# design 1

**src/rtl/matmul_pkg.sv**
```systemverilog
// Shared types and defaults for the matrix-vector multiply controller slice.
// The watchdog limit scales with the compute engine's worst-case run length.
package matmul_pkg;

    localparam int N_DEF           = 8;
    localparam int DATA_W_DEF      = 16;
    localparam int W_ADDR_BITS_DEF = 6;
    localparam int X_ADDR_BITS_DEF = 3;
    localparam int WDOG_W          = 16;

    typedef enum logic [3:0] {
        ST_IDLE,
        ST_LOAD_W,
        ST_LOAD_X,
        ST_COMP_KICK,
        ST_COMP_WAIT,
        ST_RD_ISSUE,
        ST_RD_WAIT,
        ST_RD_OUT,
        ST_FINISH
    } state_t;

    // N/4 lane groups, each N+3 cycles deep, four-fold margin plus fixed slack.
    function automatic int wdog_limit(input int n);
        return 4 * (n + 3) * (n / 4) + 64;
    endfunction

endpackage

```
**src/rtl/matmul_load_counter.sv**
```systemverilog
// Beat counter for one host-loaded buffer: counts accepted beats, flags the
// terminal beat and presents a registered write strobe/address one cycle later.
module matmul_load_counter
    import matmul_pkg::*;
#(
    parameter int DEPTH = 64,
    parameter int AW    = 6
) (
    input  logic          clk,
    input  logic          rst_n,
    input  logic          clr_i,
    input  logic          beat_i,
    output logic          last_o,
    output logic          wr_en_o,
    output logic [AW-1:0] wr_addr_o
);

    localparam int CW = AW + 1;
    localparam logic [CW-1:0] LAST = CW'(DEPTH - 1);

    logic [CW-1:0] cnt_q, cnt_d;
    logic          wr_en_q;
    logic [AW-1:0] wr_addr_q;

    assign last_o = beat_i && (cnt_q == LAST);

    always_comb begin
        cnt_d = cnt_q;
        if (clr_i || last_o) begin
            cnt_d = '0;
        end else if (beat_i) begin
            cnt_d = cnt_q + CW'(1);
        end
    end

    always_ff @(posedge clk or negedge rst_n) begin
        if (!rst_n) begin
            cnt_q     <= '0;
            wr_en_q   <= 1'b0;
            wr_addr_q <= '0;
        end else begin
            cnt_q   <= cnt_d;
            wr_en_q <= beat_i;
            if (beat_i) begin
                wr_addr_q <= cnt_q[AW-1:0];
            end
        end
    end

    assign wr_en_o   = wr_en_q;
    assign wr_addr_o = wr_addr_q;

endmodule

```
**src/rtl/matmul_controller.sv**
```systemverilog
// Job sequencer for the 4-lane matrix-vector engine: host load of weights and
// inputs, compute kick with watchdog, then a valid/ready drain of the results.
//
// state        | meaning
// IDLE         | waiting for start
// LOAD_W       | accepting N*N weight beats
// LOAD_X       | accepting N input beats
// COMP_KICK    | one-cycle compute start pulse
// COMP_WAIT    | waiting for comp_done, watchdog running
// RD_ISSUE     | output buffer address presented
// RD_WAIT      | read data returning, captured into res_data
// RD_OUT       | result held until host accepts
// FINISH       | done pulse, back to IDLE
module matmul_controller
    import matmul_pkg::*;
#(
    parameter int N           = N_DEF,
    parameter int DATA_W      = DATA_W_DEF,
    parameter int W_ADDR_BITS = W_ADDR_BITS_DEF,
    parameter int X_ADDR_BITS = X_ADDR_BITS_DEF
) (
    input  logic                   clk,
    input  logic                   rst_n,
    input  logic                   start_i,
    output logic                   busy_o,
    output logic                   done_o,
    input  logic [DATA_W-1:0]      in_data_i,
    input  logic                   in_valid_i,
    output logic                   in_ready_o,
    output logic                   w_wr_en_o,
    output logic [W_ADDR_BITS-1:0] w_wr_addr_o,
    output logic                   x_wr_en_o,
    output logic [X_ADDR_BITS-1:0] x_wr_addr_o,
    output logic [DATA_W-1:0]      buf_wr_data_o,
    output logic                   comp_start_o,
    input  logic                   comp_done_i,
    output logic [X_ADDR_BITS-1:0] o_rd_addr_o,
    input  logic [DATA_W-1:0]      o_rd_data_i,
    output logic [DATA_W-1:0]      res_data_o,
    output logic                   res_valid_o,
    input  logic                   res_ready_i,
    output logic                   timeout_err_o
);

    localparam int XCW = X_ADDR_BITS + 1;
    localparam logic [XCW-1:0]    RD_LAST   = XCW'(N - 1);
    localparam logic [WDOG_W-1:0] WDOG_LAST = WDOG_W'(wdog_limit(N) - 1);

    state_t              state_q;
    logic                busy_q, done_q, in_ready_q, comp_start_q;
    logic                res_valid_q, timeout_q;
    logic [DATA_W-1:0]   wr_data_q, res_data_q;
    logic [XCW-1:0]      rd_cnt_q;
    logic [WDOG_W-1:0]   wdog_q;

    logic w_beat, x_beat, w_last, x_last, job_clr;

    assign job_clr = start_i && (state_q == ST_IDLE);
    assign w_beat  = in_valid_i && in_ready_q && (state_q == ST_LOAD_W);
    assign x_beat  = in_valid_i && in_ready_q && (state_q == ST_LOAD_X);

    matmul_load_counter #(
        .DEPTH (N * N),
        .AW    (W_ADDR_BITS)
    ) u_w_cnt (
        .clk       (clk),
        .rst_n     (rst_n),
        .clr_i     (job_clr),
        .beat_i    (w_beat),
        .last_o    (w_last),
        .wr_en_o   (w_wr_en_o),
        .wr_addr_o (w_wr_addr_o)
    );

    matmul_load_counter #(
        .DEPTH (N),
        .AW    (X_ADDR_BITS)
    ) u_x_cnt (
        .clk       (clk),
        .rst_n     (rst_n),
        .clr_i     (job_clr),
        .beat_i    (x_beat),
        .last_o    (x_last),
        .wr_en_o   (x_wr_en_o),
        .wr_addr_o (x_wr_addr_o)
    );

    always_ff @(posedge clk or negedge rst_n) begin
        if (!rst_n) begin
            wr_data_q <= '0;
        end else if (w_beat || x_beat) begin
            wr_data_q <= in_data_i;
        end
    end

    always_ff @(posedge clk or negedge rst_n) begin
        if (!rst_n) begin
            state_q      <= ST_IDLE;
            busy_q       <= 1'b0;
            done_q       <= 1'b0;
            in_ready_q   <= 1'b0;
            comp_start_q <= 1'b0;
            res_valid_q  <= 1'b0;
            res_data_q   <= '0;
            timeout_q    <= 1'b0;
            rd_cnt_q     <= '0;
            wdog_q       <= '0;
        end else begin
            done_q       <= 1'b0;
            comp_start_q <= 1'b0;
            case (state_q)
                ST_IDLE: begin
                    if (start_i) begin
                        state_q    <= ST_LOAD_W;
                        busy_q     <= 1'b1;
                        in_ready_q <= 1'b1;
                        timeout_q  <= 1'b0;
                        rd_cnt_q   <= '0;
                        wdog_q     <= '0;
                    end
                end
                ST_LOAD_W: begin
                    if (w_last) begin
                        state_q <= ST_LOAD_X;
                    end
                end
                ST_LOAD_X: begin
                    if (x_last) begin
                        state_q      <= ST_COMP_KICK;
                        in_ready_q   <= 1'b0;
                        comp_start_q <= 1'b1;
                    end
                end
                ST_COMP_KICK: begin
                    state_q <= ST_COMP_WAIT;
                    wdog_q  <= '0;
                end
                ST_COMP_WAIT: begin
                    // A completion arriving on the expiry cycle still counts.
                    if (comp_done_i) begin
                        state_q  <= ST_RD_ISSUE;
                        rd_cnt_q <= '0;
                    end else if (wdog_q == WDOG_LAST) begin
                        state_q   <= ST_FINISH;
                        timeout_q <= 1'b1;
                        busy_q    <= 1'b0;
                        done_q    <= 1'b1;
                    end else begin
                        wdog_q <= wdog_q + WDOG_W'(1);
                    end
                end
                ST_RD_ISSUE: begin
                    state_q <= ST_RD_WAIT;
                end
                ST_RD_WAIT: begin
                    state_q     <= ST_RD_OUT;
                    res_data_q  <= o_rd_data_i;
                    res_valid_q <= 1'b1;
                end
                ST_RD_OUT: begin
                    if (res_ready_i) begin
                        res_valid_q <= 1'b0;
                        if (rd_cnt_q == RD_LAST) begin
                            state_q <= ST_FINISH;
                            busy_q  <= 1'b0;
                            done_q  <= 1'b1;
                        end else begin
                            state_q  <= ST_RD_ISSUE;
                            rd_cnt_q <= rd_cnt_q + XCW'(1);
                        end
                    end
                end
                ST_FINISH: begin
                    state_q <= ST_IDLE;
                end
                default: begin
                    state_q <= ST_IDLE;
                end
            endcase
        end
    end

    assign busy_o        = busy_q;
    assign done_o        = done_q;
    assign in_ready_o    = in_ready_q;
    assign buf_wr_data_o = wr_data_q;
    assign comp_start_o  = comp_start_q;
    assign o_rd_addr_o   = rd_cnt_q[X_ADDR_BITS-1:0];
    assign res_data_o    = res_data_q;
    assign res_valid_o   = res_valid_q;
    assign timeout_err_o = timeout_q;

endmodule

```
**config.mk**
```make
export PLATFORM = sky130hd
export DESIGN_NAME = matmul_controller
export DESIGN_NICKNAME = d
export VERILOG_FILES = /design/src/rtl/matmul_pkg.sv /design/src/rtl/matmul_load_counter.sv /design/src/rtl/matmul_controller.sv
export SDC_FILE = /design/constraint.sdc
export NUM_CORES = 1
export LEC_CHECK = 0
export ABC_AREA = 1
export ABC_CLOCK_PERIOD_IN_PS = 2800
export CORE_MARGIN = 5
export CORE_UTILIZATION = 55
export DETAILED_ROUTE_END_ITERATION = 12
export PLACE_DENSITY = 0.86
export SYNTH_ARGS = -nofsm -noshare
export SYNTH_HDL_FRONTEND = slang
export SYNTH_SLANG_ARGS = --single-unit
```
**constraint.sdc**
```tcl
create_clock -name clk -period 2.8 [get_ports clk]
set_input_delay 0.56 -clock clk [delete_from_list [all_inputs] [get_ports clk]]
set_output_delay 0.56 -clock clk [all_outputs]
set_load 0.01 [all_outputs]
```
# design 2

==> config.mk <==
export PLATFORM = sky130hd
export DESIGN_NAME = simd_issue_unit_flat
export DESIGN_NICKNAME = d
export VERILOG_FILES = /design/src/rtl/simd_issue_unit_if.sv /design/src/rtl/simd_issue_unit.sv /design/src/flat_wrapper.sv
export SDC_FILE = /design/constraint.sdc
export NUM_CORES = 1
export LEC_CHECK = 0
export CORE_ASPECT_RATIO = 0.8
export CORE_MARGIN = 2
export CORE_UTILIZATION = 30
export DETAILED_ROUTE_END_ITERATION = 6
export PLACE_DENSITY = 0.63
export SETUP_SLACK_MARGIN = 0.5
export SKIP_LAST_GASP = 1
export SYNTH_ARGS = -nofsm -noshare
export SYNTH_HDL_FRONTEND = slang
export SYNTH_SLANG_ARGS = --single-unit
==> constraint.sdc <==
create_clock -name clk -period 2.63 [get_ports clk]
set_input_delay 0.526 -clock clk [delete_from_list [all_inputs] [get_ports clk]]
set_output_delay 0.526 -clock clk [all_outputs]
set_load 0.01 [all_outputs]
==> src/rtl/simd_issue_unit_if.sv <==
// -----------------------------------------------------------------------------
// simd_issue_unit_if
//
// Bundles the buses of the SIMD issue front end:
//   imem_addr   : instruction address (driven by the issue unit)
//   imem_rdata  : instruction word, one cycle after imem_addr
//   issue_*     : valid/ready handshake and decoded payload towards execute
//   wb_valid/rd : write-back notification from execute (scoreboard release)
//
// modport master : the issue unit
// modport slave  : instruction memory plus execute stage
// -----------------------------------------------------------------------------
interface simd_issue_unit_if #(
  parameter int IMEM_AW = 4
);
  logic [IMEM_AW-1:0] imem_addr;
  logic [15:0]        imem_rdata;
  logic               issue_valid;
  logic               issue_ready;
  logic [1:0]         issue_op;
  logic [2:0]         issue_rd;
  logic [2:0]         issue_rs1;
  logic [2:0]         issue_rs2;
  logic               wb_valid;
  logic [2:0]         wb_rd;

  modport master (
    output imem_addr,
    input  imem_rdata,
    output issue_valid,
    input  issue_ready,
    output issue_op,
    output issue_rd,
    output issue_rs1,
    output issue_rs2,
    input  wb_valid,
    input  wb_rd
  );

  modport slave (
    input  imem_addr,
    output imem_rdata,
    input  issue_valid,
    output issue_ready,
    input  issue_op,
    input  issue_rd,
    input  issue_rs1,
    input  issue_rs2,
    output wb_valid,
    output wb_rd
  );
endinterface

==> src/rtl/simd_issue_unit.sv <==
// -----------------------------------------------------------------------------
// simd_issue_unit
//
// In-order fetch/issue front end of the SIMD GPU core. Owns the PC, reads a
// synchronous instruction memory, decodes 16-bit words and hands ADD/MUL
// operations to the execute stage one at a time over valid/ready.
//
// Instruction word: [15:14] op (00 ADD, 01 MUL, 10 NOP, 11 HALT),
//                   [13:11] rd, [10:8] rs1, [7:5] rs2, [4:0] ignored.
//
// Ports:
//   clk, reset    : clock, synchronous active-high reset
//   start         : pulse, starts execution at PC 0 (only in IDLE/HALTED)
//   bus           : simd_issue_unit_if.master (imem, issue handshake, wb)
//   busy          : high in FETCH or ISSUE
//   halted        : high in HALTED
//   issued_count  : operations accepted since last reset/start (wraps)
//
// Build option SIMD_ISSUE_SCOREBOARD_EN:
//   defined   -> per-register scoreboard; ADD/MUL stall on RAW/WAW hazards
//                until the matching write-back arrives.
//   undefined -> no scoreboard, wb_valid/wb_rd ignored, no hazard stalls.
// -----------------------------------------------------------------------------
module simd_issue_unit #(
  parameter int IMEM_AW = 4,
  parameter int REGS    = 8
) (
  input  logic                     clk,
  input  logic                     reset,
  input  logic                     start,
  simd_issue_unit_if.master        bus,
  output logic                     busy,
  output logic                     halted,
  output logic [15:0]              issued_count
);

  localparam logic [1:0] OP_ADD  = 2'b00;
  localparam logic [1:0] OP_MUL  = 2'b01;
  localparam logic [1:0] OP_NOP  = 2'b10;
  localparam logic [1:0] OP_HALT = 2'b11;

  typedef enum logic [1:0] {IDLE, FETCH, ISSUE, HALTED} state_t;

  state_t             state_reg, state_next;
  logic [IMEM_AW-1:0] pc_reg, pc_next;
  logic [15:0]        count_reg, count_next;

  logic [1:0] dec_op;
  logic [2:0] dec_rd, dec_rs1, dec_rs2;
  logic       is_alu;
  logic       hazard;
  logic       valid_int;
  logic       issue_fire;

  // Decode straight from the memory output: imem_addr holds the PC while in
  // ISSUE, so the word is stable for as long as we stall.
  assign dec_op  = bus.imem_rdata[15:14];
  assign dec_rd  = bus.imem_rdata[13:11];
  assign dec_rs1 = bus.imem_rdata[10:8];
  assign dec_rs2 = bus.imem_rdata[7:5];

  logic unused_rdata;
  assign unused_rdata = ^bus.imem_rdata[4:0];

  assign is_alu     = (dec_op == OP_ADD) || (dec_op == OP_MUL);
  // issue_ready deliberately does not feed valid.
  assign valid_int  = (state_reg == ISSUE) && is_alu && !hazard;
  assign issue_fire = valid_int && bus.issue_ready;

`ifdef SIMD_ISSUE_SCOREBOARD_EN
  logic [REGS-1:0] sb_reg, sb_next, sb_eff, wb_clr, issue_set;

  for (genvar gi = 0; gi < REGS; gi++) begin : g_sb
    assign wb_clr[gi]    = bus.wb_valid && (bus.wb_rd == 3'(gi));
    assign issue_set[gi] = issue_fire && (dec_rd == 3'(gi));
  end

  // A write-back releases a stall in the same cycle it arrives.
  assign sb_eff  = sb_reg & ~wb_clr;
  // Set after clear: a same-cycle issue to the written-back rd stays pending.
  assign sb_next = sb_eff | issue_set;
  assign hazard  = sb_eff[dec_rs1] | sb_eff[dec_rs2] | sb_eff[dec_rd];

  always_ff @(posedge clk) begin
    if (reset) begin
      sb_reg <= '0;
    end else begin
      sb_reg <= sb_next;
    end
  end
`else
  // Software guarantees spacing between dependent operations.
  logic            unused_wb;
  logic [REGS-1:0] unused_sb_stub;
  assign hazard         = 1'b0;
  assign unused_sb_stub = '0;
  assign unused_wb      = ^{bus.wb_valid, bus.wb_rd};
`endif

  always_ff @(posedge clk) begin
    if (reset) begin
      state_reg <= IDLE;
      pc_reg    <= '0;
      count_reg <= '0;
    end else begin
      state_reg <= state_next;
      pc_reg    <= pc_next;
      count_reg <= count_next;
    end
  end

  always_comb begin
    state_next = state_reg;
    pc_next    = pc_reg;
    count_next = count_reg;
    case (state_reg)
      IDLE, HALTED: begin
        if (start) begin
          pc_next    = '0;
          count_next = '0;
          state_next = FETCH;
        end
      end
      FETCH: begin
        state_next = ISSUE;
      end
      ISSUE: begin
        if (dec_op == OP_HALT) begin
          state_next = HALTED;
        end else if (dec_op == OP_NOP) begin
          pc_next    = pc_reg + 1'b1;
          state_next = FETCH;
        end else if (issue_fire) begin
          pc_next    = pc_reg + 1'b1;
          count_next = count_reg + 16'd1;
          state_next = FETCH;
        end
      end
      default: begin
        state_next = IDLE;
      end
    endcase
  end

  assign bus.imem_addr   = pc_reg;
  assign bus.issue_valid = valid_int;
  assign bus.issue_op    = valid_int ? dec_op  : 2'b00;
  assign bus.issue_rd    = valid_int ? dec_rd  : 3'b000;
  assign bus.issue_rs1   = valid_int ? dec_rs1 : 3'b000;
  assign bus.issue_rs2   = valid_int ? dec_rs2 : 3'b000;

  assign busy         = (state_reg == FETCH) || (state_reg == ISSUE);
  assign halted       = (state_reg == HALTED);
  assign issued_count = count_reg;

endmodule
==> src/flat_wrapper.sv <==
// flat-port wrapper written by rule: the top's interface ports become plain ports
module simd_issue_unit_flat 
#(
  parameter int IMEM_AW = 4,
  parameter int REGS    = 8
)
  (clk, reset, start, busy, halted, issued_count, bus_imem_addr, bus_imem_rdata, bus_issue_valid, bus_issue_ready, bus_issue_op, bus_issue_rd, bus_issue_rs1, bus_issue_rs2, bus_wb_valid, bus_wb_rd);
  simd_issue_unit_if #(.IMEM_AW(IMEM_AW)) bus_i ();
  input  logic clk;
  input  logic reset;
  input  logic start;
  output logic busy;
  output logic halted;
  output logic [15:0] issued_count;
  output wire logic [$bits(bus_i.imem_addr)-1:0] bus_imem_addr;
  input wire logic [$bits(bus_i.imem_rdata)-1:0] bus_imem_rdata;
  output wire logic [$bits(bus_i.issue_valid)-1:0] bus_issue_valid;
  input wire logic [$bits(bus_i.issue_ready)-1:0] bus_issue_ready;
  output wire logic [$bits(bus_i.issue_op)-1:0] bus_issue_op;
  output wire logic [$bits(bus_i.issue_rd)-1:0] bus_issue_rd;
  output wire logic [$bits(bus_i.issue_rs1)-1:0] bus_issue_rs1;
  output wire logic [$bits(bus_i.issue_rs2)-1:0] bus_issue_rs2;
  input wire logic [$bits(bus_i.wb_valid)-1:0] bus_wb_valid;
  input wire logic [$bits(bus_i.wb_rd)-1:0] bus_wb_rd;
  assign bus_imem_addr = bus_i.imem_addr;
  assign bus_i.imem_rdata = bus_imem_rdata;
  assign bus_issue_valid = bus_i.issue_valid;
  assign bus_i.issue_ready = bus_issue_ready;
  assign bus_issue_op = bus_i.issue_op;
  assign bus_issue_rd = bus_i.issue_rd;
  assign bus_issue_rs1 = bus_i.issue_rs1;
  assign bus_issue_rs2 = bus_i.issue_rs2;
  assign bus_i.wb_valid = bus_wb_valid;
  assign bus_i.wb_rd = bus_wb_rd;
  simd_issue_unit #(.IMEM_AW(IMEM_AW), .REGS(REGS)) u_core (.clk(clk), .reset(reset), .start(start), .bus(bus_i), .busy(busy), .halted(halted), .issued_count(issued_count));
endmodule
Figure 1. Metal 3 (design 2).
Drawn at 4 px/um.
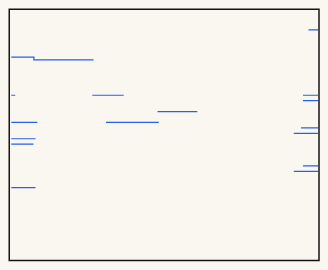
The longest straight run is 14.7 um. The layer carries 103 um of wire. The wires run mostly horizontal. 14 nets have wire on it. The layer holds 3.1% of the routed length.
Post-Route WL: 3.30 mm
Vias: 1288
GR met3 Demand/Resource: 3.03%

Figure 2. Wiring by layer (design 2).
Drawn at 4 px/um. Only two layers are drawn.
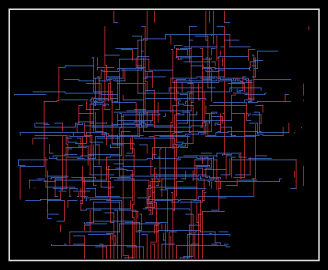
met1: in blue, wire length 1710 um. met2: in red, wire length 1480 um.
All-Layer GR Usage: 14.0%
wire per inst: 12.2 um

==> summary.txt, design 2 <==
Worst path top cell family by delay: buffers and inverters
Met2 routed WL: 1.48 mm
Starting DRT DRC Count: 52
Clock Root Buffer: clkbuf_8
Core area: 4150 um^2
Pint: 0.657 mW
CP required: 2.10 ns
Hold depth: 2
Count of final setup violators: 0
Status: complete, no violations
R2R Setup Slk: 0.67 ns
Seq area share: 23.2%
Share of cells above drive strength 1: 13.6%
Die area: 4810 um^2
ANT cells: 0
GR peak layer: met2
Synth cell types: 41
Final core occ: 46.1%
Dominant flop cell: dfxtp_1
Site Rows: 21
Hold-fix buffers, CTS: 0
Registers: 22
Combinational share of power: 26.0%
Num ports: 58
Final min period: 2.07 ns
Most common logic cell in the routed design: clkdlybuf4s50_1
Clk pwr share: 35.7%
Die X: 77.1 um
Die extent in y: 62.5 um
Met2 usage: 22.5%
Pin count of the biggest net entering global routing: 17
Ys Warns: 0
AO/OA Area Share: 19.5%
Sw Pwr: 0.254 mW
Clock Buffer Count: 3
IR Drop Worst-Case VDD: 0.261 mV
Post-synthesis cell count: 159
Final Skew: 0.0124 ns
Core Density at Floorplan: 30.9%
CP Data Arrival Time: 1.55 ns
Critical Path End: bus_issue_rs1[1]
CP Class: reg -> out
CP bufs+invs: 3
Gpl congestion: 0.744
First-pass GRT wire length: 5.56 mm
Flop pwr share: 38.3%
Figure 3. Hierarchy map of the flops (design 1).
Drawn at 4 px/um.
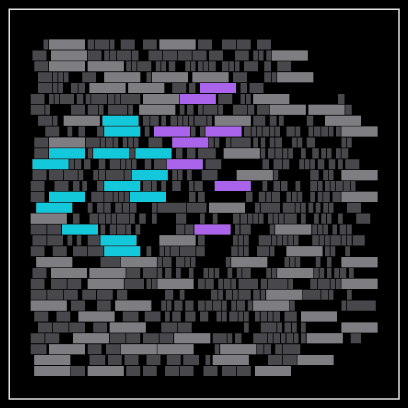
u_w_cnt: in cyan, flops 14, where west. u_x_cnt: in purple, flops 8.
Another 62 sequential cells are not coloured.
die area: 9420 um^2
final std cells w/o fill: 689
final core occ: 72.3%

==> summary.txt, design 1 <==
Final cycle utilization of the critical path: 73.8%
Crit path launch type: flop
Largest class: flip-flops and latches
Critical path startpoint: wdog_q[0]$_DFFE_PN0P_
Top cell area share: 50.5%
First-pass GRT wire length: 16.5 mm
Insertion delay at the late pin of the worst-skew pair: 0.36 ns
Switching part of the total: 38.8%
Asr flop ratio synth: 100%
Hold Crit Class: in -> async
CP required: 3.04 ns
Comb pwr: 2.10 mW
Fa+ha+maj area frac: 1.20%
Combinational share of power: 44.1%
Most common logic cell in the routed design: nand2_1
Clk pwr share: 17.0%
Vias in the first global route: 3667
Core area: 7330 um^2
Pwr dens: 899 nW/um^2
Xor/xnor share: 2.10%
Hold-fix buffers, CTS: 0
Grt met1 use: 25.4%
Core Density at Floorplan: 56.8%
Worst path top cell family by delay: simple AND/OR/NAND/NOR gates
Total power after layout: 4.77 mW
Die X: 97.0 um
Final Skew: 0.00901 ns
FILL cells: 539
H-tree depth: 3
Setup TNS: 0 ns
Final ANT Viol Nets: 0
Status: complete, no violations
Most used cell, CP: nand2_1
IR Drop Worst-Case VDD: 0.675 mV
Seq pwr: 1.86 mW
Multi-input comb cells: 348
Vias per cell: 5.18
Vias: 3572
Max-cap violation count: 0
Final min period: 2.07 ns
Final #Nets: 627
NonClk Buf Share: 17.4%
CP peak stage delay: 0.47 ns
Count of final setup violators: 0
GR peak layer: met2
GR met3 Demand/Resource: 6.55%
Met2 routed WL: 4.71 mm
Chip Area, Yosys: 4170 um^2
Synth Seq Share: 50.5%
DP Area: 5120 um^2
Met2 usage: 35.8%
Number of non-clock buffers in the layout: 92
Gate Area: 1780 um^2
Max Used Layer: met4
Comb area share: 33.6%
Minimum hold slack: 0.170 ns
Yosys reg bits: 84
Pin count of the biggest net entering global routing: 44
Area fraction in mux cells: 4.32%
Num ports: 90
Pre-CTS setup slack: 0.516 ns
Tightest Pin Transition: 0.537 ns
Number of remaining DRC errors: 0
CP cell instances: ha_1, nand2_1, inv_1, nand2_1, nor2_1, nand3_1, nand2_2, inv_2, nand2_1, o21ai_0
Ys Warns: 0
Reg area: 2100 um^2
AO/OA Area Share: 4.95%

==> layout pictures side by side <==
Cell placement.
panel A
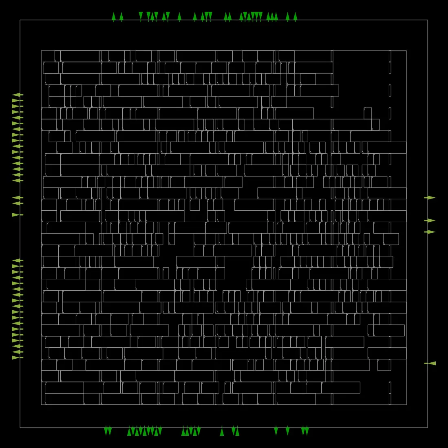
panel B
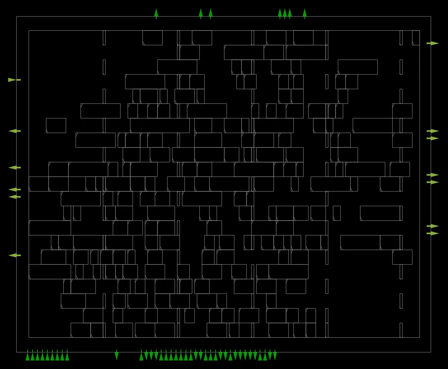
- most cells: panel A
- most sequential cells: panel A
design 1: panel A
design 2: panel B


# design 3

Figure 4. Wiring by layer (design 3).
Drawn at 4 px/um. Only two layers are drawn.
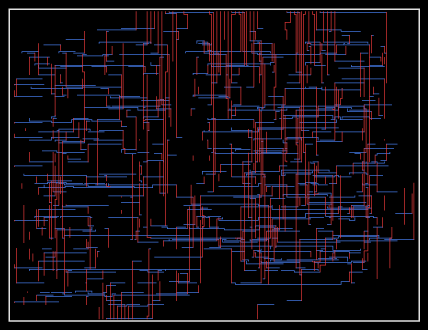

File: src/rtl/data_mem_arbiter_if.sv
// Bundle between the two requesters, the arbiter and the single-port data memory.
// Handshake: rX_req is valid and rX_gnt the same-cycle ready; an access is performed exactly in a cycle with rX_req && rX_gnt, and a read returns one cycle later on rX_rvalid/rX_rdata.
interface data_mem_arbiter_if #(
   parameter int AW = 8,
   parameter int DW = 8
);
   logic          r0_req;
   logic          r0_we;
   logic          r0_lock;
   logic [AW-1:0] r0_addr;
   logic [DW-1:0] r0_wdata;
   logic          r0_gnt;
   logic          r0_rvalid;
   logic [DW-1:0] r0_rdata;

   logic          r1_req;
   logic          r1_we;
   logic          r1_lock;
   logic [AW-1:0] r1_addr;
   logic [DW-1:0] r1_wdata;
   logic          r1_gnt;
   logic          r1_rvalid;
   logic [DW-1:0] r1_rdata;

   logic          MemRead;
   logic          MemWrite;
   logic [AW-1:0] Address;
   logic [DW-1:0] DataSrc;
   logic [DW-1:0] DataMemOut;

   // master: the requesters plus the memory; slave: the arbiter
   modport master (
      output r0_req, r0_we, r0_lock, r0_addr, r0_wdata,
      input  r0_gnt, r0_rvalid, r0_rdata,
      output r1_req, r1_we, r1_lock, r1_addr, r1_wdata,
      input  r1_gnt, r1_rvalid, r1_rdata,
      input  MemRead, MemWrite, Address, DataSrc,
      output DataMemOut
   );

   modport slave (
      input  r0_req, r0_we, r0_lock, r0_addr, r0_wdata,
      output r0_gnt, r0_rvalid, r0_rdata,
      input  r1_req, r1_we, r1_lock, r1_addr, r1_wdata,
      output r1_gnt, r1_rvalid, r1_rdata,
      output MemRead, MemWrite, Address, DataSrc,
      input  DataMemOut
   );
endinterface

File: src/rtl/data_mem_arbiter.sv
// Round-robin arbiter with bounded lock for two requesters sharing a single-port data memory.
// Grants are combinational; read data returns registered one cycle after the grant.
module data_mem_arbiter #(
   parameter int AW         = 8,
   parameter int DW         = 8,
   parameter int MAX_LOCK   = 8,
   parameter int RESET_PRIO = 0
) (
   input  logic                 CLK,
   input  logic                 Reset,
   data_mem_arbiter_if.slave    bus,
   output logic [1:0]           o_dbg_owner
);

   typedef enum logic [1:0] {
      OWN_NONE = 2'd0,
      OWN_0    = 2'd1,
      OWN_1    = 2'd2
   } owner_t;

   owner_t        r_owner;
   logic          r_last;
   logic [7:0]    r_lock_cnt;
   logic          r_rv0;
   logic          r_rv1;
   logic [DW-1:0] r_rd0;
   logic [DW-1:0] r_rd1;

   logic          w_at_max;
   logic          w_rr0;
   logic          w_rr1;
   logic          w_gnt0;
   logic          w_gnt1;
   logic          w_gnt;
   logic          w_we;
   logic          w_lock;
   logic [AW-1:0] w_addr;
   logic [DW-1:0] w_wdata;
   owner_t        w_gnt_owner;

   assign w_at_max = (r_lock_cnt == 8'(MAX_LOCK));

   // Tie goes to the side that was not granted last
   assign w_rr0 = bus.r0_req && (!bus.r1_req || r_last);
   assign w_rr1 = bus.r1_req && (!bus.r0_req || !r_last);

   always_comb begin
      w_gnt0 = 1'b0;
      w_gnt1 = 1'b0;
      if (!Reset) begin
         case (r_owner)
            OWN_0: begin
               if (w_at_max && bus.r1_req) begin
                  w_gnt0 = w_rr0;
                  w_gnt1 = w_rr1;
               end else begin
                  w_gnt0 = bus.r0_req;
               end
            end
            OWN_1: begin
               if (w_at_max && bus.r0_req) begin
                  w_gnt0 = w_rr0;
                  w_gnt1 = w_rr1;
               end else begin
                  w_gnt1 = bus.r1_req;
               end
            end
            default: begin
               w_gnt0 = w_rr0;
               w_gnt1 = w_rr1;
            end
         endcase
      end
   end

   assign w_gnt       = w_gnt0 | w_gnt1;
   assign w_we        = w_gnt1 ? bus.r1_we    : bus.r0_we;
   assign w_lock      = w_gnt1 ? bus.r1_lock  : bus.r0_lock;
   assign w_addr      = w_gnt1 ? bus.r1_addr  : bus.r0_addr;
   assign w_wdata     = w_gnt1 ? bus.r1_wdata : bus.r0_wdata;
   assign w_gnt_owner = w_gnt1 ? OWN_1 : OWN_0;

   assign bus.r0_gnt    = w_gnt0;
   assign bus.r1_gnt    = w_gnt1;
   assign bus.MemRead   = w_gnt & ~w_we;
   assign bus.MemWrite  = w_gnt & w_we;
   assign bus.Address   = w_gnt ? w_addr : '0;
   assign bus.DataSrc   = (w_gnt && w_we) ? w_wdata : '0;

   assign bus.r0_rvalid = r_rv0;
   assign bus.r1_rvalid = r_rv1;
   assign bus.r0_rdata  = r_rd0;
   assign bus.r1_rdata  = r_rd1;
   assign o_dbg_owner   = r_owner;

   always_ff @(posedge CLK) begin
      if (Reset) begin
         r_owner    <= OWN_NONE;
         r_last     <= (RESET_PRIO == 0) ? 1'b1 : 1'b0;
         r_lock_cnt <= 8'd0;
         r_rv0      <= 1'b0;
         r_rv1      <= 1'b0;
         r_rd0      <= '0;
         r_rd1      <= '0;
      end else begin
         r_rv0 <= w_gnt0 & ~bus.r0_we;
         r_rv1 <= w_gnt1 & ~bus.r1_we;
         if (w_gnt0 && !bus.r0_we) r_rd0 <= bus.DataMemOut;
         if (w_gnt1 && !bus.r1_we) r_rd1 <= bus.DataMemOut;
         if (w_gnt) begin
            r_last <= w_gnt1;
            if (w_lock) begin
               r_owner <= w_gnt_owner;
               // A fresh owner (including after a forced break) starts counting at 1
               if (r_owner == w_gnt_owner)
                  r_lock_cnt <= w_at_max ? r_lock_cnt : r_lock_cnt + 8'd1;
               else
                  r_lock_cnt <= 8'd1;
            end else begin
               r_owner    <= OWN_NONE;
               r_lock_cnt <= 8'd0;
            end
         end
      end
   end

endmodule

File: src/flat_wrapper.sv
// flat-port wrapper written by rule: the top's interface ports become plain ports
module data_mem_arbiter_flat 
#(
   parameter int AW         = 8,
   parameter int DW         = 8,
   parameter int MAX_LOCK   = 8,
   parameter int RESET_PRIO = 0
)
  (CLK, Reset, o_dbg_owner, bus_r0_req, bus_r0_we, bus_r0_lock, bus_r0_addr, bus_r0_wdata, bus_r0_gnt, bus_r0_rvalid, bus_r0_rdata, bus_r1_req, bus_r1_we, bus_r1_lock, bus_r1_addr, bus_r1_wdata, bus_r1_gnt, bus_r1_rvalid, bus_r1_rdata, bus_MemRead, bus_MemWrite, bus_Address, bus_DataSrc, bus_DataMemOut);
  data_mem_arbiter_if #(.AW(AW), .DW(DW)) bus_i ();
  input  logic CLK;
  input  logic Reset;
  output logic [1:0] o_dbg_owner;
  input wire logic [$bits(bus_i.r0_req)-1:0] bus_r0_req;
  input wire logic [$bits(bus_i.r0_we)-1:0] bus_r0_we;
  input wire logic [$bits(bus_i.r0_lock)-1:0] bus_r0_lock;
  input wire logic [$bits(bus_i.r0_addr)-1:0] bus_r0_addr;
  input wire logic [$bits(bus_i.r0_wdata)-1:0] bus_r0_wdata;
  output wire logic [$bits(bus_i.r0_gnt)-1:0] bus_r0_gnt;
  output wire logic [$bits(bus_i.r0_rvalid)-1:0] bus_r0_rvalid;
  output wire logic [$bits(bus_i.r0_rdata)-1:0] bus_r0_rdata;
  input wire logic [$bits(bus_i.r1_req)-1:0] bus_r1_req;
  input wire logic [$bits(bus_i.r1_we)-1:0] bus_r1_we;
  input wire logic [$bits(bus_i.r1_lock)-1:0] bus_r1_lock;
  input wire logic [$bits(bus_i.r1_addr)-1:0] bus_r1_addr;
  input wire logic [$bits(bus_i.r1_wdata)-1:0] bus_r1_wdata;
  output wire logic [$bits(bus_i.r1_gnt)-1:0] bus_r1_gnt;
  output wire logic [$bits(bus_i.r1_rvalid)-1:0] bus_r1_rvalid;
  output wire logic [$bits(bus_i.r1_rdata)-1:0] bus_r1_rdata;
  output wire logic [$bits(bus_i.MemRead)-1:0] bus_MemRead;
  output wire logic [$bits(bus_i.MemWrite)-1:0] bus_MemWrite;
  output wire logic [$bits(bus_i.Address)-1:0] bus_Address;
  output wire logic [$bits(bus_i.DataSrc)-1:0] bus_DataSrc;
  input wire logic [$bits(bus_i.DataMemOut)-1:0] bus_DataMemOut;
  assign bus_i.r0_req = bus_r0_req;
  assign bus_i.r0_we = bus_r0_we;
  assign bus_i.r0_lock = bus_r0_lock;
  assign bus_i.r0_addr = bus_r0_addr;
  assign bus_i.r0_wdata = bus_r0_wdata;
  assign bus_r0_gnt = bus_i.r0_gnt;
  assign bus_r0_rvalid = bus_i.r0_rvalid;
  assign bus_r0_rdata = bus_i.r0_rdata;
  assign bus_i.r1_req = bus_r1_req;
  assign bus_i.r1_we = bus_r1_we;
  assign bus_i.r1_lock = bus_r1_lock;
  assign bus_i.r1_addr = bus_r1_addr;
  assign bus_i.r1_wdata = bus_r1_wdata;
  assign bus_r1_gnt = bus_i.r1_gnt;
  assign bus_r1_rvalid = bus_i.r1_rvalid;
  assign bus_r1_rdata = bus_i.r1_rdata;
  assign bus_MemRead = bus_i.MemRead;
  assign bus_MemWrite = bus_i.MemWrite;
  assign bus_Address = bus_i.Address;
  assign bus_DataSrc = bus_i.DataSrc;
  assign bus_i.DataMemOut = bus_DataMemOut;
  data_mem_arbiter #(.AW(AW), .DW(DW), .MAX_LOCK(MAX_LOCK), .RESET_PRIO(RESET_PRIO)) u_core (.CLK(CLK), .Reset(Reset), .bus(bus_i), .o_dbg_owner(o_dbg_owner));
endmodule
File: config.mk
export PLATFORM = sky130hd
export DESIGN_NAME = data_mem_arbiter_flat
export DESIGN_NICKNAME = d
export VERILOG_FILES = /design/src/rtl/data_mem_arbiter_if.sv /design/src/rtl/data_mem_arbiter.sv /design/src/flat_wrapper.sv
export SDC_FILE = /design/constraint.sdc
export NUM_CORES = 1
export LEC_CHECK = 0
export CAP_MARGIN = 20
export CELL_PAD_IN_SITES_DETAIL_PLACEMENT = 2
export CELL_PAD_IN_SITES_GLOBAL_PLACEMENT = 2
export CORE_ASPECT_RATIO = 0.75
export CORE_MARGIN = 2
export CORE_UTILIZATION = 23
export DETAILED_ROUTE_END_ITERATION = 12
export HOLD_SLACK_MARGIN = 0.15
export PLACE_DENSITY_LB_ADDON = 0.05
export SYNTH_ARGS = -nofsm -noshare
export SYNTH_HDL_FRONTEND = slang
export SYNTH_SLANG_ARGS = --single-unit
File: constraint.sdc
create_clock -name CLK -period 5 [get_ports CLK]
set_input_delay 1.25 -clock CLK [delete_from_list [all_inputs] [get_ports CLK]]
set_output_delay 1.25 -clock CLK [all_outputs]
set_load 0.005 [all_outputs]
# design 4

$ cat src/rtl/multi_dataflow_engine_fsm_pkg.sv
// Shared types for the multi-dataflow compute path.
//
// Contents:
//   CNT_WIDTH_DEFAULT       default width of the job output counters
//   ctrl_kernel_adapter_t   control driven towards the kernel adapter (start)
//   flags_kernel_adapter_t  status returned by the kernel adapter (done/ready/idle)
//   engine_state_t          sequencing states of the engine FSM
package multi_dataflow_package;

  localparam int unsigned CNT_WIDTH_DEFAULT = 16;

  typedef struct packed {
    logic start;
  } ctrl_kernel_adapter_t;

  typedef struct packed {
    logic done;
    logic ready;
    logic idle;
  } flags_kernel_adapter_t;

  typedef enum logic [2:0] {
    ST_IDLE    = 3'd0,
    ST_START   = 3'd1,
    ST_COMPUTE = 3'd2,
    ST_DONE    = 3'd3,
    ST_ERROR   = 3'd4
  } engine_state_t;

endpackage

$ cat src/rtl/multi_dataflow_engine_fsm_if.sv
// Kernel-adapter link between the engine FSM and the kernel adapter.
//
// Signals:
//   ctrl_ka   engine -> adapter control (start)
//   flags_ka  adapter -> engine status (done, ready, idle)
// Modports:
//   master    engine side (drives ctrl_ka, reads flags_ka)
//   slave     adapter side (reads ctrl_ka, drives flags_ka)
interface multi_dataflow_engine_fsm_if;
  import multi_dataflow_package::*;

  ctrl_kernel_adapter_t  ctrl_ka;
  flags_kernel_adapter_t flags_ka;

  modport master (output ctrl_ka, input flags_ka);
  modport slave  (input ctrl_ka, output flags_ka);

endinterface

$ cat src/rtl/multi_dataflow_engine_fsm_watchdog.sv
// Saturating stall watchdog for the engine COMPUTE phase.
//
// The count is the number of cycles elapsed since the last kick (or since
// the counter was enabled). expired_o flags the cycle whose end would bring
// the count to TIMEOUT_CYCLES-1 without a kick, so the owner can leave on
// that same edge. A kick in that cycle wins.
//
// Ports:
//   clk_i      clock
//   rst_ni     asynchronous active-low reset
//   clear_i    synchronous clear of the count
//   en_i       counting enable; the count is held at 0 while low
//   kick_i     activity seen this cycle; restarts the elapsed-cycle count
//   expired_o  timeout reached this cycle (combinational)
module multi_dataflow_watchdog #(
  parameter int unsigned TIMEOUT_CYCLES = 1024
) (
  input  logic clk_i,
  input  logic rst_ni,
  input  logic clear_i,
  input  logic en_i,
  input  logic kick_i,
  output logic expired_o
);

  localparam int unsigned TO_WIDTH = $clog2(TIMEOUT_CYCLES) + 1;
  localparam logic [TO_WIDTH-1:0] WD_MAX  = TO_WIDTH'(TIMEOUT_CYCLES - 1);
  localparam logic [TO_WIDTH-1:0] WD_TRIP = TO_WIDTH'(TIMEOUT_CYCLES - 2);

  logic [TO_WIDTH-1:0] wd_q;

  always_ff @(posedge clk_i or negedge rst_ni) begin
    if (!rst_ni) begin
      wd_q <= '0;
    end else if (clear_i || !en_i) begin
      wd_q <= '0;
    end else if (kick_i) begin
      // The cycle after a kick is the first elapsed cycle.
      wd_q <= TO_WIDTH'(1);
    end else if (wd_q != WD_MAX) begin
      wd_q <= wd_q + TO_WIDTH'(1);
    end
  end

  assign expired_o = en_i & ~kick_i & (wd_q >= WD_TRIP);

endmodule

$ cat src/rtl/multi_dataflow_engine_fsm.sv
// Compute-sequencing engine sitting directly upstream of the kernel adapter.
//
// A job request issues a single kernel start, then counts per-element done
// pulses from the adapter up to the latched output count and finishes with
// a one-cycle done pulse. A stalled kernel trips the watchdog and parks the
// engine in ERROR until a soft clear. All outputs are registered.
//
// Ports:
//   clk_i        clock
//   rst_ni       asynchronous active-low reset
//   test_mode_i  test mode (no functional effect)
//   clear_i      synchronous soft clear, highest priority after reset
//   start_i      job request, sampled only in IDLE
//   n_outputs_i  outputs expected for the job, latched on an accepted start
//   ka           kernel-adapter link (master): ctrl_ka.start out, flags_ka in
//   busy_o       high in every state except IDLE
//   done_o       one-cycle job-complete pulse
//   err_o        high in ERROR
//   cnt_out_o    done pulses counted in the current job
//   state_o      current FSM state, for debug
module multi_dataflow_engine_fsm
  import multi_dataflow_package::*;
#(
  parameter int unsigned CNT_WIDTH      = CNT_WIDTH_DEFAULT,
  parameter int unsigned TIMEOUT_CYCLES = 1024
) (
  input  logic                         clk_i,
  input  logic                         rst_ni,
  input  logic                         test_mode_i,
  input  logic                         clear_i,
  input  logic                         start_i,
  input  logic [CNT_WIDTH-1:0]         n_outputs_i,
  multi_dataflow_engine_fsm_if.master  ka,
  output logic                         busy_o,
  output logic                         done_o,
  output logic                         err_o,
  output logic [CNT_WIDTH-1:0]         cnt_out_o,
  output engine_state_t                state_o
);

  engine_state_t        state_q, state_d;
  logic [CNT_WIDTH-1:0] n_q, n_d;
  logic [CNT_WIDTH-1:0] cnt_q, cnt_d;
  logic                 zero_job;
  logic                 wd_expired;
  ctrl_kernel_adapter_t ctrl_q;
  logic                 busy_q, done_q, err_q;

  // ready/idle do not steer sequencing; a kernel going idle early is caught
  // by the watchdog instead.
  logic unused_inputs;
  assign unused_inputs = ^{test_mode_i, ka.flags_ka.ready, ka.flags_ka.idle};

  multi_dataflow_watchdog #(
    .TIMEOUT_CYCLES (TIMEOUT_CYCLES)
  ) u_watchdog (
    .clk_i     (clk_i),
    .rst_ni    (rst_ni),
    .clear_i   (clear_i),
    .en_i      (state_q == ST_COMPUTE),
    .kick_i    (ka.flags_ka.done),
    .expired_o (wd_expired)
  );

  always_comb begin
    state_d  = state_q;
    n_d      = n_q;
    cnt_d    = cnt_q;
    zero_job = 1'b0;

    unique case (state_q)
      ST_IDLE: begin
        if (start_i) begin
          if (n_outputs_i != '0) begin
            n_d     = n_outputs_i;
            cnt_d   = '0;
            state_d = ST_START;
          end else begin
            // Empty job: acknowledge without touching the kernel.
            zero_job = 1'b1;
          end
        end
      end
      ST_START: begin
        state_d = ST_COMPUTE;
      end
      ST_COMPUTE: begin
        // A done pulse takes precedence over a simultaneous timeout.
        if (ka.flags_ka.done) begin
          cnt_d = cnt_q + CNT_WIDTH'(1);
          if (cnt_q == n_q - CNT_WIDTH'(1)) begin
            state_d = ST_DONE;
          end
        end else if (wd_expired) begin
          state_d = ST_ERROR;
        end
      end
      ST_DONE: begin
        state_d = ST_IDLE;
      end
      ST_ERROR: begin
        state_d = ST_ERROR;
      end
      default: begin
        state_d = ST_IDLE;
      end
    endcase

    if (clear_i) begin
      state_d  = ST_IDLE;
      n_d      = '0;
      cnt_d    = '0;
      zero_job = 1'b0;
    end
  end

  // Outputs are decoded from the next state so they line up with state_q.
  always_ff @(posedge clk_i or negedge rst_ni) begin
    if (!rst_ni) begin
      state_q      <= ST_IDLE;
      n_q          <= '0;
      cnt_q        <= '0;
      ctrl_q.start <= 1'b0;
      busy_q       <= 1'b0;
      done_q       <= 1'b0;
      err_q        <= 1'b0;
    end else begin
      state_q      <= state_d;
      n_q          <= n_d;
      cnt_q        <= cnt_d;
      ctrl_q.start <= (state_d == ST_START);
      busy_q       <= (state_d != ST_IDLE);
      done_q       <= (state_d == ST_DONE) || zero_job;
      err_q        <= (state_d == ST_ERROR);
    end
  end

  assign ka.ctrl_ka = ctrl_q;
  assign busy_o     = busy_q;
  assign done_o     = done_q;
  assign err_o      = err_q;
  assign cnt_out_o  = cnt_q;
  assign state_o    = state_q;

endmodule

$ cat src/flat_wrapper.sv
// flat-port wrapper written by rule: the top's interface ports become plain ports
module multi_dataflow_engine_fsm_flat import multi_dataflow_package::*;
#(
  parameter int unsigned CNT_WIDTH      = CNT_WIDTH_DEFAULT,
  parameter int unsigned TIMEOUT_CYCLES = 1024
)
  (clk_i, rst_ni, test_mode_i, clear_i, start_i, n_outputs_i, busy_o, done_o, err_o, cnt_out_o, state_o, ka_ctrl_ka, ka_flags_ka);
  multi_dataflow_engine_fsm_if ka_i ();
  input  logic clk_i;
  input  logic rst_ni;
  input  logic test_mode_i;
  input  logic clear_i;
  input  logic start_i;
  input  logic [CNT_WIDTH-1:0] n_outputs_i;
  output logic busy_o;
  output logic done_o;
  output logic err_o;
  output logic [CNT_WIDTH-1:0] cnt_out_o;
  output engine_state_t state_o;
  output wire logic [$bits(ka_i.ctrl_ka)-1:0] ka_ctrl_ka;
  input wire logic [$bits(ka_i.flags_ka)-1:0] ka_flags_ka;
  assign ka_ctrl_ka = ka_i.ctrl_ka;
  assign ka_i.flags_ka = ka_flags_ka;
  multi_dataflow_engine_fsm #(.CNT_WIDTH(CNT_WIDTH), .TIMEOUT_CYCLES(TIMEOUT_CYCLES)) u_core (.clk_i(clk_i), .rst_ni(rst_ni), .test_mode_i(test_mode_i), .clear_i(clear_i), .start_i(start_i), .n_outputs_i(n_outputs_i), .ka(ka_i), .busy_o(busy_o), .done_o(done_o), .err_o(err_o), .cnt_out_o(cnt_out_o), .state_o(state_o));
endmodule
$ cat config.mk
export PLATFORM = sky130hd
export DESIGN_NAME = multi_dataflow_engine_fsm_flat
export DESIGN_NICKNAME = d
export VERILOG_FILES = /design/src/rtl/multi_dataflow_engine_fsm_pkg.sv /design/src/rtl/multi_dataflow_engine_fsm_if.sv /design/src/rtl/multi_dataflow_engine_fsm_watchdog.sv /design/src/rtl/multi_dataflow_engine_fsm.sv /design/src/flat_wrapper.sv
export SDC_FILE = /design/constraint.sdc
export NUM_CORES = 1
export LEC_CHECK = 0
export ABC_AREA = 1
export CAP_MARGIN = 30
export CORE_AREA = 2 2 89 91
export DETAILED_ROUTE_END_ITERATION = 12
export DIE_AREA = 0 0 91 93
export DONT_BUFFER_PORTS = 1
export GPL_TIMING_DRIVEN = 1
export SLEW_MARGIN = 10
export SYNTH_ARGS = -nofsm -noshare
export SYNTH_HDL_FRONTEND = slang
export SYNTH_SLANG_ARGS = --single-unit
$ cat constraint.sdc
create_clock -name clk_i -period 1.69 [get_ports clk_i]
set_input_delay 0.338 -clock clk_i [delete_from_list [all_inputs] [get_ports clk_i]]
set_output_delay 0.338 -clock clk_i [all_outputs]
set_load 0.1 [all_outputs]
# design 5

### src/rtl/stopwatch_pkg.sv
// Shared definitions for the stopwatch front end: debounce timing defaults,
// channel numbering and the arbitration helper used by button_conditioner.
package stopwatch_pkg;

    // 10 ms of stable input at a 100 MHz system clock.
    localparam int DEBOUNCE_CYCLES_DEF = 1000000;
    // 2^20 = 1048576 covers the default debounce interval.
    localparam int CNT_W_DEF           = 20;
    // Short interval used in simulation so presses resolve in a few cycles.
    localparam int DEBOUNCE_SIM        = 4;

    // Channel indices into the per-channel raw and conditioned vectors.
    localparam int CH_START     = 0;
    localparam int CH_STOP      = 1;
    localparam int CH_RESET     = 2;
    localparam int CH_LAP       = 3;
    localparam int CH_COUNTDOWN = 4;
    localparam int NUM_CH       = 5;

    // One conditioned value per channel, in output order.
    typedef struct packed {
        logic start;
        logic stop;
        logic reset_button;
        logic lap_button;
        logic count_down;
    } cond_t;

    // Priority among the stopwatch commands: reset beats start and stop,
    // stop beats start. Lap and the direction level pass untouched.
    function automatic cond_t arbitrate(input cond_t req);
        cond_t grant;
        grant              = req;
        grant.stop         = req.stop  && !req.reset_button;
        grant.start        = req.start && !req.stop && !req.reset_button;
        return grant;
    endfunction

endpackage

### src/rtl/button_conditioner_if.sv
// Raw pushbutton/switch inputs and conditioned outputs of the stopwatch
// front end. The board side drives the raw levels (master); the
// conditioner reads them and drives the clean pulses and level (slave).
interface button_conditioner_if;

    logic startRaw;
    logic stopRaw;
    logic resetRaw;
    logic lapRaw;
    logic countDownRaw;

    logic start;
    logic stop;
    logic resetButton;
    logic lapButton;
    logic countDown;

    modport master (
        output startRaw, stopRaw, resetRaw, lapRaw, countDownRaw,
        input  start, stop, resetButton, lapButton, countDown
    );

    modport slave (
        input  startRaw, stopRaw, resetRaw, lapRaw, countDownRaw,
        output start, stop, resetButton, lapButton, countDown
    );

endinterface

### src/rtl/button_conditioner_debounce_channel.sv
// One debounce channel: two-flop synchronizer, stability counter, stable
// level and rise detect. cond_nxt is the value the output register should
// load at the coming edge: the rise pulse for button channels, or the next
// stable level for level channels.
module debounce_channel
    import stopwatch_pkg::*;
#(
    parameter int DEBOUNCE_CYCLES = DEBOUNCE_CYCLES_DEF,
    parameter int CNT_W           = CNT_W_DEF,
    parameter bit PULSE           = 1'b1
) (
    input  logic clk,
    input  logic reset,
    input  logic raw,
    output logic cond_nxt
);

    // Last count value before the stable level is allowed to follow.
    localparam logic [CNT_W-1:0] CNT_MAX = CNT_W'(DEBOUNCE_CYCLES - 1);

    logic             sync1;
    logic             sync2;
    logic             stable;
    logic [CNT_W-1:0] cnt;

    logic             differ;
    logic             expire;
    logic             stable_nxt;
    logic             rise;

    // Decide whether the synchronized value has held long enough to be accepted.
    // NOTE: every signal here is assigned on every pass, so no latch can be inferred.
    always_comb begin
        differ     = (sync2 != stable);
        expire     = differ && (cnt == CNT_MAX);
        stable_nxt = expire ? sync2 : stable;
        rise       = expire && sync2;
        cond_nxt   = PULSE ? rise : stable_nxt;
    end

    // Synchronize the raw input and track how long it has disagreed with stable.
    // NOTE: non-blocking assignments let sync2 take the old sync1, forming a real two-flop chain.
    always_ff @(posedge clk) begin
        if (reset) begin
            sync1  <= 1'b0;
            sync2  <= 1'b0;
            stable <= 1'b0;
            cnt    <= '0;
        end else begin
            sync1  <= raw;
            sync2  <= sync1;
            stable <= stable_nxt;
            // Agreement or acceptance both restart the count, so it never
            // climbs past CNT_MAX and cannot wrap.
            if (!differ || expire) begin
                cnt <= '0;
            end else begin
                cnt <= cnt + CNT_W'(1);
            end
        end
    end

endmodule

### src/rtl/button_conditioner.sv
// Stopwatch button front end: debounces four pushbuttons and one slide
// switch, turns button presses into single-cycle pulses, resolves
// conflicting commands and presents everything from output flops.
module button_conditioner
    import stopwatch_pkg::*;
#(
    parameter int DEBOUNCE_CYCLES = DEBOUNCE_CYCLES_DEF,
    parameter int CNT_W           = CNT_W_DEF
) (
    input  logic                 clk,
    input  logic                 reset,
    button_conditioner_if.slave  btn
);

    logic [NUM_CH-1:0] raw;
    logic [NUM_CH-1:0] cond_nxt;

    cond_t req;
    cond_t grant;
    cond_t out_q;

    assign raw[CH_START]     = btn.startRaw;
    assign raw[CH_STOP]      = btn.stopRaw;
    assign raw[CH_RESET]     = btn.resetRaw;
    assign raw[CH_LAP]       = btn.lapRaw;
    assign raw[CH_COUNTDOWN] = btn.countDownRaw;

    // Buttons produce press pulses; the direction switch produces a level.
    for (genvar i = 0; i < NUM_CH; i++) begin : g_ch
        debounce_channel #(
            .DEBOUNCE_CYCLES (DEBOUNCE_CYCLES),
            .CNT_W           (CNT_W),
            .PULSE           (i != CH_COUNTDOWN)
        ) u_ch (
            .clk      (clk),
            .reset    (reset),
            .raw      (raw[i]),
            .cond_nxt (cond_nxt[i])
        );
    end

    // Collect the channel results and resolve conflicting commands before registering.
    always_comb begin
        req = '{
            start:        cond_nxt[CH_START],
            stop:         cond_nxt[CH_STOP],
            reset_button: cond_nxt[CH_RESET],
            lap_button:   cond_nxt[CH_LAP],
            count_down:   cond_nxt[CH_COUNTDOWN]
        };
        grant = arbitrate(req);
    end

    // Output register: every output is a flop, aligned with its stable-level change.
    always_ff @(posedge clk) begin
        if (reset) begin
            out_q <= '0;
        end else begin
            out_q <= grant;
        end
    end

    assign btn.start       = out_q.start;
    assign btn.stop        = out_q.stop;
    assign btn.resetButton = out_q.reset_button;
    assign btn.lapButton   = out_q.lap_button;
    assign btn.countDown   = out_q.count_down;

endmodule

### src/flat_wrapper.sv
// flat-port wrapper written by rule: the top's interface ports become plain ports
module button_conditioner_flat import stopwatch_pkg::*;
#(
    parameter int DEBOUNCE_CYCLES = DEBOUNCE_CYCLES_DEF,
    parameter int CNT_W           = CNT_W_DEF
)
  (clk, reset, btn_startRaw, btn_stopRaw, btn_resetRaw, btn_lapRaw, btn_countDownRaw, btn_start, btn_stop, btn_resetButton, btn_lapButton, btn_countDown);
  button_conditioner_if btn_i ();
  input  logic clk;
  input  logic reset;
  input wire logic [$bits(btn_i.startRaw)-1:0] btn_startRaw;
  input wire logic [$bits(btn_i.stopRaw)-1:0] btn_stopRaw;
  input wire logic [$bits(btn_i.resetRaw)-1:0] btn_resetRaw;
  input wire logic [$bits(btn_i.lapRaw)-1:0] btn_lapRaw;
  input wire logic [$bits(btn_i.countDownRaw)-1:0] btn_countDownRaw;
  output wire logic [$bits(btn_i.start)-1:0] btn_start;
  output wire logic [$bits(btn_i.stop)-1:0] btn_stop;
  output wire logic [$bits(btn_i.resetButton)-1:0] btn_resetButton;
  output wire logic [$bits(btn_i.lapButton)-1:0] btn_lapButton;
  output wire logic [$bits(btn_i.countDown)-1:0] btn_countDown;
  assign btn_i.startRaw = btn_startRaw;
  assign btn_i.stopRaw = btn_stopRaw;
  assign btn_i.resetRaw = btn_resetRaw;
  assign btn_i.lapRaw = btn_lapRaw;
  assign btn_i.countDownRaw = btn_countDownRaw;
  assign btn_start = btn_i.start;
  assign btn_stop = btn_i.stop;
  assign btn_resetButton = btn_i.resetButton;
  assign btn_lapButton = btn_i.lapButton;
  assign btn_countDown = btn_i.countDown;
  button_conditioner #(.DEBOUNCE_CYCLES(DEBOUNCE_CYCLES), .CNT_W(CNT_W)) u_core (.clk(clk), .reset(reset), .btn(btn_i));
endmodule
### config.mk
export PLATFORM = sky130hd
export DESIGN_NAME = button_conditioner_flat
export DESIGN_NICKNAME = d
export VERILOG_FILES = /design/src/rtl/stopwatch_pkg.sv /design/src/rtl/button_conditioner_if.sv /design/src/rtl/button_conditioner_debounce_channel.sv /design/src/rtl/button_conditioner.sv /design/src/flat_wrapper.sv
export SDC_FILE = /design/constraint.sdc
export NUM_CORES = 1
export LEC_CHECK = 0
export CAP_MARGIN = 20
export CELL_PAD_IN_SITES_DETAIL_PLACEMENT = 0
export CELL_PAD_IN_SITES_GLOBAL_PLACEMENT = 1
export CORE_UTILIZATION = 40
export CTS_BUF_LIST = sky130_fd_sc_hd__clkbuf_4 sky130_fd_sc_hd__clkbuf_8
export DETAILED_ROUTE_END_ITERATION = 10
export GPL_TIMING_DRIVEN = 0
export PLACE_DENSITY_LB_ADDON = 0.1
export SYNTH_ARGS = -nofsm -noshare
export SYNTH_HDL_FRONTEND = slang
export SYNTH_SLANG_ARGS = --single-unit
### constraint.sdc
create_clock -name clk -period 2.9 [get_ports clk]
set_input_delay 0.435 -clock clk [delete_from_list [all_inputs] [get_ports clk]]
set_output_delay 0.435 -clock clk [all_outputs]
set_load 0.1 [all_outputs]
# design 6

`config.mk`:
```
export PLATFORM = sky130hd
export DESIGN_NAME = sigmoid_unit
export DESIGN_NICKNAME = d
export VERILOG_FILES = /design/src/rtl/sigmoid_pkg.sv /design/src/rtl/sigmoid_plan_core.sv /design/src/rtl/sigmoid_unit.sv
export SDC_FILE = /design/constraint.sdc
export NUM_CORES = 1
export LEC_CHECK = 0
export ABC_CLOCK_PERIOD_IN_PS = 4440
export CORE_MARGIN = 3
export CORE_UTILIZATION = 53
export CTS_BUF_LIST = sky130_fd_sc_hd__clkbuf_16
export DETAILED_ROUTE_END_ITERATION = 6
export GPL_ROUTABILITY_DRIVEN = 0
export PLACE_DENSITY = 0.87
export SYNTH_ARGS = -nofsm -noshare
export SYNTH_HDL_FRONTEND = slang
export SYNTH_SLANG_ARGS = --single-unit
```
`constraint.sdc`:
```
create_clock -name clock -period 4.44 [get_ports clock]
set_input_delay 0.444 -clock clock [delete_from_list [all_inputs] [get_ports clock]]
set_output_delay 0.444 -clock clock [all_outputs]
set_load 0.01 [all_outputs]
```
`src/rtl/sigmoid_pkg.sv`:
```
// Shared widths, breakpoints and offsets for the PLAN piecewise-linear sigmoid.
// Used by sigmoid_plan_core and sigmoid_unit.
package sigmoid_pkg;

  localparam int IN_W  = 8;
  localparam int OUT_W = 8;
  localparam int ACC_W = 9;

  localparam logic [IN_W-1:0]  BP1  = 8'd16;
  localparam logic [IN_W-1:0]  BP2  = 8'd38;
  localparam logic [IN_W-1:0]  BP3  = 8'd80;

  localparam logic [ACC_W-1:0] OFF0 = 9'd128;
  localparam logic [ACC_W-1:0] OFF1 = 9'd160;
  localparam logic [ACC_W-1:0] OFF2 = 9'd216;
  localparam logic [ACC_W-1:0] SAT  = 9'd256;

  typedef enum logic [1:0] {
    SEG0,
    SEG1,
    SEG2,
    SEG_SAT
  } seg_e;

  function automatic seg_e seg_of(input logic [IN_W-1:0] mag);
    if (mag < BP1)      return SEG0;
    else if (mag < BP2) return SEG1;
    else if (mag < BP3) return SEG2;
    else                return SEG_SAT;
  endfunction

endpackage

```
`src/rtl/sigmoid_plan_core.sv`:
```
// Combinational PLAN sigmoid: |x|, segment select, segment evaluation and the
// negative-side mirror (out = 1 - p).
module sigmoid_plan_core
  import sigmoid_pkg::*;
(
  input  logic [IN_W-1:0]  in,
  output logic [OUT_W-1:0] out
);

  logic [IN_W-1:0]  mag;
  logic [ACC_W-1:0] p;
  seg_e             seg;

  always_comb begin
    // 0x80 negates to itself, which reads as 128 unsigned.
    mag = in[IN_W-1] ? IN_W'(~in + 8'd1) : in;
    seg = seg_of(mag);
    case (seg)
      SEG0:    p = OFF0 + (ACC_W'(mag) << 2);
      SEG1:    p = OFF1 + (ACC_W'(mag) << 1);
      SEG2:    p = OFF2 + ACC_W'(mag >> 1);
      default: p = SAT;
    endcase
    // p never drops below 128, so the mirrored value always fits in OUT_W bits.
    if (in[IN_W-1])
      out = OUT_W'(SAT - p);
    else
      out = p[ACC_W-1] ? {OUT_W{1'b1}} : p[OUT_W-1:0];
  end

endmodule

```
`src/rtl/sigmoid_unit.sv`:
```
// Registered sigmoid activation with valid flag. Define SIGMOID_OUT_REG_EN to
// add a second data/valid register stage (2-cycle latency).
module sigmoid_unit
  import sigmoid_pkg::*;
(
  input  logic             clock,
  input  logic             reset,
  input  logic             in_valid,
  input  logic [IN_W-1:0]  in,
  output logic             out_valid,
  output logic [OUT_W-1:0] out
);

  logic [OUT_W-1:0] f_value;
  logic [OUT_W-1:0] s1_data_reg;
  logic             s1_valid_reg;

  sigmoid_plan_core u_core (
    .in  (in),
    .out (f_value)
  );

  // Data only loads on valid, so the last result holds while valid is low.
  always_ff @(posedge clock) begin
    if (reset) begin
      s1_data_reg  <= '0;
      s1_valid_reg <= 1'b0;
    end else begin
      s1_valid_reg <= in_valid;
      if (in_valid)
        s1_data_reg <= f_value;
    end
  end

`ifdef SIGMOID_OUT_REG_EN
  logic [OUT_W-1:0] s2_data_reg;
  logic             s2_valid_reg;

  always_ff @(posedge clock) begin
    if (reset) begin
      s2_data_reg  <= '0;
      s2_valid_reg <= 1'b0;
    end else begin
      s2_valid_reg <= s1_valid_reg;
      if (s1_valid_reg)
        s2_data_reg <= s1_data_reg;
    end
  end

  assign out       = s2_data_reg;
  assign out_valid = s2_valid_reg;
`else
  assign out       = s1_data_reg;
  assign out_valid = s1_valid_reg;
`endif

endmodule

```
Figure 5. Cell placement (design 5).
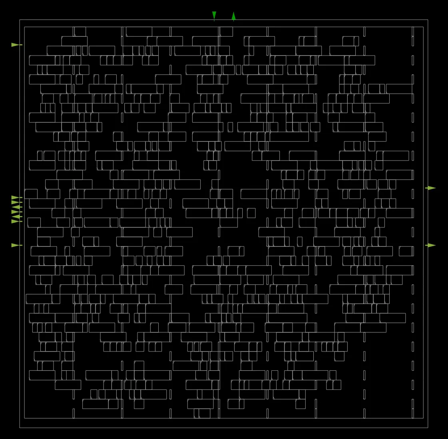
final core occ: 46.9%
final std cells w/o fill: 814

==> summary.txt, design 5 <==
Biggest regs: u_core.g_ch.u_ch.cnt (100), u_core.g_ch.u_ch.sync1 (5), u_core.g_ch.u_ch.sync2 (5)
Clock Root Buffer: clkbuf_8
Clk pwr: 1.50 mW
Total power after layout: 3.19 mW
Max stage delay cell, worst path: clkdlybuf4s50_1
Mapped cell area: 5230 um^2
CP bufs+invs: 1
GR met3 Demand/Resource: 5.55%
Maximum clock insertion buffer count: 2
Count of final setup violators: 0
Area fraction in mux cells: 0%
FILL cells: 1262
H-tree depth: 4
Hold EP: u_core.g_ch[0].u_ch.sync2$_SDFF_PP0_
Tightest Pin Transition: 0.976 ns
Flop pwr share: 51.6%
GR Overflow Total: 0
Critical path startpoint: u_core.btn.countDown$_SDFFE_PP0P_
Crit path launch type: flop
P_leak: 1.71 nW
Clk pin slew, worst setup/hold paths: 0.07 ns
CP Data Arrival Time: 1.97 ns
RR Endpoint: u_core.g_ch[1].u_ch.cnt[14]$_SDFF_PP0_
Synth logic family: simple AND/OR/NAND/NOR gates
Clock Buffer Count: 23
Pwr dens: 537 nW/um^2
Status: complete, no violations
Placed Instances: 783
Ys cells: 601
Top cells excl fill/tap: 119 x dfxtp_1, 83 x nor2_1, 40 x nand3_1, 40 x xnor2_1, 33 x a21oi_1
CP required: 2.47 ns
Minimum hold slack: 0.439 ns
Post-Syn Nets: 613
Relative slew margins: 34.7%
Sw Pwr: 0.655 mW
CP cell instances: clkdlybuf4s50_1
Non-clk invs: 17
Pint: 2.54 mW
Final min period: 2.40 ns
GR peak layer: met2
Max Used Layer: met4
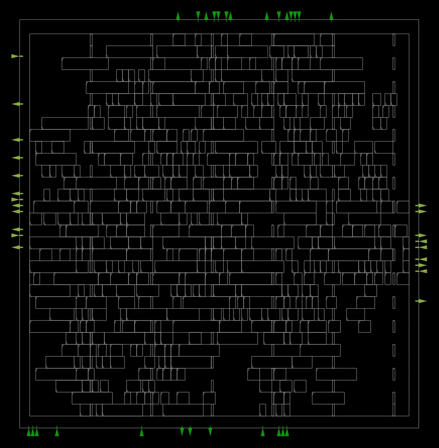
Figure 6: design 4, cell placement.
core area: 7530 um^2
registers: 50
Seq area share: 28.7%
Tap Count: 102

==> summary.txt, design 4 <==
Status: finished, violations left
Violated checks: negative setup slack
Clk pwr: 0.741 mW
Met2 usage: 36.7%
Final cycle utilization of the critical path: 102%
Vias in the first global route: 3131
Total power after layout: 2.88 mW
PnR worst setup slack: -0.0327 ns
ANT cells: 0
Die area: 8460 um^2
Maximum fanout along the worst path: 6
Largest class: multi-input combinational cells
Count of final setup violators: 4
Pre-CTS setup slack: -0.142 ns
Yosys reg bits: 50
Setup crit end kind: flop
Area Growth Syn to Fin: 36.5%
All-Layer GR Usage: 21.4%
Worst path top cell family by delay: simple AND/OR/NAND/NOR gates
OpenROAD warning count: 33
Synth Seq Share: 37.8%
Hold Crit Start: clear_i
Clock sink count: 50
RSZ-0062 raised after global routing: true
Die extent in y: 93 um
Dominant flop cell: dfrtp_1
Vias: 3159
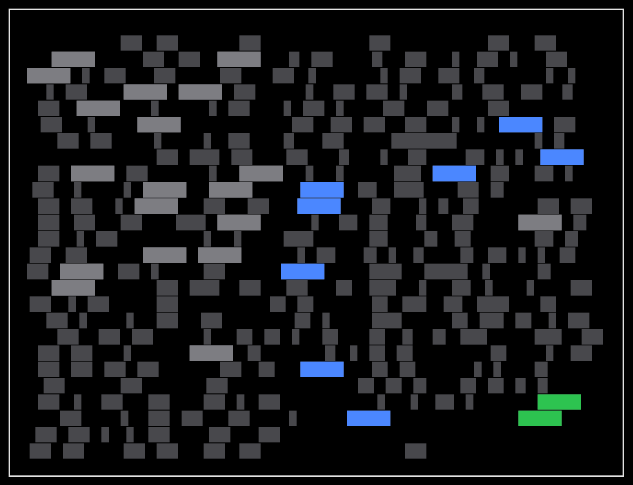
Figure 7: design 3, register map, names as in the netlist.
Drawn at 6 px/um.
u_core.o_dbg_owner: in green, flops 2. u_core.r_lock_cnt: in blue, flops 8.
final core occ: 40.0%
Seq area share: 21.1%
Reg area: 581 um^2

## Picture notes: Figure 4
met1: in blue, wire length 2680 um. met2: in red, wire length 2620 um.
Post-Route WL: 5.69 mm
Vias: 1704

==> summary.txt, design 3 <==
Mapped cell area: 1660 um^2
Post-synthesis cell count: 195
Sw Pwr: 0.164 mW
Final Skew: 0.00153 ns
Reg2reg path depth: 11
Tap Count: 98
Top cells excl fill/tap: 87 x clkdlybuf4s50_1, 30 x nor2_1, 29 x nand2_1, 29 x dfxtp_1, 24 x mux2i_1
Clock sink count: 29
Clk pwr share: 39.7%
PnR worst setup slack: 0.353 ns
DP Area: 2640 um^2
Relative slew margins: 72.8%
Non-clk invs: 6
Pint: 0.491 mW
Num ports: 88
Dominant flop cell: dfxtp_1
Status: complete, no violations
Multi-input comb cells: 149
Placed Instances: 377
Most common cell in the netlist: nor2_1
Initial antenna violation count: 0
GR Overflow Total: 0
Seq pwr: 0.246 mW
Combinational share of power: 22.8%
Met2 routed WL: 2.62 mm
CTS tree: done
CTS Buf Count: 5
ANT cells: 0
Hold depth: 1
FMAX: 215 MHz
EDFF count, synth: 0
First-pass GRT wire length: 9.59 mm
RSZ-0062 raised after global routing: false
Switching part of the total: 25.0%
Crit. path cell count: 8
CP Data Arrival Time: 3.40 ns
Setup crit end kind: primary output
Top post-synthesis cells by count: 30 x nor2_1, 29 x dfxtp_1, 29 x nand2_1
Minimum hold slack: 0.497 ns
Die extent in y: 77.6 um
GR peak layer: met2
AO/OA Area Share: 14.4%
Final std cells w/o fill: 385
Clk pwr: 0.260 mW
Asr flop ratio synth: 0%
Final Hold Fails: 0
Setup TNS: 0 ns
Clock Buffer Count: 6
Core Density at Floorplan: 24.1%
H-tree depth: 2
Die area: 7920 um^2
Tightest Pin Transition: 0.405 ns
OpenROAD warning count: 28
Vias in the first global route: 1946
Clk pin slew, worst setup/hold paths: 0.07 ns
Ys Warns: 0
Most common logic cell in the routed design: clkdlybuf4s50_1
GR met3 Demand/Resource: 5.86%
Critical path startpoint: bus_r1_req
Figure 8. Wiring by layer (design 6).
Drawn at 8 px/um. Only two layers are drawn.
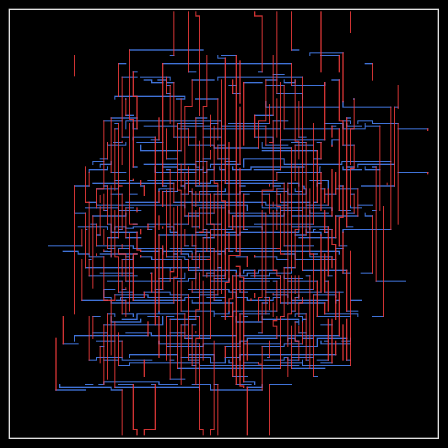
met1: in blue, wire length 1330 um. met2: in red, wire length 1660 um.
Post-Route WL: 3.34 mm
Vias: 1271

Figure 9. Placement density heat map (design 6).
Drawn at 8 px/um. 11 x 11 tiles, from black (low) to pale yellow (high), 0 to 100% covered.
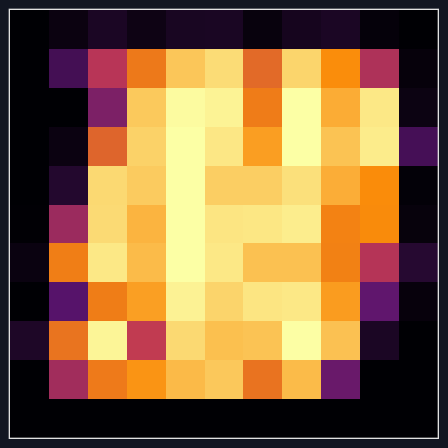
The emptiest ninth of the die: north-west. The fullest tile reaches 100%. The densest ninth of the die: centre. 24% of the tiles are nearly empty. The mean over all tiles is 51%. 43% of the tiles are over 75% full.
final core occ: 72.8%
core area: 2040 um^2
Core Density at Floorplan: 58.5%

==> summary.txt, design 6 <==
Status: complete, no violations
Met3 Routed Length: 248 um
Top post-synthesis cells by count: 11 x nor2_1, 9 x dfxtp_1, 9 x nand2b_1, 9 x o21ai_0
Yosys top cell by area: dfxtp_1
Reg area: 180 um^2
Die area: 2860 um^2
Count of final setup violators: 0
1st-pass router iterations: 4
Clk pwr share: 33.6%
Area fraction in mux cells: 1.68%
Relative slew margins: 54.2%
Clock sink count: 9
CP cell instances: clkdlybuf4s50_1, inv_1, ha_1, or4bb_2, o211ai_2, inv_1, ha_1, nor2b_1, a221oi_4, nor3_1, a21oi_1, ha_1, nand3b_4, o31ai_2, xnor2_1, a211oi_2
Num ports: 20
Wire per inst: 17.0 um
Hold EP: out[1]$_SDFFE_PP0P_
Starting DRT DRC Count: 42
Hold-fix buffers, CTS: 0
Hold Crit Start: out[1]$_SDFFE_PP0P_
Setup TNS: 0 ns
CP required: 4.60 ns
Comb pwr: 0.227 mW
Met2 usage: 43.3%
Crit path launch type: primary input
Fa+ha+maj area frac: 7.34%
Vias per cell: 6.48
Registers: 9
Hold Crit Class: reg -> reg
Flop pwr share: 19.6%
Clock Root Buffer: clkbuf_16
Most common cell in the netlist: nor2_1
ANT cells: 0
Seq pwr: 0.0953 mW
Initial antenna violation count: 0
Asr flop ratio synth: 0%

## Gallery

Metal 3.
Plate I
Drawn at 4 px/um.
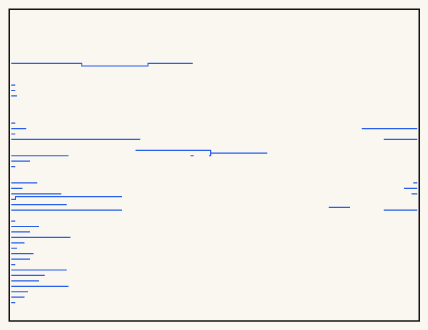
Plate II
Drawn at 8 px/um.
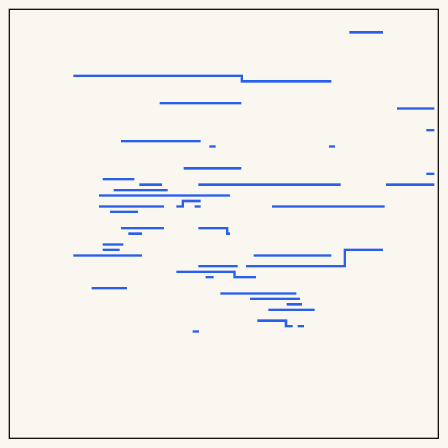
Plate III
Drawn at 4 px/um.
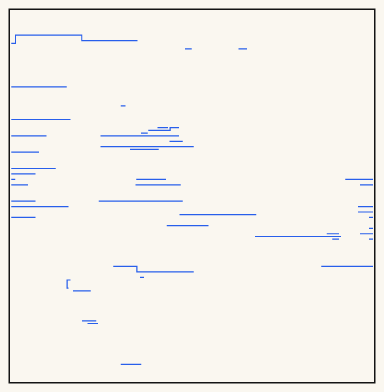
Plate IV
Drawn at 3 px/um.
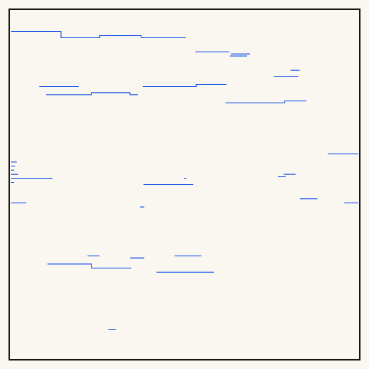
| from | picture |
|---|---|
| design 5 | Plate IV |
| design 3 | Plate I |
| design 6 | Plate II |
| design 4 | Plate III |

Key to Plate IV:
The layer carries 330 um of wire. 23 nets have wire on it. The layer holds 3.2% of the routed length.


# design 7

Figure 10. Metal 3 (design 7).
Drawn at 4 px/um.
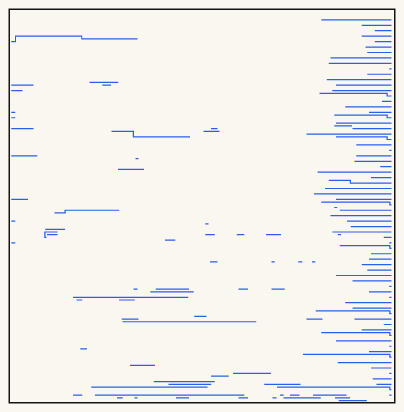

File: config.mk
export PLATFORM = sky130hd
export DESIGN_NAME = fifo_wr_stream_arbiter_flat
export DESIGN_NICKNAME = d
export VERILOG_FILES = /design/src/rtl/fifo_wr_stream_arbiter_if.sv /design/src/rtl/fifo_wr_stream_arbiter.sv /design/src/flat_wrapper.sv
export SDC_FILE = /design/constraint.sdc
export NUM_CORES = 1
export LEC_CHECK = 0
export ABC_AREA = 1
export CORE_AREA = 2 2 94 96
export DETAILED_ROUTE_END_ITERATION = 16
export DIE_AREA = 0 0 96 98
export PLACE_DENSITY_LB_ADDON = 0.25
export SYNTH_ARGS = -nofsm -noshare
export SYNTH_HDL_FRONTEND = slang
export SYNTH_SLANG_ARGS = --single-unit
File: constraint.sdc
create_clock -name wr_clk -period 8.55 [get_ports wr_clk]
set_input_delay 1.71 -clock wr_clk [delete_from_list [all_inputs] [get_ports wr_clk]]
set_output_delay 1.71 -clock wr_clk [all_outputs]
set_load 0.005 [all_outputs]
File: src/rtl/fifo_wr_stream_arbiter_if.sv
// Stream-source and FIFO write-port bundle for the write-side packet arbiter.
interface fifo_wr_stream_arbiter_if #(
    parameter int unsigned NUM_SRC    = 4,
    parameter int unsigned DATA_WIDTH = 32,
    parameter int unsigned ID_WIDTH   = 2
);
    logic [NUM_SRC*DATA_WIDTH-1:0]    s_tdata;
    logic [NUM_SRC-1:0]               s_tvalid;
    logic [NUM_SRC-1:0]               s_tlast;
    logic [NUM_SRC-1:0]               s_tready;
    logic [DATA_WIDTH+ID_WIDTH:0]     fifo_din;
    logic                             fifo_wr_en;
    logic                             fifo_full;

    modport master (
        output s_tdata, s_tvalid, s_tlast, fifo_full,
        input  s_tready, fifo_din, fifo_wr_en
    );

    modport slave (
        input  s_tdata, s_tvalid, s_tlast, fifo_full,
        output s_tready, fifo_din, fifo_wr_en
    );
endinterface

File: src/rtl/fifo_wr_stream_arbiter.sv
// Packet-granular round-robin arbiter sharing the async FIFO write port among stream sources.
// FIFO words are {last, src_id, data}; a grant is held from the first beat up to last.
module fifo_wr_stream_arbiter #(
    parameter int unsigned NUM_SRC       = 4,
    parameter int unsigned DATA_WIDTH    = 32,
    parameter int unsigned ID_WIDTH      = 2,
    parameter int unsigned MAX_PKT_BEATS = 256
) (
    input  logic                    wr_clk,
    input  logic                    wr_rst,
    fifo_wr_stream_arbiter_if.slave bus,
    output logic [ID_WIDTH-1:0]     grant_id,
    output logic                    busy,
    output logic [15:0]             pkt_count,
    output logic [7:0]              trunc_count
);
    localparam int unsigned BEAT_W = $clog2(MAX_PKT_BEATS) + 1;

    typedef enum logic {IDLE, BUSY} state_t;

    state_t                  state, state_d;
    logic [ID_WIDTH-1:0]     grant_d;
    logic [BEAT_W-1:0]       beat_cnt, beat_d;
    logic [15:0]             pkt_d;
    logic [7:0]              trunc_d;

    logic                    req_found;
    logic [ID_WIDTH-1:0]     req_id;
    int unsigned             hop, best_hop;

    logic [DATA_WIDTH-1:0]   src_data;
    logic                    src_valid, src_last;
    logic                    xfer, last_out;

    // Select the granted source's beat
    always_comb begin
        src_data  = '0;
        src_valid = 1'b0;
        src_last  = 1'b0;
        for (int unsigned j = 0; j < NUM_SRC; j++) begin
            if (grant_id == ID_WIDTH'(j)) begin
                src_data  = bus.s_tdata[j*DATA_WIDTH +: DATA_WIDTH];
                src_valid = bus.s_tvalid[j];
                src_last  = bus.s_tlast[j];
            end
        end
    end

    // Round-robin search: hop 0 is the source right after the last grant
    always_comb begin
        req_found = 1'b0;
        req_id    = grant_id;
        best_hop  = NUM_SRC;
        hop       = 0;
        for (int unsigned j = 0; j < NUM_SRC; j++) begin
            hop = (j + NUM_SRC - 1 - 32'(grant_id)) % NUM_SRC;
            if (bus.s_tvalid[j] && (hop < best_hop)) begin
                best_hop  = hop;
                req_id    = ID_WIDTH'(j);
                req_found = 1'b1;
            end
        end
    end

    assign busy     = (state == BUSY);
    assign xfer     = busy && src_valid && !bus.fifo_full;
    assign last_out = src_last || (beat_cnt == BEAT_W'(MAX_PKT_BEATS - 1));

    assign bus.fifo_wr_en = xfer;
    assign bus.s_tready   = (busy && !bus.fifo_full) ? (NUM_SRC'(1) << grant_id) : '0;
    assign bus.fifo_din   = busy ? {last_out, grant_id, src_data} : '0;

    // Next state, grant and counters
    always_comb begin
        state_d = state;
        grant_d = grant_id;
        beat_d  = beat_cnt;
        pkt_d   = pkt_count;
        trunc_d = trunc_count;
        case (state)
            IDLE: begin
                if (req_found) begin
                    state_d = BUSY;
                    grant_d = req_id;
                end
            end
            BUSY: begin
                if (xfer) begin
                    if (last_out) begin
                        state_d = IDLE;
                        beat_d  = '0;
                        pkt_d   = pkt_count + 16'd1;
                        if (!src_last && (trunc_count != 8'hFF)) begin
                            trunc_d = trunc_count + 8'd1;
                        end
                    end else begin
                        beat_d = beat_cnt + BEAT_W'(1);
                    end
                end
            end
        endcase
    end

    always_ff @(posedge wr_clk or posedge wr_rst) begin
        if (wr_rst) begin
            state       <= IDLE;
            grant_id    <= ID_WIDTH'(NUM_SRC - 1);
            beat_cnt    <= '0;
            pkt_count   <= '0;
            trunc_count <= '0;
        end else begin
            state       <= state_d;
            grant_id    <= grant_d;
            beat_cnt    <= beat_d;
            pkt_count   <= pkt_d;
            trunc_count <= trunc_d;
        end
    end
endmodule

File: src/flat_wrapper.sv
// flat-port wrapper written by rule: the top's interface ports become plain ports
module fifo_wr_stream_arbiter_flat 
#(
    parameter int unsigned NUM_SRC       = 4,
    parameter int unsigned DATA_WIDTH    = 32,
    parameter int unsigned ID_WIDTH      = 2,
    parameter int unsigned MAX_PKT_BEATS = 256
)
  (wr_clk, wr_rst, grant_id, busy, pkt_count, trunc_count, bus_s_tdata, bus_s_tvalid, bus_s_tlast, bus_fifo_full, bus_s_tready, bus_fifo_din, bus_fifo_wr_en);
  fifo_wr_stream_arbiter_if #(.NUM_SRC(NUM_SRC), .DATA_WIDTH(DATA_WIDTH), .ID_WIDTH(ID_WIDTH)) bus_i ();
  input  logic wr_clk;
  input  logic wr_rst;
  output logic [ID_WIDTH-1:0] grant_id;
  output logic busy;
  output logic [15:0] pkt_count;
  output logic [7:0] trunc_count;
  input wire logic [$bits(bus_i.s_tdata)-1:0] bus_s_tdata;
  input wire logic [$bits(bus_i.s_tvalid)-1:0] bus_s_tvalid;
  input wire logic [$bits(bus_i.s_tlast)-1:0] bus_s_tlast;
  input wire logic [$bits(bus_i.fifo_full)-1:0] bus_fifo_full;
  output wire logic [$bits(bus_i.s_tready)-1:0] bus_s_tready;
  output wire logic [$bits(bus_i.fifo_din)-1:0] bus_fifo_din;
  output wire logic [$bits(bus_i.fifo_wr_en)-1:0] bus_fifo_wr_en;
  assign bus_i.s_tdata = bus_s_tdata;
  assign bus_i.s_tvalid = bus_s_tvalid;
  assign bus_i.s_tlast = bus_s_tlast;
  assign bus_i.fifo_full = bus_fifo_full;
  assign bus_s_tready = bus_i.s_tready;
  assign bus_fifo_din = bus_i.fifo_din;
  assign bus_fifo_wr_en = bus_i.fifo_wr_en;
  fifo_wr_stream_arbiter #(.NUM_SRC(NUM_SRC), .DATA_WIDTH(DATA_WIDTH), .ID_WIDTH(ID_WIDTH), .MAX_PKT_BEATS(MAX_PKT_BEATS)) u_core (.wr_clk(wr_clk), .wr_rst(wr_rst), .bus(bus_i), .grant_id(grant_id), .busy(busy), .pkt_count(pkt_count), .trunc_count(trunc_count));
endmodule
# design 8

--- src/rtl/sram_pkg.sv ---
// Shared constants and helpers for the SRAM read/write parity blocks.
// Latency: n/a (package only).
// Backpressure: n/a (package only).
package sram_pkg;

   // Default geometry of the SRAM read-return path.
   localparam int DATA_W_DEF = 32;
   localparam int LANE_W_DEF = 8;
   localparam int ADDR_W_DEF = 16;
   localparam int CNT_W_DEF  = 8;

   // Parity polarity: 0 selects even parity (XOR of lane plus parity bit is 0).
   localparam logic PARITY_ODD = 1'b0;

   // Number of parity bits protecting a data word.
   function automatic int par_w(input int data_w, input int lane_w);
      return data_w / lane_w;
   endfunction

endpackage

--- src/rtl/sram_lane_parity.sv ---
// Per-lane parity generator: one parity bit per LANE_W-bit slice of data.
// Latency: 0 cycles, purely combinational.
// Backpressure: none, output follows input.
module sram_lane_parity
   import sram_pkg::*;
#(
   parameter  int DATA_W = DATA_W_DEF,
   parameter  int LANE_W = LANE_W_DEF,
   localparam int PAR_W  = par_w(DATA_W, LANE_W)
) (
   input  logic [DATA_W-1:0] data,
   output logic [PAR_W-1:0]  parity
);

   // XOR-reduce each lane; polarity constant lets the write side share this block.
   always_comb begin
      parity = '0;
      for (int i = 0; i < PAR_W; i++) begin
         parity[i] = (^data[i*LANE_W +: LANE_W]) ^ PARITY_ODD;
      end
   end

endmodule

--- config.mk ---
export PLATFORM = sky130hd
export DESIGN_NAME = sram_lane_parity
export DESIGN_NICKNAME = d
export VERILOG_FILES = /design/src/rtl/sram_pkg.sv /design/src/rtl/sram_lane_parity.sv
export SDC_FILE = /design/constraint.sdc
export NUM_CORES = 1
export LEC_CHECK = 0
export CAP_MARGIN = 30
export CORE_AREA = 2 2 39 41
export DETAILED_ROUTE_END_ITERATION = 7
export DIE_AREA = 0 0 41 43
export PLACE_DENSITY = 0.66
export SLEW_MARGIN = 5
export SYNTH_ARGS = -nofsm -noshare
export SYNTH_HDL_FRONTEND = slang
export SYNTH_SLANG_ARGS = --single-unit
--- constraint.sdc ---
create_clock -name vclk -period 0.8
set_input_delay 0.16 -clock vclk [all_inputs]
set_output_delay 0.16 -clock vclk [all_outputs]
set_load 0.005 [all_outputs]
# design 9

File: config.mk
export PLATFORM = sky130hd
export DESIGN_NAME = regfile_mp_flat
export DESIGN_NICKNAME = d
export VERILOG_FILES = /design/src/rtl/regfile_pkg.sv /design/src/rtl/regfile_mp_if.sv /design/src/rtl/rf_scoreboard.sv /design/src/rtl/regfile_mp.sv /design/src/flat_wrapper.sv
export SDC_FILE = /design/constraint.sdc
export NUM_CORES = 1
export LEC_CHECK = 0
export ABC_CLOCK_PERIOD_IN_PS = 8200
export CAP_MARGIN = 20
export CORE_ASPECT_RATIO = 1.4
export CORE_UTILIZATION = 56
export DETAILED_ROUTE_END_ITERATION = 10
export GPL_TIMING_DRIVEN = 1
export PLACE_DENSITY = 0.84
export SLEW_MARGIN = 10
export SYNTH_ARGS = -nofsm -noshare
export SYNTH_HDL_FRONTEND = slang
export SYNTH_HIERARCHICAL = 1
export SYNTH_SLANG_ARGS = --single-unit
File: constraint.sdc
create_clock -name clk -period 8.2 [get_ports clk]
set_input_delay 2.05 -clock clk [delete_from_list [all_inputs] [get_ports clk]]
set_output_delay 2.05 -clock clk [all_outputs]
set_load 0.01 [all_outputs]
File: src/rtl/regfile_pkg.sv
// regfile_pkg -- shared types for the multi-port register file.
//   rf_state_e : clear-walk FSM states (RF_INIT walks the array to zero,
//                RF_RUN is normal operation).
//   rf_data_t / rf_addr_t : register word and index sized from the default
//                geometry (16 x 16-bit).
package regfile_pkg;

  localparam int RF_DATA_WIDTH = 16;
  localparam int RF_NUM_REGS   = 16;
  localparam int RF_NUM_READ   = 2;
  localparam int RF_NUM_WRITE  = 2;
  localparam int RF_ADDR_WIDTH = $clog2(RF_NUM_REGS);

  typedef logic [RF_DATA_WIDTH-1:0] rf_data_t;
  typedef logic [RF_ADDR_WIDTH-1:0] rf_addr_t;

  typedef enum logic {
    RF_INIT = 1'b0,
    RF_RUN  = 1'b1
  } rf_state_e;

endpackage

File: src/rtl/regfile_mp_if.sv
// regfile_mp_if -- bundle of all read, write, predicate and scoreboard
// signals between decode/execute (master) and the register file (slave).
//
// Handshake: every request is valid-only. A *_valid / ps_read / busy_set
// bit high at a rising clk edge is a request taken on that edge; there is
// no ready/backpressure per request. The single 'ready' output only tells
// the master that the post-reset clear walk has finished; requests made
// while ready is low are ignored.
//
//   rd_valid/rd_addr -> rd_data   : NUM_READ read ports, data one cycle later
//   ps_read          -> ps_out    : predicate sample, one cycle later
//   wr_valid/wr_addr/wr_data      : NUM_WRITE write ports, higher index wins
//   ps_wr_valid/ps_wr_data        : predicate write
//   busy_set/busy_addr -> busy    : pending-writeback scoreboard
//   ready                         : clear walk done
interface regfile_mp_if
  import regfile_pkg::*;
#(
  parameter int DATA_WIDTH = RF_DATA_WIDTH,
  parameter int NUM_REGS   = RF_NUM_REGS,
  parameter int NUM_READ   = RF_NUM_READ,
  parameter int NUM_WRITE  = RF_NUM_WRITE,
  localparam int ADDR_WIDTH = $clog2(NUM_REGS)
);

  logic [NUM_READ-1:0]                  rd_valid;
  logic [NUM_READ-1:0][ADDR_WIDTH-1:0]  rd_addr;
  logic [NUM_READ-1:0][DATA_WIDTH-1:0]  rd_data;
  logic                                 ps_read;
  logic                                 ps_out;
  logic [NUM_WRITE-1:0]                 wr_valid;
  logic [NUM_WRITE-1:0][ADDR_WIDTH-1:0] wr_addr;
  logic [NUM_WRITE-1:0][DATA_WIDTH-1:0] wr_data;
  logic                                 ps_wr_valid;
  logic                                 ps_wr_data;
  logic                                 busy_set;
  logic [ADDR_WIDTH-1:0]                busy_addr;
  logic [NUM_REGS-1:0]                  busy;
  logic                                 ready;

  modport master (
    output rd_valid, rd_addr, ps_read,
    output wr_valid, wr_addr, wr_data, ps_wr_valid, ps_wr_data,
    output busy_set, busy_addr,
    input  rd_data, ps_out, busy, ready
  );

  modport slave (
    input  rd_valid, rd_addr, ps_read,
    input  wr_valid, wr_addr, wr_data, ps_wr_valid, ps_wr_data,
    input  busy_set, busy_addr,
    output rd_data, ps_out, busy, ready
  );

endinterface

File: src/rtl/rf_scoreboard.sv
// rf_scoreboard -- per-register "awaiting writeback" vector.
//   clk, n_rst : clock, async active-low reset (busy clears to 0)
//   clr_vec    : one bit per register written this cycle
//   set_en     : an instruction issued this cycle targets set_addr
//   set_addr   : register being claimed
//   busy       : registered scoreboard, updates one cycle after the event
// A set and a clear of the same register in one cycle leaves it set: the
// newly issued producer supersedes the one whose result just landed.
module rf_scoreboard #(
  parameter int NUM_REGS = 16,
  parameter bit ZERO_REG = 1'b0,
  localparam int ADDR_WIDTH = $clog2(NUM_REGS)
) (
  input  logic                  clk,
  input  logic                  n_rst,
  input  logic [NUM_REGS-1:0]   clr_vec,
  input  logic                  set_en,
  input  logic [ADDR_WIDTH-1:0] set_addr,
  output logic [NUM_REGS-1:0]   busy
);

  logic [NUM_REGS-1:0] busy_q;
  logic [NUM_REGS-1:0] busy_d;
  logic [NUM_REGS-1:0] set_vec;

  always_comb begin
    set_vec = '0;
    if (set_en) set_vec[set_addr] = 1'b1;
    busy_d = (busy_q & ~clr_vec) | set_vec;
    // A hardwired zero register never has a pending producer.
    if (ZERO_REG) busy_d[0] = 1'b0;
  end

  always_ff @(posedge clk or negedge n_rst) begin
    if (!n_rst) busy_q <= '0;
    else        busy_q <= busy_d;
  end

  assign busy = busy_q;

endmodule

File: src/rtl/regfile_mp.sv
// regfile_mp -- parametrised multi-port register file between decode and
// execute.
//   clk, n_rst : clock, asynchronous active-low reset
//   bus        : regfile_mp_if.slave (read/write/ps/scoreboard/ready)
//   dbg_state  : current clear-walk FSM state
//
// The array itself has no reset. After n_rst releases, RF_INIT writes zero
// to one entry per cycle (NUM_REGS cycles), then RF_RUN accepts traffic.
// Reads are registered with write-first bypass; among writes to one
// address the highest-index port wins, both in the array and the bypass.
//
// Build option: define REGFILE_ZERO_REG_EN to hardwire register 0 to zero
// (writes dropped, no bypass, busy[0] held low).
module regfile_mp
  import regfile_pkg::*;
#(
  parameter int DATA_WIDTH = RF_DATA_WIDTH,
  parameter int NUM_REGS   = RF_NUM_REGS,
  parameter int NUM_READ   = RF_NUM_READ,
  parameter int NUM_WRITE  = RF_NUM_WRITE,
  localparam int ADDR_WIDTH = $clog2(NUM_REGS)
) (
  input  logic         clk,
  input  logic         n_rst,
  regfile_mp_if.slave  bus,
  output rf_state_e    dbg_state
);

`ifdef REGFILE_ZERO_REG_EN
  localparam bit ZERO_REG = 1'b1;
`else
  localparam bit ZERO_REG = 1'b0;
`endif

  localparam logic [ADDR_WIDTH-1:0] LAST_IDX = ADDR_WIDTH'(NUM_REGS - 1);

  rf_state_e             state_q, state_d;
  logic [ADDR_WIDTH-1:0] clr_cnt_q, clr_cnt_d;
  logic                  clr_we;
  logic                  run;

  logic [DATA_WIDTH-1:0]                mem [NUM_REGS];
  logic [NUM_WRITE-1:0]                 wr_en;
  logic [NUM_READ-1:0][DATA_WIDTH-1:0]  rd_next;
  logic [NUM_READ-1:0][DATA_WIDTH-1:0]  rd_q;
  logic                                 ps_q;
  logic                                 ps_out_q;
  logic [NUM_REGS-1:0]                  clr_vec;
  logic                                 set_en;

  // ---------------- clear-walk FSM ----------------
  always_ff @(posedge clk or negedge n_rst) begin
    if (!n_rst) begin
      state_q   <= RF_INIT;
      clr_cnt_q <= '0;
    end else begin
      state_q   <= state_d;
      clr_cnt_q <= clr_cnt_d;
    end
  end

  always_comb begin
    state_d   = state_q;
    clr_cnt_d = clr_cnt_q;
    clr_we    = 1'b0;
    if (state_q == RF_INIT) begin
      clr_we    = 1'b1;
      clr_cnt_d = clr_cnt_q + ADDR_WIDTH'(1);
      if (clr_cnt_q == LAST_IDX) state_d = RF_RUN;
    end
  end

  assign run       = (state_q == RF_RUN);
  assign dbg_state = state_q;
  assign bus.ready = run;

  // ---------------- write side ----------------
  always_comb begin
    wr_en   = '0;
    clr_vec = '0;
    for (int w = 0; w < NUM_WRITE; w++) begin
      wr_en[w] = bus.wr_valid[w] && run &&
                 !(ZERO_REG && (bus.wr_addr[w] == '0));
      if (wr_en[w]) clr_vec[bus.wr_addr[w]] = 1'b1;
    end
  end

  // Later loop iterations override earlier ones, so the highest-index port
  // wins on a shared address. clr_we and wr_en are never both active.
  always_ff @(posedge clk) begin
    if (clr_we) mem[clr_cnt_q] <= '0;
    for (int w = 0; w < NUM_WRITE; w++) begin
      if (wr_en[w]) mem[bus.wr_addr[w]] <= bus.wr_data[w];
    end
  end

  // ---------------- read side with write-first bypass ----------------
  always_comb begin
    rd_next = '0;
    for (int p = 0; p < NUM_READ; p++) begin
      rd_next[p] = mem[bus.rd_addr[p]];
      for (int w = 0; w < NUM_WRITE; w++) begin
        if (wr_en[w] && (bus.wr_addr[w] == bus.rd_addr[p]))
          rd_next[p] = bus.wr_data[w];
      end
      if (ZERO_REG && (bus.rd_addr[p] == '0)) rd_next[p] = '0;
    end
  end

  always_ff @(posedge clk or negedge n_rst) begin
    if (!n_rst) begin
      rd_q     <= '0;
      ps_q     <= 1'b0;
      ps_out_q <= 1'b0;
    end else begin
      for (int p = 0; p < NUM_READ; p++) begin
        if (run && bus.rd_valid[p]) rd_q[p] <= rd_next[p];
      end
      if (run && bus.ps_wr_valid) ps_q <= bus.ps_wr_data;
      if (run && bus.ps_read)
        ps_out_q <= bus.ps_wr_valid ? bus.ps_wr_data : ps_q;
    end
  end

  assign bus.rd_data = rd_q;
  assign bus.ps_out  = ps_out_q;

  // ---------------- scoreboard ----------------
  assign set_en = run && bus.busy_set && !(ZERO_REG && (bus.busy_addr == '0));

  rf_scoreboard #(
    .NUM_REGS (NUM_REGS),
    .ZERO_REG (ZERO_REG)
  ) u_scoreboard (
    .clk      (clk),
    .n_rst    (n_rst),
    .clr_vec  (clr_vec),
    .set_en   (set_en),
    .set_addr (bus.busy_addr),
    .busy     (bus.busy)
  );

endmodule

File: src/flat_wrapper.sv
// flat-port wrapper written by rule: the top's interface ports become plain ports
module regfile_mp_flat import regfile_pkg::*;
#(
  parameter int DATA_WIDTH = RF_DATA_WIDTH,
  parameter int NUM_REGS   = RF_NUM_REGS,
  parameter int NUM_READ   = RF_NUM_READ,
  parameter int NUM_WRITE  = RF_NUM_WRITE,
  localparam int ADDR_WIDTH = $clog2(NUM_REGS)
)
  (clk, n_rst, dbg_state, bus_rd_valid, bus_rd_addr, bus_ps_read, bus_wr_valid, bus_wr_addr, bus_wr_data, bus_ps_wr_valid, bus_ps_wr_data, bus_busy_set, bus_busy_addr, bus_rd_data, bus_ps_out, bus_busy, bus_ready);
  regfile_mp_if #(.DATA_WIDTH(DATA_WIDTH), .NUM_REGS(NUM_REGS), .NUM_READ(NUM_READ), .NUM_WRITE(NUM_WRITE)) bus_i ();
  input  logic clk;
  input  logic n_rst;
  output rf_state_e dbg_state;
  input wire logic [$bits(bus_i.rd_valid)-1:0] bus_rd_valid;
  input wire logic [$bits(bus_i.rd_addr)-1:0] bus_rd_addr;
  input wire logic [$bits(bus_i.ps_read)-1:0] bus_ps_read;
  input wire logic [$bits(bus_i.wr_valid)-1:0] bus_wr_valid;
  input wire logic [$bits(bus_i.wr_addr)-1:0] bus_wr_addr;
  input wire logic [$bits(bus_i.wr_data)-1:0] bus_wr_data;
  input wire logic [$bits(bus_i.ps_wr_valid)-1:0] bus_ps_wr_valid;
  input wire logic [$bits(bus_i.ps_wr_data)-1:0] bus_ps_wr_data;
  input wire logic [$bits(bus_i.busy_set)-1:0] bus_busy_set;
  input wire logic [$bits(bus_i.busy_addr)-1:0] bus_busy_addr;
  output wire logic [$bits(bus_i.rd_data)-1:0] bus_rd_data;
  output wire logic [$bits(bus_i.ps_out)-1:0] bus_ps_out;
  output wire logic [$bits(bus_i.busy)-1:0] bus_busy;
  output wire logic [$bits(bus_i.ready)-1:0] bus_ready;
  assign bus_i.rd_valid = bus_rd_valid;
  assign bus_i.rd_addr = bus_rd_addr;
  assign bus_i.ps_read = bus_ps_read;
  assign bus_i.wr_valid = bus_wr_valid;
  assign bus_i.wr_addr = bus_wr_addr;
  assign bus_i.wr_data = bus_wr_data;
  assign bus_i.ps_wr_valid = bus_ps_wr_valid;
  assign bus_i.ps_wr_data = bus_ps_wr_data;
  assign bus_i.busy_set = bus_busy_set;
  assign bus_i.busy_addr = bus_busy_addr;
  assign bus_rd_data = bus_i.rd_data;
  assign bus_ps_out = bus_i.ps_out;
  assign bus_busy = bus_i.busy;
  assign bus_ready = bus_i.ready;
  regfile_mp #(.DATA_WIDTH(DATA_WIDTH), .NUM_REGS(NUM_REGS), .NUM_READ(NUM_READ), .NUM_WRITE(NUM_WRITE)) u_core (.clk(clk), .n_rst(n_rst), .bus(bus_i), .dbg_state(dbg_state));
endmodule
Figure 11. Cell placement (design 7).
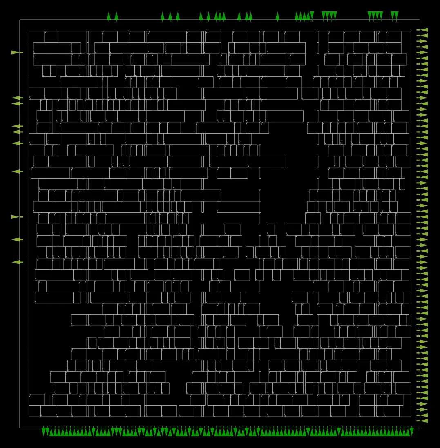
registers: 36
Seq area share: 16.5%
final std cells w/o fill: 805
Site Rows: 34

Notes on Figure 10 above:
The longest straight run is 37.0 um. The layer holds 8.2% of the routed length. The wires run mostly horizontal.
Post-Route WL: 13.2 mm
Vias: 4239
GR met3 Demand/Resource: 6.48%

==> summary.txt, design 7 <==
Critical path startpoint: bus_s_tlast[1]
Placed Instances: 797
Top cell area share: 25.5%
Die X: 96 um
Area fraction in mux cells: 0%
Reg2reg path depth: 18
Minimum hold slack: 0.539 ns
Final Skew: 0.00948 ns
R2R Setup Slk: 5.17 ns
CP bufs+invs: 3
Gpl congestion: 0.895
Final min period: 5.21 ns
AO/OA Area Share: 29.0%
Most common logic cell in the routed design: clkdlybuf4s50_1
Initial antenna violation count: 0
Max Used Layer: met4
OpenROAD warning count: 29
Wire per inst: 16.4 um
Final ANT Viol Nets: 0
P_leak: 2.24 nW
Non-clk invs: 37
Final Instance Area: 5490 um^2
Top cells excl fill/tap: 205 x clkdlybuf4s50_1, 108 x o21ai_0, 78 x nand2_1
Status: complete, no violations
Num ports: 206
Crit path launch type: primary input
Final #Nets: 846
Met2 routed WL: 6.23 mm
Seq pwr: 0.313 mW
Largest power group: combinational logic
Post-synthesis cell count: 511
Hold depth: 1
Post-Syn Nets: 661
FMAX: 192 MHz
Tightest Pin Transition: 1.06 ns
Maximum clock insertion buffer count: 2
Core Density at Floorplan: 39.3%
Ys cells: 511
Die extent in y: 98 um
Met3 Routed Length: 1.08 mm
EDFF count, synth: 0
Clock Buffer Count: 7
Multi-input comb cells: 407
FILL cells: 754
CP Data Arrival Time: 3.50 ns
Tap Count: 108
Biggest register: u_core.pkt_count
Maximum fanout along the worst path: 4
Max stage delay cell, worst path: clkdlybuf4s50_1
RSZ-0062 raised after global routing: false
Sw Pwr: 0.796 mW
Max-slew violation count: 0
Number of remaining DRC errors: 0
Biggest regs: u_core.pkt_count (16), u_core.beat_cnt (9), u_core.trunc_count (8)
Hold Crit Start: u_core.pkt_count[7]$_DFFE_PP0P_
Figure 12. Wiring by layer (design 8).
Drawn at 8 px/um. Only two layers are drawn.
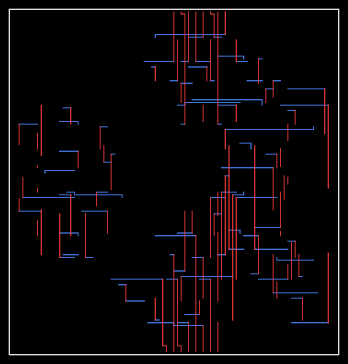
met1: in blue, wire length 219 um. met2: in red, wire length 401 um.
All-Layer GR Usage: 8.34%
Post-Route WL: 703 um
Vias: 308
wire per inst: 8.79 um

==> summary.txt, design 8 <==
Tap Count: 16
Status: finished, violations left
Synth logic family: XOR/XNOR gates
Pin count of the biggest net entering global routing: 2
CP cell instances: buf_6, xor2_1, xnor2_1, xnor2_1, buf_2
Top cell area share: 85.7%
Xor/xnor share: 100%
CP Data Arrival Time: 0.86 ns
Count of final setup violators: 4
Flop pwr share: 0%
Clk pwr: 0 mW
Hold Crit Start: data[14]
Clock Buffer Count: 0
Met2 routed WL: 400 um
Final Hold Fails: 0
Core Density at Floorplan: 17.7%
Most common cell in the netlist: xnor2_1
DP Area: 626 um^2
Total power after layout: 0.539 mW
FILL cells: 147
Yosys top cell by area: xnor2_1
Combinational share of power: 100.0%
Multi-input comb cells: 28
Final ANT Viol Nets: 0
Die X: 41 um
IR Drop Worst-Case VDD: 0.333 mV
Number of non-clock buffers in the layout: 36
Final #Nets: 98
Violated checks: negative setup slack
PnR worst setup slack: -0.218 ns
ANT cells: 0
CP Class: in -> out
Figure 13. Wiring by layer (design 9).
Drawn at 1.5 px/um. Only two layers are drawn.
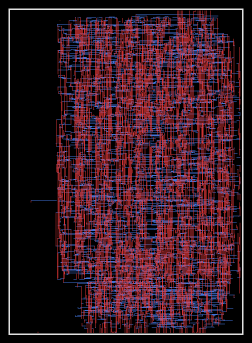
met1: in blue, wire length 16800 um. met2: in red, wire length 25.8 mm.
Vias: 14000
Post-Route WL: 51.2 mm
All-Layer GR Usage: 30.7%
wire per inst: 25.5 um

Figure 14. Metal 3 (design 9).
Drawn at 1.5 px/um.
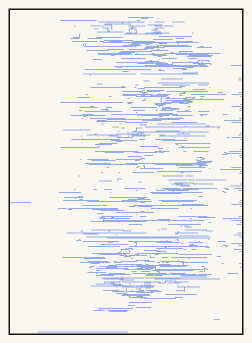
The longest straight run is 69.0 um. The layer carries 6230 um of wire. The layer holds 12% of the routed length. The wires run mostly horizontal.
GR met3 Demand/Resource: 6.45%

==> summary.txt, design 9 <==
Yosys reg bits: 311
Crit path launch type: primary input
CP cell instances: clkdlybuf4s50_1, and2_1, nand3_1, inv_1, a31oi_1, o21bai_2
Status: complete, no violations
H-tree depth: 1
Comb pwr: 0.556 mW
Starting DRT DRC Count: 2050
Gpl congestion: 0.907
Final Hold Fails: 0
Reg area: 9060 um^2
Top cell area share: 42.1%
Critical Path End: u_core/mem[3][1]$_DFFE_PP_
Number of non-clock buffers in the layout: 146
Number of flip-flops in the largest register: 256
Dominant flop cell: edfxtp_1

# design 10

Figure 15. Register map, names as in the netlist (design 10).
Drawn at 1.5 px/um.
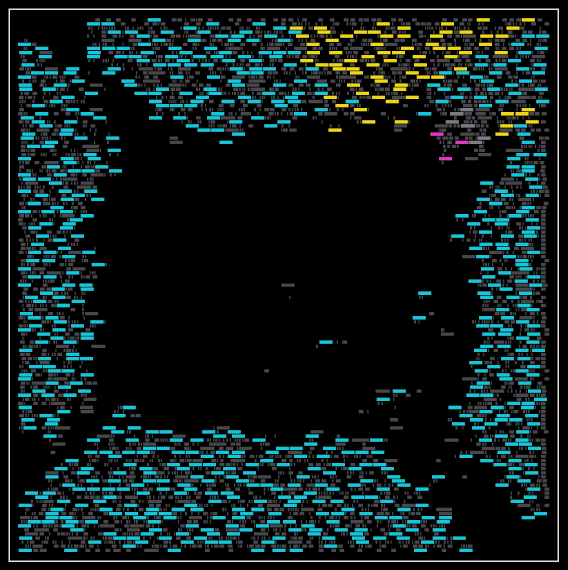

===== config.mk =====
export PLATFORM = sky130hd
export DESIGN_NAME = conv_seq_ctrl_flat
export DESIGN_NICKNAME = d
export VERILOG_FILES = /design/src/rtl/conv_seq_ctrl_if.sv /design/src/rtl/conv_seq_ctrl.sv /design/src/flat_wrapper.sv
export SDC_FILE = /design/constraint.sdc
export NUM_CORES = 1
export LEC_CHECK = 0
export CAP_MARGIN = 10
export CORE_AREA = 5 5 360 362
export CTS_BUF_LIST = sky130_fd_sc_hd__clkbuf_16
export DETAILED_ROUTE_END_ITERATION = 16
export DIE_AREA = 0 0 365 367
export GPL_TIMING_DRIVEN = 0
export REMOVE_ABC_BUFFERS = 1
export SLEW_MARGIN = 20
export SYNTH_ARGS = -nofsm -noshare
export SYNTH_HDL_FRONTEND = slang
export SYNTH_SLANG_ARGS = --single-unit

===== constraint.sdc =====
create_clock -name i_clk -period 2.3 [get_ports i_clk]
set_input_delay 0.23 -clock i_clk [delete_from_list [all_inputs] [get_ports i_clk]]
set_output_delay 0.23 -clock i_clk [all_outputs]
set_load 0.01 [all_outputs]

===== src/rtl/conv_seq_ctrl_if.sv =====
// Handshake/bus bundle between the Conv sequencer and its neighbours:
// frame input, Conv window/launch, Conv results and the downstream result port.
interface conv_seq_ctrl_if #(
  parameter int NCH  = 8,
  parameter int WIN  = 5,
  parameter int NOUT = 3,
  parameter int DW   = 16,
  parameter int OW   = 24
);
  logic          i_clear;
  logic [DW-1:0] i_frame [0:NCH-1];
  logic          i_frame_valid;
  logic          o_frame_ready;
  logic [DW-1:0] o_conv_data [0:NCH*WIN-1];
  logic          o_conv_start;
  logic [OW-1:0] i_conv_out [0:NOUT-1];
  logic [OW-1:0] o_result [0:NOUT-1];
  logic          o_result_valid;
  logic          i_result_ready;
  logic          o_busy;

  modport slave (
    input  i_clear, i_frame, i_frame_valid, i_conv_out, i_result_ready,
    output o_frame_ready, o_conv_data, o_conv_start, o_result, o_result_valid, o_busy
  );

  modport master (
    output i_clear, i_frame, i_frame_valid, i_conv_out, i_result_ready,
    input  o_frame_ready, o_conv_data, o_conv_start, o_result, o_result_valid, o_busy
  );
endinterface


===== src/rtl/conv_seq_ctrl.sv =====
// Conv sequencer: sliding window of WIN frames per channel, strided launches,
// fixed-latency capture of Conv results and a valid/ready result port.
module conv_seq_lane #(
  parameter int WIN = 5,
  parameter int DW  = 16
) (
  input  logic          i_clk,
  input  logic          i_rst_n,
  input  logic          i_clear,
  input  logic          i_shift,
  input  logic [DW-1:0] i_sample,
  output logic [DW-1:0] o_win [0:WIN-1]
);
  logic [DW-1:0] win_q [0:WIN-1];

  // Slot 0 holds the oldest sample; new samples enter at WIN-1.
  always_ff @(posedge i_clk or negedge i_rst_n) begin
    if (!i_rst_n) begin
      for (int t = 0; t < WIN; t++) win_q[t] <= '0;
    end else if (i_clear) begin
      for (int t = 0; t < WIN; t++) win_q[t] <= '0;
    end else if (i_shift) begin
      for (int t = 0; t < WIN-1; t++) win_q[t] <= win_q[t+1];
      win_q[WIN-1] <= i_sample;
    end
  end

  assign o_win = win_q;
endmodule

module conv_seq_ctrl #(
  parameter int NCH      = 8,
  parameter int WIN      = 5,
  parameter int NOUT     = 3,
  parameter int DW       = 16,
  parameter int OW       = 24,
  parameter int STRIDE   = 1,
  parameter int CONV_LAT = 4
) (
  input  logic            i_clk,
  input  logic            i_rst_n,
  conv_seq_ctrl_if.slave  bus
);
  localparam int FW = $clog2(WIN + 1);
  localparam int SW = (STRIDE > 1) ? $clog2(STRIDE) : 1;
  localparam int LW = (CONV_LAT > 1) ? $clog2(CONV_LAT) : 1;

  typedef enum logic [1:0] {FILL, RUN, OUT} state_e;

  state_e        state_q, state_d;
  logic [FW-1:0] fill_q, fill_d;
  logic [SW-1:0] stride_q, stride_d;
  logic [LW-1:0] lat_q, lat_d;
  logic          launched_q, launched_d;
  logic          start_q, start_d;
  logic [OW-1:0] res_q [0:NOUT-1];
  logic [OW-1:0] res_d [0:NOUT-1];
  logic          accept;
  logic          launch;
  logic [DW-1:0] lane_win [0:NCH-1][0:WIN-1];

  genvar ch, t;
  generate
    for (ch = 0; ch < NCH; ch++) begin : g_lane
      conv_seq_lane #(.WIN(WIN), .DW(DW)) u_lane (
        .i_clk    (i_clk),
        .i_rst_n  (i_rst_n),
        .i_clear  (bus.i_clear),
        .i_shift  (accept),
        .i_sample (bus.i_frame[ch]),
        .o_win    (lane_win[ch])
      );
      // Channel-major layout expected by Conv: element ch*WIN+t.
      for (t = 0; t < WIN; t++) begin : g_tap
        assign bus.o_conv_data[ch*WIN+t] = lane_win[ch][t];
      end
    end
  endgenerate

  always_ff @(posedge i_clk or negedge i_rst_n) begin
    if (!i_rst_n) begin
      state_q    <= FILL;
      fill_q     <= '0;
      stride_q   <= '0;
      lat_q      <= '0;
      launched_q <= 1'b0;
      start_q    <= 1'b0;
      for (int o = 0; o < NOUT; o++) res_q[o] <= '0;
    end else begin
      state_q    <= state_d;
      fill_q     <= fill_d;
      stride_q   <= stride_d;
      lat_q      <= lat_d;
      launched_q <= launched_d;
      start_q    <= start_d;
      res_q      <= res_d;
    end
  end

  always_comb begin
    state_d    = state_q;
    fill_d     = fill_q;
    stride_d   = stride_q;
    lat_d      = lat_q;
    launched_d = launched_q;
    start_d    = 1'b0;
    res_d      = res_q;
    accept     = 1'b0;
    launch     = 1'b0;

    if (bus.i_clear) begin
      state_d    = FILL;
      fill_d     = '0;
      stride_d   = '0;
      lat_d      = '0;
      launched_d = 1'b0;
      res_d      = '{default: '0};
    end else begin
      unique case (state_q)
        FILL: begin
          if (bus.i_frame_valid) begin
            accept = 1'b1;
            if (fill_q != FW'(WIN)) fill_d = fill_q + FW'(1);
            // The very first full window launches at once; afterwards every STRIDE accepts.
            if (fill_d == FW'(WIN) && !launched_q) begin
              launch = 1'b1;
            end else if (fill_q == FW'(WIN)) begin
              if (stride_q == SW'(STRIDE-1)) begin
                launch   = 1'b1;
                stride_d = '0;
              end else begin
                stride_d = stride_q + SW'(1);
              end
            end
            if (launch) begin
              state_d    = RUN;
              lat_d      = '0;
              start_d    = 1'b1;
              launched_d = 1'b1;
            end
          end
        end
        RUN: begin
          if (lat_q == LW'(CONV_LAT-1)) begin
            res_d   = bus.i_conv_out;
            lat_d   = '0;
            state_d = OUT;
          end else begin
            lat_d = lat_q + LW'(1);
          end
        end
        OUT: begin
          if (bus.i_result_ready) state_d = FILL;
        end
        default: state_d = FILL;
      endcase
    end
  end

  assign bus.o_frame_ready  = (state_q == FILL);
  assign bus.o_conv_start   = start_q;
  assign bus.o_result       = res_q;
  assign bus.o_result_valid = (state_q == OUT);
  assign bus.o_busy         = (state_q != FILL);
endmodule


===== src/flat_wrapper.sv =====
// flat-port wrapper written by rule: the top's interface ports become plain ports
module conv_seq_ctrl_flat 
#(
  parameter int NCH      = 8,
  parameter int WIN      = 5,
  parameter int NOUT     = 3,
  parameter int DW       = 16,
  parameter int OW       = 24,
  parameter int STRIDE   = 1,
  parameter int CONV_LAT = 4
)
  (i_clk, i_rst_n, bus_i_clear, bus_i_frame, bus_i_frame_valid, bus_i_conv_out, bus_i_result_ready, bus_o_frame_ready, bus_o_conv_data, bus_o_conv_start, bus_o_result, bus_o_result_valid, bus_o_busy);
  conv_seq_ctrl_if #(.NCH(NCH), .WIN(WIN), .NOUT(NOUT), .DW(DW), .OW(OW)) bus_i ();
  input  logic i_clk;
  input  logic i_rst_n;
  input wire logic [$bits(bus_i.i_clear)-1:0] bus_i_clear;
  input wire logic [$bits(bus_i.i_frame)-1:0] bus_i_frame;
  input wire logic [$bits(bus_i.i_frame_valid)-1:0] bus_i_frame_valid;
  input wire logic [$bits(bus_i.i_conv_out)-1:0] bus_i_conv_out;
  input wire logic [$bits(bus_i.i_result_ready)-1:0] bus_i_result_ready;
  output wire logic [$bits(bus_i.o_frame_ready)-1:0] bus_o_frame_ready;
  output wire logic [$bits(bus_i.o_conv_data)-1:0] bus_o_conv_data;
  output wire logic [$bits(bus_i.o_conv_start)-1:0] bus_o_conv_start;
  output wire logic [$bits(bus_i.o_result)-1:0] bus_o_result;
  output wire logic [$bits(bus_i.o_result_valid)-1:0] bus_o_result_valid;
  output wire logic [$bits(bus_i.o_busy)-1:0] bus_o_busy;
  assign bus_i.i_clear = bus_i_clear;
  assign bus_i.i_frame = {>>{bus_i_frame}};
  assign bus_i.i_frame_valid = bus_i_frame_valid;
  assign bus_i.i_conv_out = {>>{bus_i_conv_out}};
  assign bus_i.i_result_ready = bus_i_result_ready;
  assign bus_o_frame_ready = bus_i.o_frame_ready;
  assign bus_o_conv_data = {>>{bus_i.o_conv_data}};
  assign bus_o_conv_start = bus_i.o_conv_start;
  assign bus_o_result = {>>{bus_i.o_result}};
  assign bus_o_result_valid = bus_i.o_result_valid;
  assign bus_o_busy = bus_i.o_busy;
  conv_seq_ctrl #(.NCH(NCH), .WIN(WIN), .NOUT(NOUT), .DW(DW), .OW(OW), .STRIDE(STRIDE), .CONV_LAT(CONV_LAT)) u_core (.i_clk(i_clk), .i_rst_n(i_rst_n), .bus(bus_i));
endmodule

# design 11

$ cat src/rtl/pin_bus_pkg.sv
// Shared types and constants for the device pin bus arbiter.
// SYNC_DEPTH is only used when PIN_SYNC_EN is defined.
package pin_bus_pkg;

    typedef enum logic [1:0] {
        IDLE = 2'd0,
        XFER = 2'd1,
        TURN = 2'd2
    } state_t;

    localparam int PIN_W      = 29;
    localparam int SYNC_DEPTH = 2;

endpackage

$ cat src/rtl/rr_pick.sv
// Combinational round-robin picker.
// The search starts at ptr and wraps modulo NREQ.
module rr_pick #(
    parameter int NREQ = 4,
    parameter int PTRW = 2
) (
    input  logic [NREQ-1:0] req,
    input  logic [PTRW-1:0] ptr,
    output logic [NREQ-1:0] win,
    output logic            any_req
);

    logic            found;
    logic [PTRW-1:0] idx;

    always_comb begin
        win   = '0;
        found = 1'b0;
        idx   = '0;
        for (int k = 0; k < NREQ; k++) begin
            idx = PTRW'((int'(ptr) + k) % NREQ);
            if (!found && req[idx]) begin
                win[idx] = 1'b1;
                found    = 1'b1;
            end
        end
    end

    assign any_req = |req;

endmodule

$ cat src/rtl/pin_bus_arbiter.sv
// Round-robin owner of the shared device pin bus with a turnaround cycle.
// Define PIN_SYNC_EN to sample pin_in through a 2-flop synchronizer.
module pin_bus_arbiter
    import pin_bus_pkg::*;
#(
    parameter int NREQ = 4,
    parameter int PW   = PIN_W
) (
    input  logic             clk,
    input  logic             rst_n,
    input  logic [NREQ-1:0]  req,
    input  logic [NREQ-1:0]  is_write,
    input  logic [NREQ*PW-1:0] wdata,
    output logic [NREQ-1:0]  grant,
    output logic [NREQ-1:0]  done,
    output logic [PW-1:0]    rdata,
    output logic             rparity,
    output logic [PW-1:0]    pin_out,
    output logic [PW-1:0]    pin_oe,
    input  logic [PW-1:0]    pin_in
);

    localparam int PTRW = $clog2(NREQ);

    state_t          state;
    state_t          state_nxt;
    logic [PTRW-1:0] ptr;
    logic [PTRW-1:0] ptr_nxt;
    logic [PTRW-1:0] win_idx;
    logic [NREQ-1:0] win;
    logic            any_req;
    logic            wr;
    logic            win_wr;
    logic            xfer_last;
    logic [PW-1:0]   wsel;
    logic [PW-1:0]   sample;

    rr_pick #(
        .NREQ (NREQ),
        .PTRW (PTRW)
    ) u_pick (
        .req     (req),
        .ptr     (ptr),
        .win     (win),
        .any_req (any_req)
    );

    always_comb begin
        win_idx = '0;
        wsel    = '0;
        for (int i = 0; i < NREQ; i++) begin
            if (win[i]) begin
                win_idx = PTRW'(i);
                wsel    = wdata[i*PW +: PW];
            end
        end
    end

    assign win_wr  = |(is_write & win);
    assign ptr_nxt = (win_idx == PTRW'(NREQ - 1)) ? '0 : win_idx + 1'b1;

`ifdef PIN_SYNC_EN
    logic [PW-1:0] sync_q [SYNC_DEPTH];
    logic [1:0]    cnt;

    // Reads stay in XFER until the synchronizer has flushed the pin value.
    assign xfer_last = wr || (cnt == 2'(SYNC_DEPTH));
    assign sample    = sync_q[SYNC_DEPTH-1];

    always_ff @(posedge clk or negedge rst_n) begin
        if (!rst_n) begin
            for (int i = 0; i < SYNC_DEPTH; i++) sync_q[i] <= '0;
            cnt <= '0;
        end else begin
            sync_q[0] <= pin_in;
            for (int i = 1; i < SYNC_DEPTH; i++) sync_q[i] <= sync_q[i-1];
            cnt <= (state == XFER && !xfer_last) ? cnt + 1'b1 : '0;
        end
    end
`else
    assign xfer_last = 1'b1;
    assign sample    = pin_in;
`endif

    always_comb begin
        state_nxt = state;
        unique case (state)
            IDLE:    if (any_req) state_nxt = XFER;
            XFER:    if (xfer_last) state_nxt = TURN;
            TURN:    state_nxt = IDLE;
            default: state_nxt = IDLE;
        endcase
    end

    always_ff @(posedge clk or negedge rst_n) begin
        if (!rst_n) begin
            state   <= IDLE;
            ptr     <= '0;
            grant   <= '0;
            wr      <= 1'b0;
            pin_out <= '0;
            rdata   <= '0;
        end else begin
            state <= state_nxt;
            unique case (state)
                IDLE: begin
                    if (any_req) begin
                        grant <= win;
                        wr    <= win_wr;
                        ptr   <= ptr_nxt;
                        if (win_wr) pin_out <= wsel;
                    end
                end
                XFER:    if (xfer_last && !wr) rdata <= sample;
                TURN:    grant <= '0;
                default: ;
            endcase
        end
    end

    // Decoded from state so an async reset releases the pins at once.
    assign pin_oe  = {PW{(state == XFER) && wr}};
    assign done    = (state == TURN) ? grant : '0;
    assign rparity = ^rdata;

endmodule

$ cat config.mk
export PLATFORM = sky130hd
export DESIGN_NAME = pin_bus_arbiter
export DESIGN_NICKNAME = d
export VERILOG_FILES = /design/src/rtl/pin_bus_pkg.sv /design/src/rtl/rr_pick.sv /design/src/rtl/pin_bus_arbiter.sv
export SDC_FILE = /design/constraint.sdc
export NUM_CORES = 1
export LEC_CHECK = 0
export ABC_AREA = 0
export CAP_MARGIN = 20
export CORE_MARGIN = 4
export CORE_UTILIZATION = 41
export DETAILED_ROUTE_END_ITERATION = 8
export GPL_ROUTABILITY_DRIVEN = 0
export GPL_TIMING_DRIVEN = 0
export PLACE_DENSITY = 0.95
export SYNTH_ARGS = -nofsm -noshare
export SYNTH_HDL_FRONTEND = slang
export SYNTH_HIERARCHICAL = 1
export SYNTH_SLANG_ARGS = --single-unit
$ cat constraint.sdc
create_clock -name clk -period 7.15 [get_ports clk]
set_input_delay 1.43 -clock clk [delete_from_list [all_inputs] [get_ports clk]]
set_output_delay 1.43 -clock clk [all_outputs]
set_load 0.02 [all_outputs]

==> gallery <==
Wiring by layer.
shot_01.png
Drawn at 1 px/um. Only two layers are drawn.
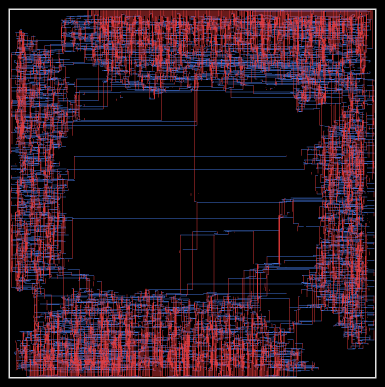
shot_02.png
Drawn at 3 px/um. Only two layers are drawn.
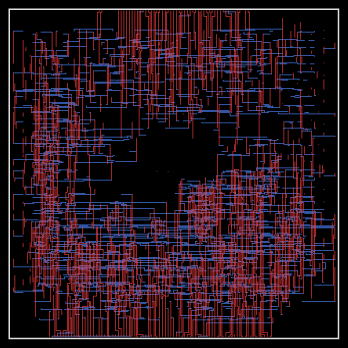
shot_02.png: design 11
shot_01.png: design 10
Of these, largest die: shot_01.png
Of these, most wire: shot_01.png

Key to shot_01.png:
met1: in blue, wire length 44.0 mm. met2: in red, wire length 53.0 mm.

Figure 16. Register map, names as in the netlist (design 11).
Drawn at 4 px/um.
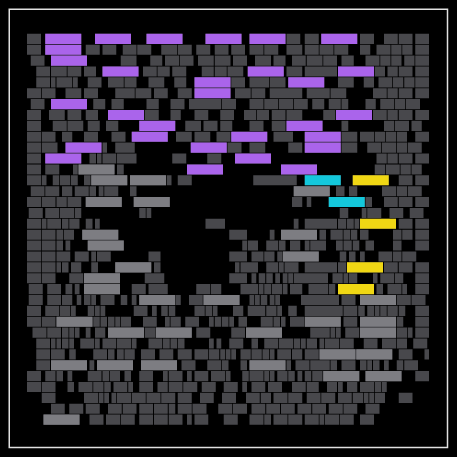
state: in cyan, flops 2. rdata: in purple, flops 29. grant: in yellow, flops 4, where east.
Another 32 sequential cells are not coloured.
seq pwr: 0.755 mW
Seq area share: 23.7%
final core occ: 71.8%
Reg area: 1680 um^2

==> summary.txt, design 11 <==
Status: complete, no violations
OpenROAD warning count: 31
Post-synthesis cell count: 429
Dpl hpwl: 11.9 mm
Xor/xnor share: 6.37%
Registers: 67
Hold EP: wr$_DFFE_PN0P_
Synth cell types: 30
Clock buf/inv share: 2.99%
Yosys reg bits: 67
Clk pwr: 0.337 mW
Tap Count: 133
Largest class: non-clock buffers
RR Endpoint: pin_out[21]$_DFFE_PN0P_
Final Instance Area: 7080 um^2
Figure 17. Placement by cell class (design 10).
Drawn at 1 px/um.
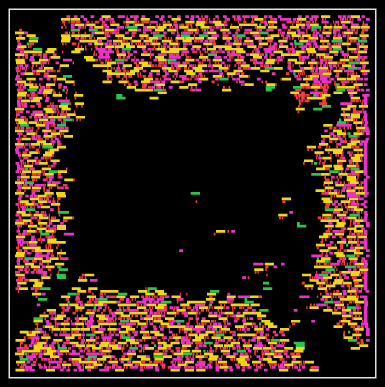
other buffers and delay cells: in magenta, cells 1025. all other logic: in red, cells 2178. clock drivers and dummy loads: in green, cells 149. flops: in yellow, cells 721.
Site Rows: 131
Final Instance Area: 43300 um^2

Figure 18. Cell placement (design 10).
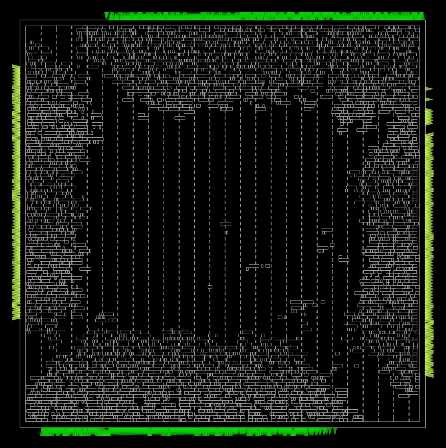
registers: 721
final core occ: 34.3%

About Figure 15:
u_core.bus.o_result: in yellow, flops 72. u_core.fill_q: in magenta, flops 3. u_core.g_lane.u_lane.o_win: in cyan, flops 640, where widely spread.
Another 6 sequential cells are not coloured.
Seq area share: 41.6%
Reg area: 18000 um^2
seq pwr: 13.2 mW

==> summary.txt, design 10 <==
Status: complete, no violations
Mean Syn Cell Area: 9.01 um^2
DP Area: 39900 um^2
Post-synthesis cell count: 3137
Area contributors post-synth: dfrtp_1 64%, nand2_1 19%, a21oi_1 13%, clkbuf_1 1.8%, buf_2 1.6%
Maximum clock insertion buffer count: 3
Gpl congestion: 0.827
Clk pwr: 12.7 mW
Ys cells: 3137
Hold EP: u_core.g_lane[6].u_lane.o_win[53]$_DFFE_PN0P_
CP bufs+invs: 6
Final Skew: 0.0281 ns
Core area: 126000 um^2
Post-Route WL: 110 mm
GR Overflow Total: 0
Synth cell types: 28
Area fraction in mux cells: 0.0708%
Synth logic family: simple AND/OR/NAND/NOR gates
Final Hold Fails: 0
Placed Instances: 5553
Number of remaining DRC errors: 0
Final min period: 2.20 ns
Relative slew margins: 48.2%
Pin count of the biggest net entering global routing: 114
Most used cell, CP: buf_4


==> screenshots <==
Wiring by layer.
image #1
Drawn at 4 px/um. Only two layers are drawn.
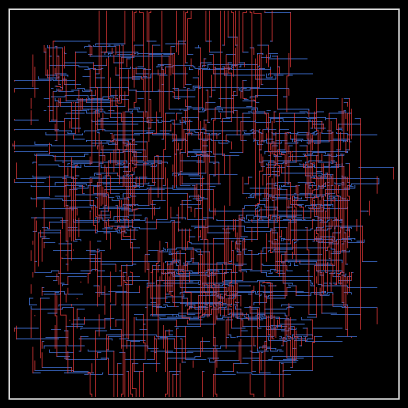
image #2
Drawn at 4 px/um. Only two layers are drawn.
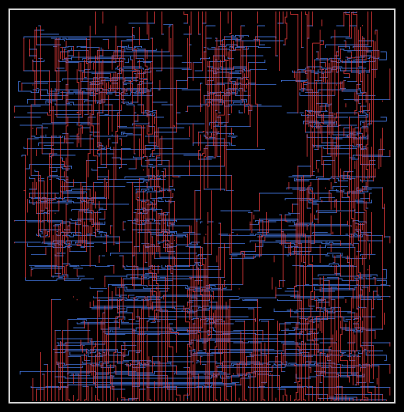
image #3
Drawn at 4 px/um. Only two layers are drawn.
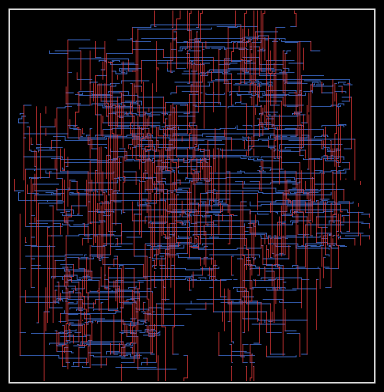
image #4
Drawn at 3 px/um. Only two layers are drawn.
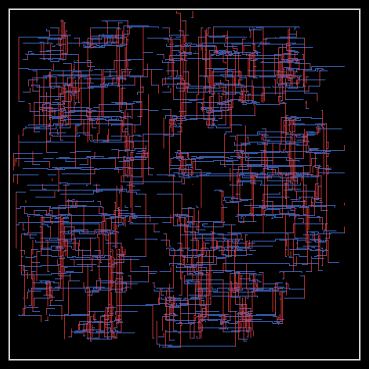
Of these, largest die: image #4
Of these, most wire: image #2
For design 7, see image #2.
For design 1, see image #1.
For design 4, see image #3.
For design 5, see image #4.

Key to image #4:
met1: in blue, wire length 5300 um. met2: in red, wire length 4550 um.


==> screenshots <==
Cell placement.
(a)
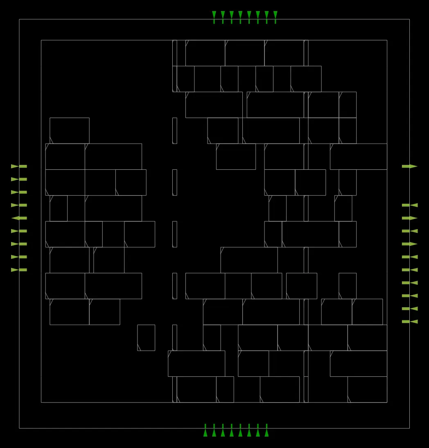
(b)
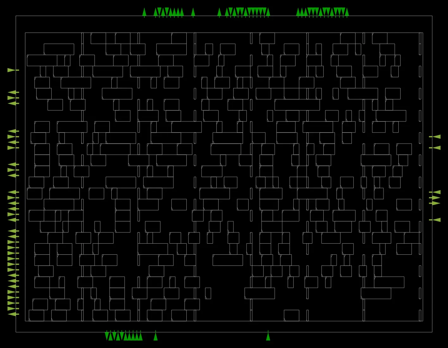
(c)
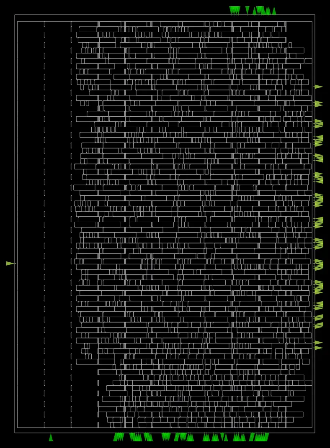
(d)
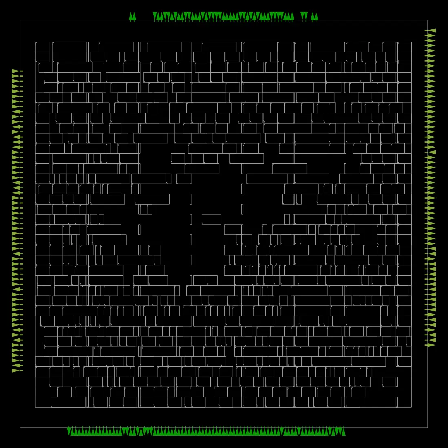
(a) is design 8.
(c) is design 9.
(d) is design 11.
(b) is design 3.

Power figures rest on the tool's default switching activity, not on a simulated workload.
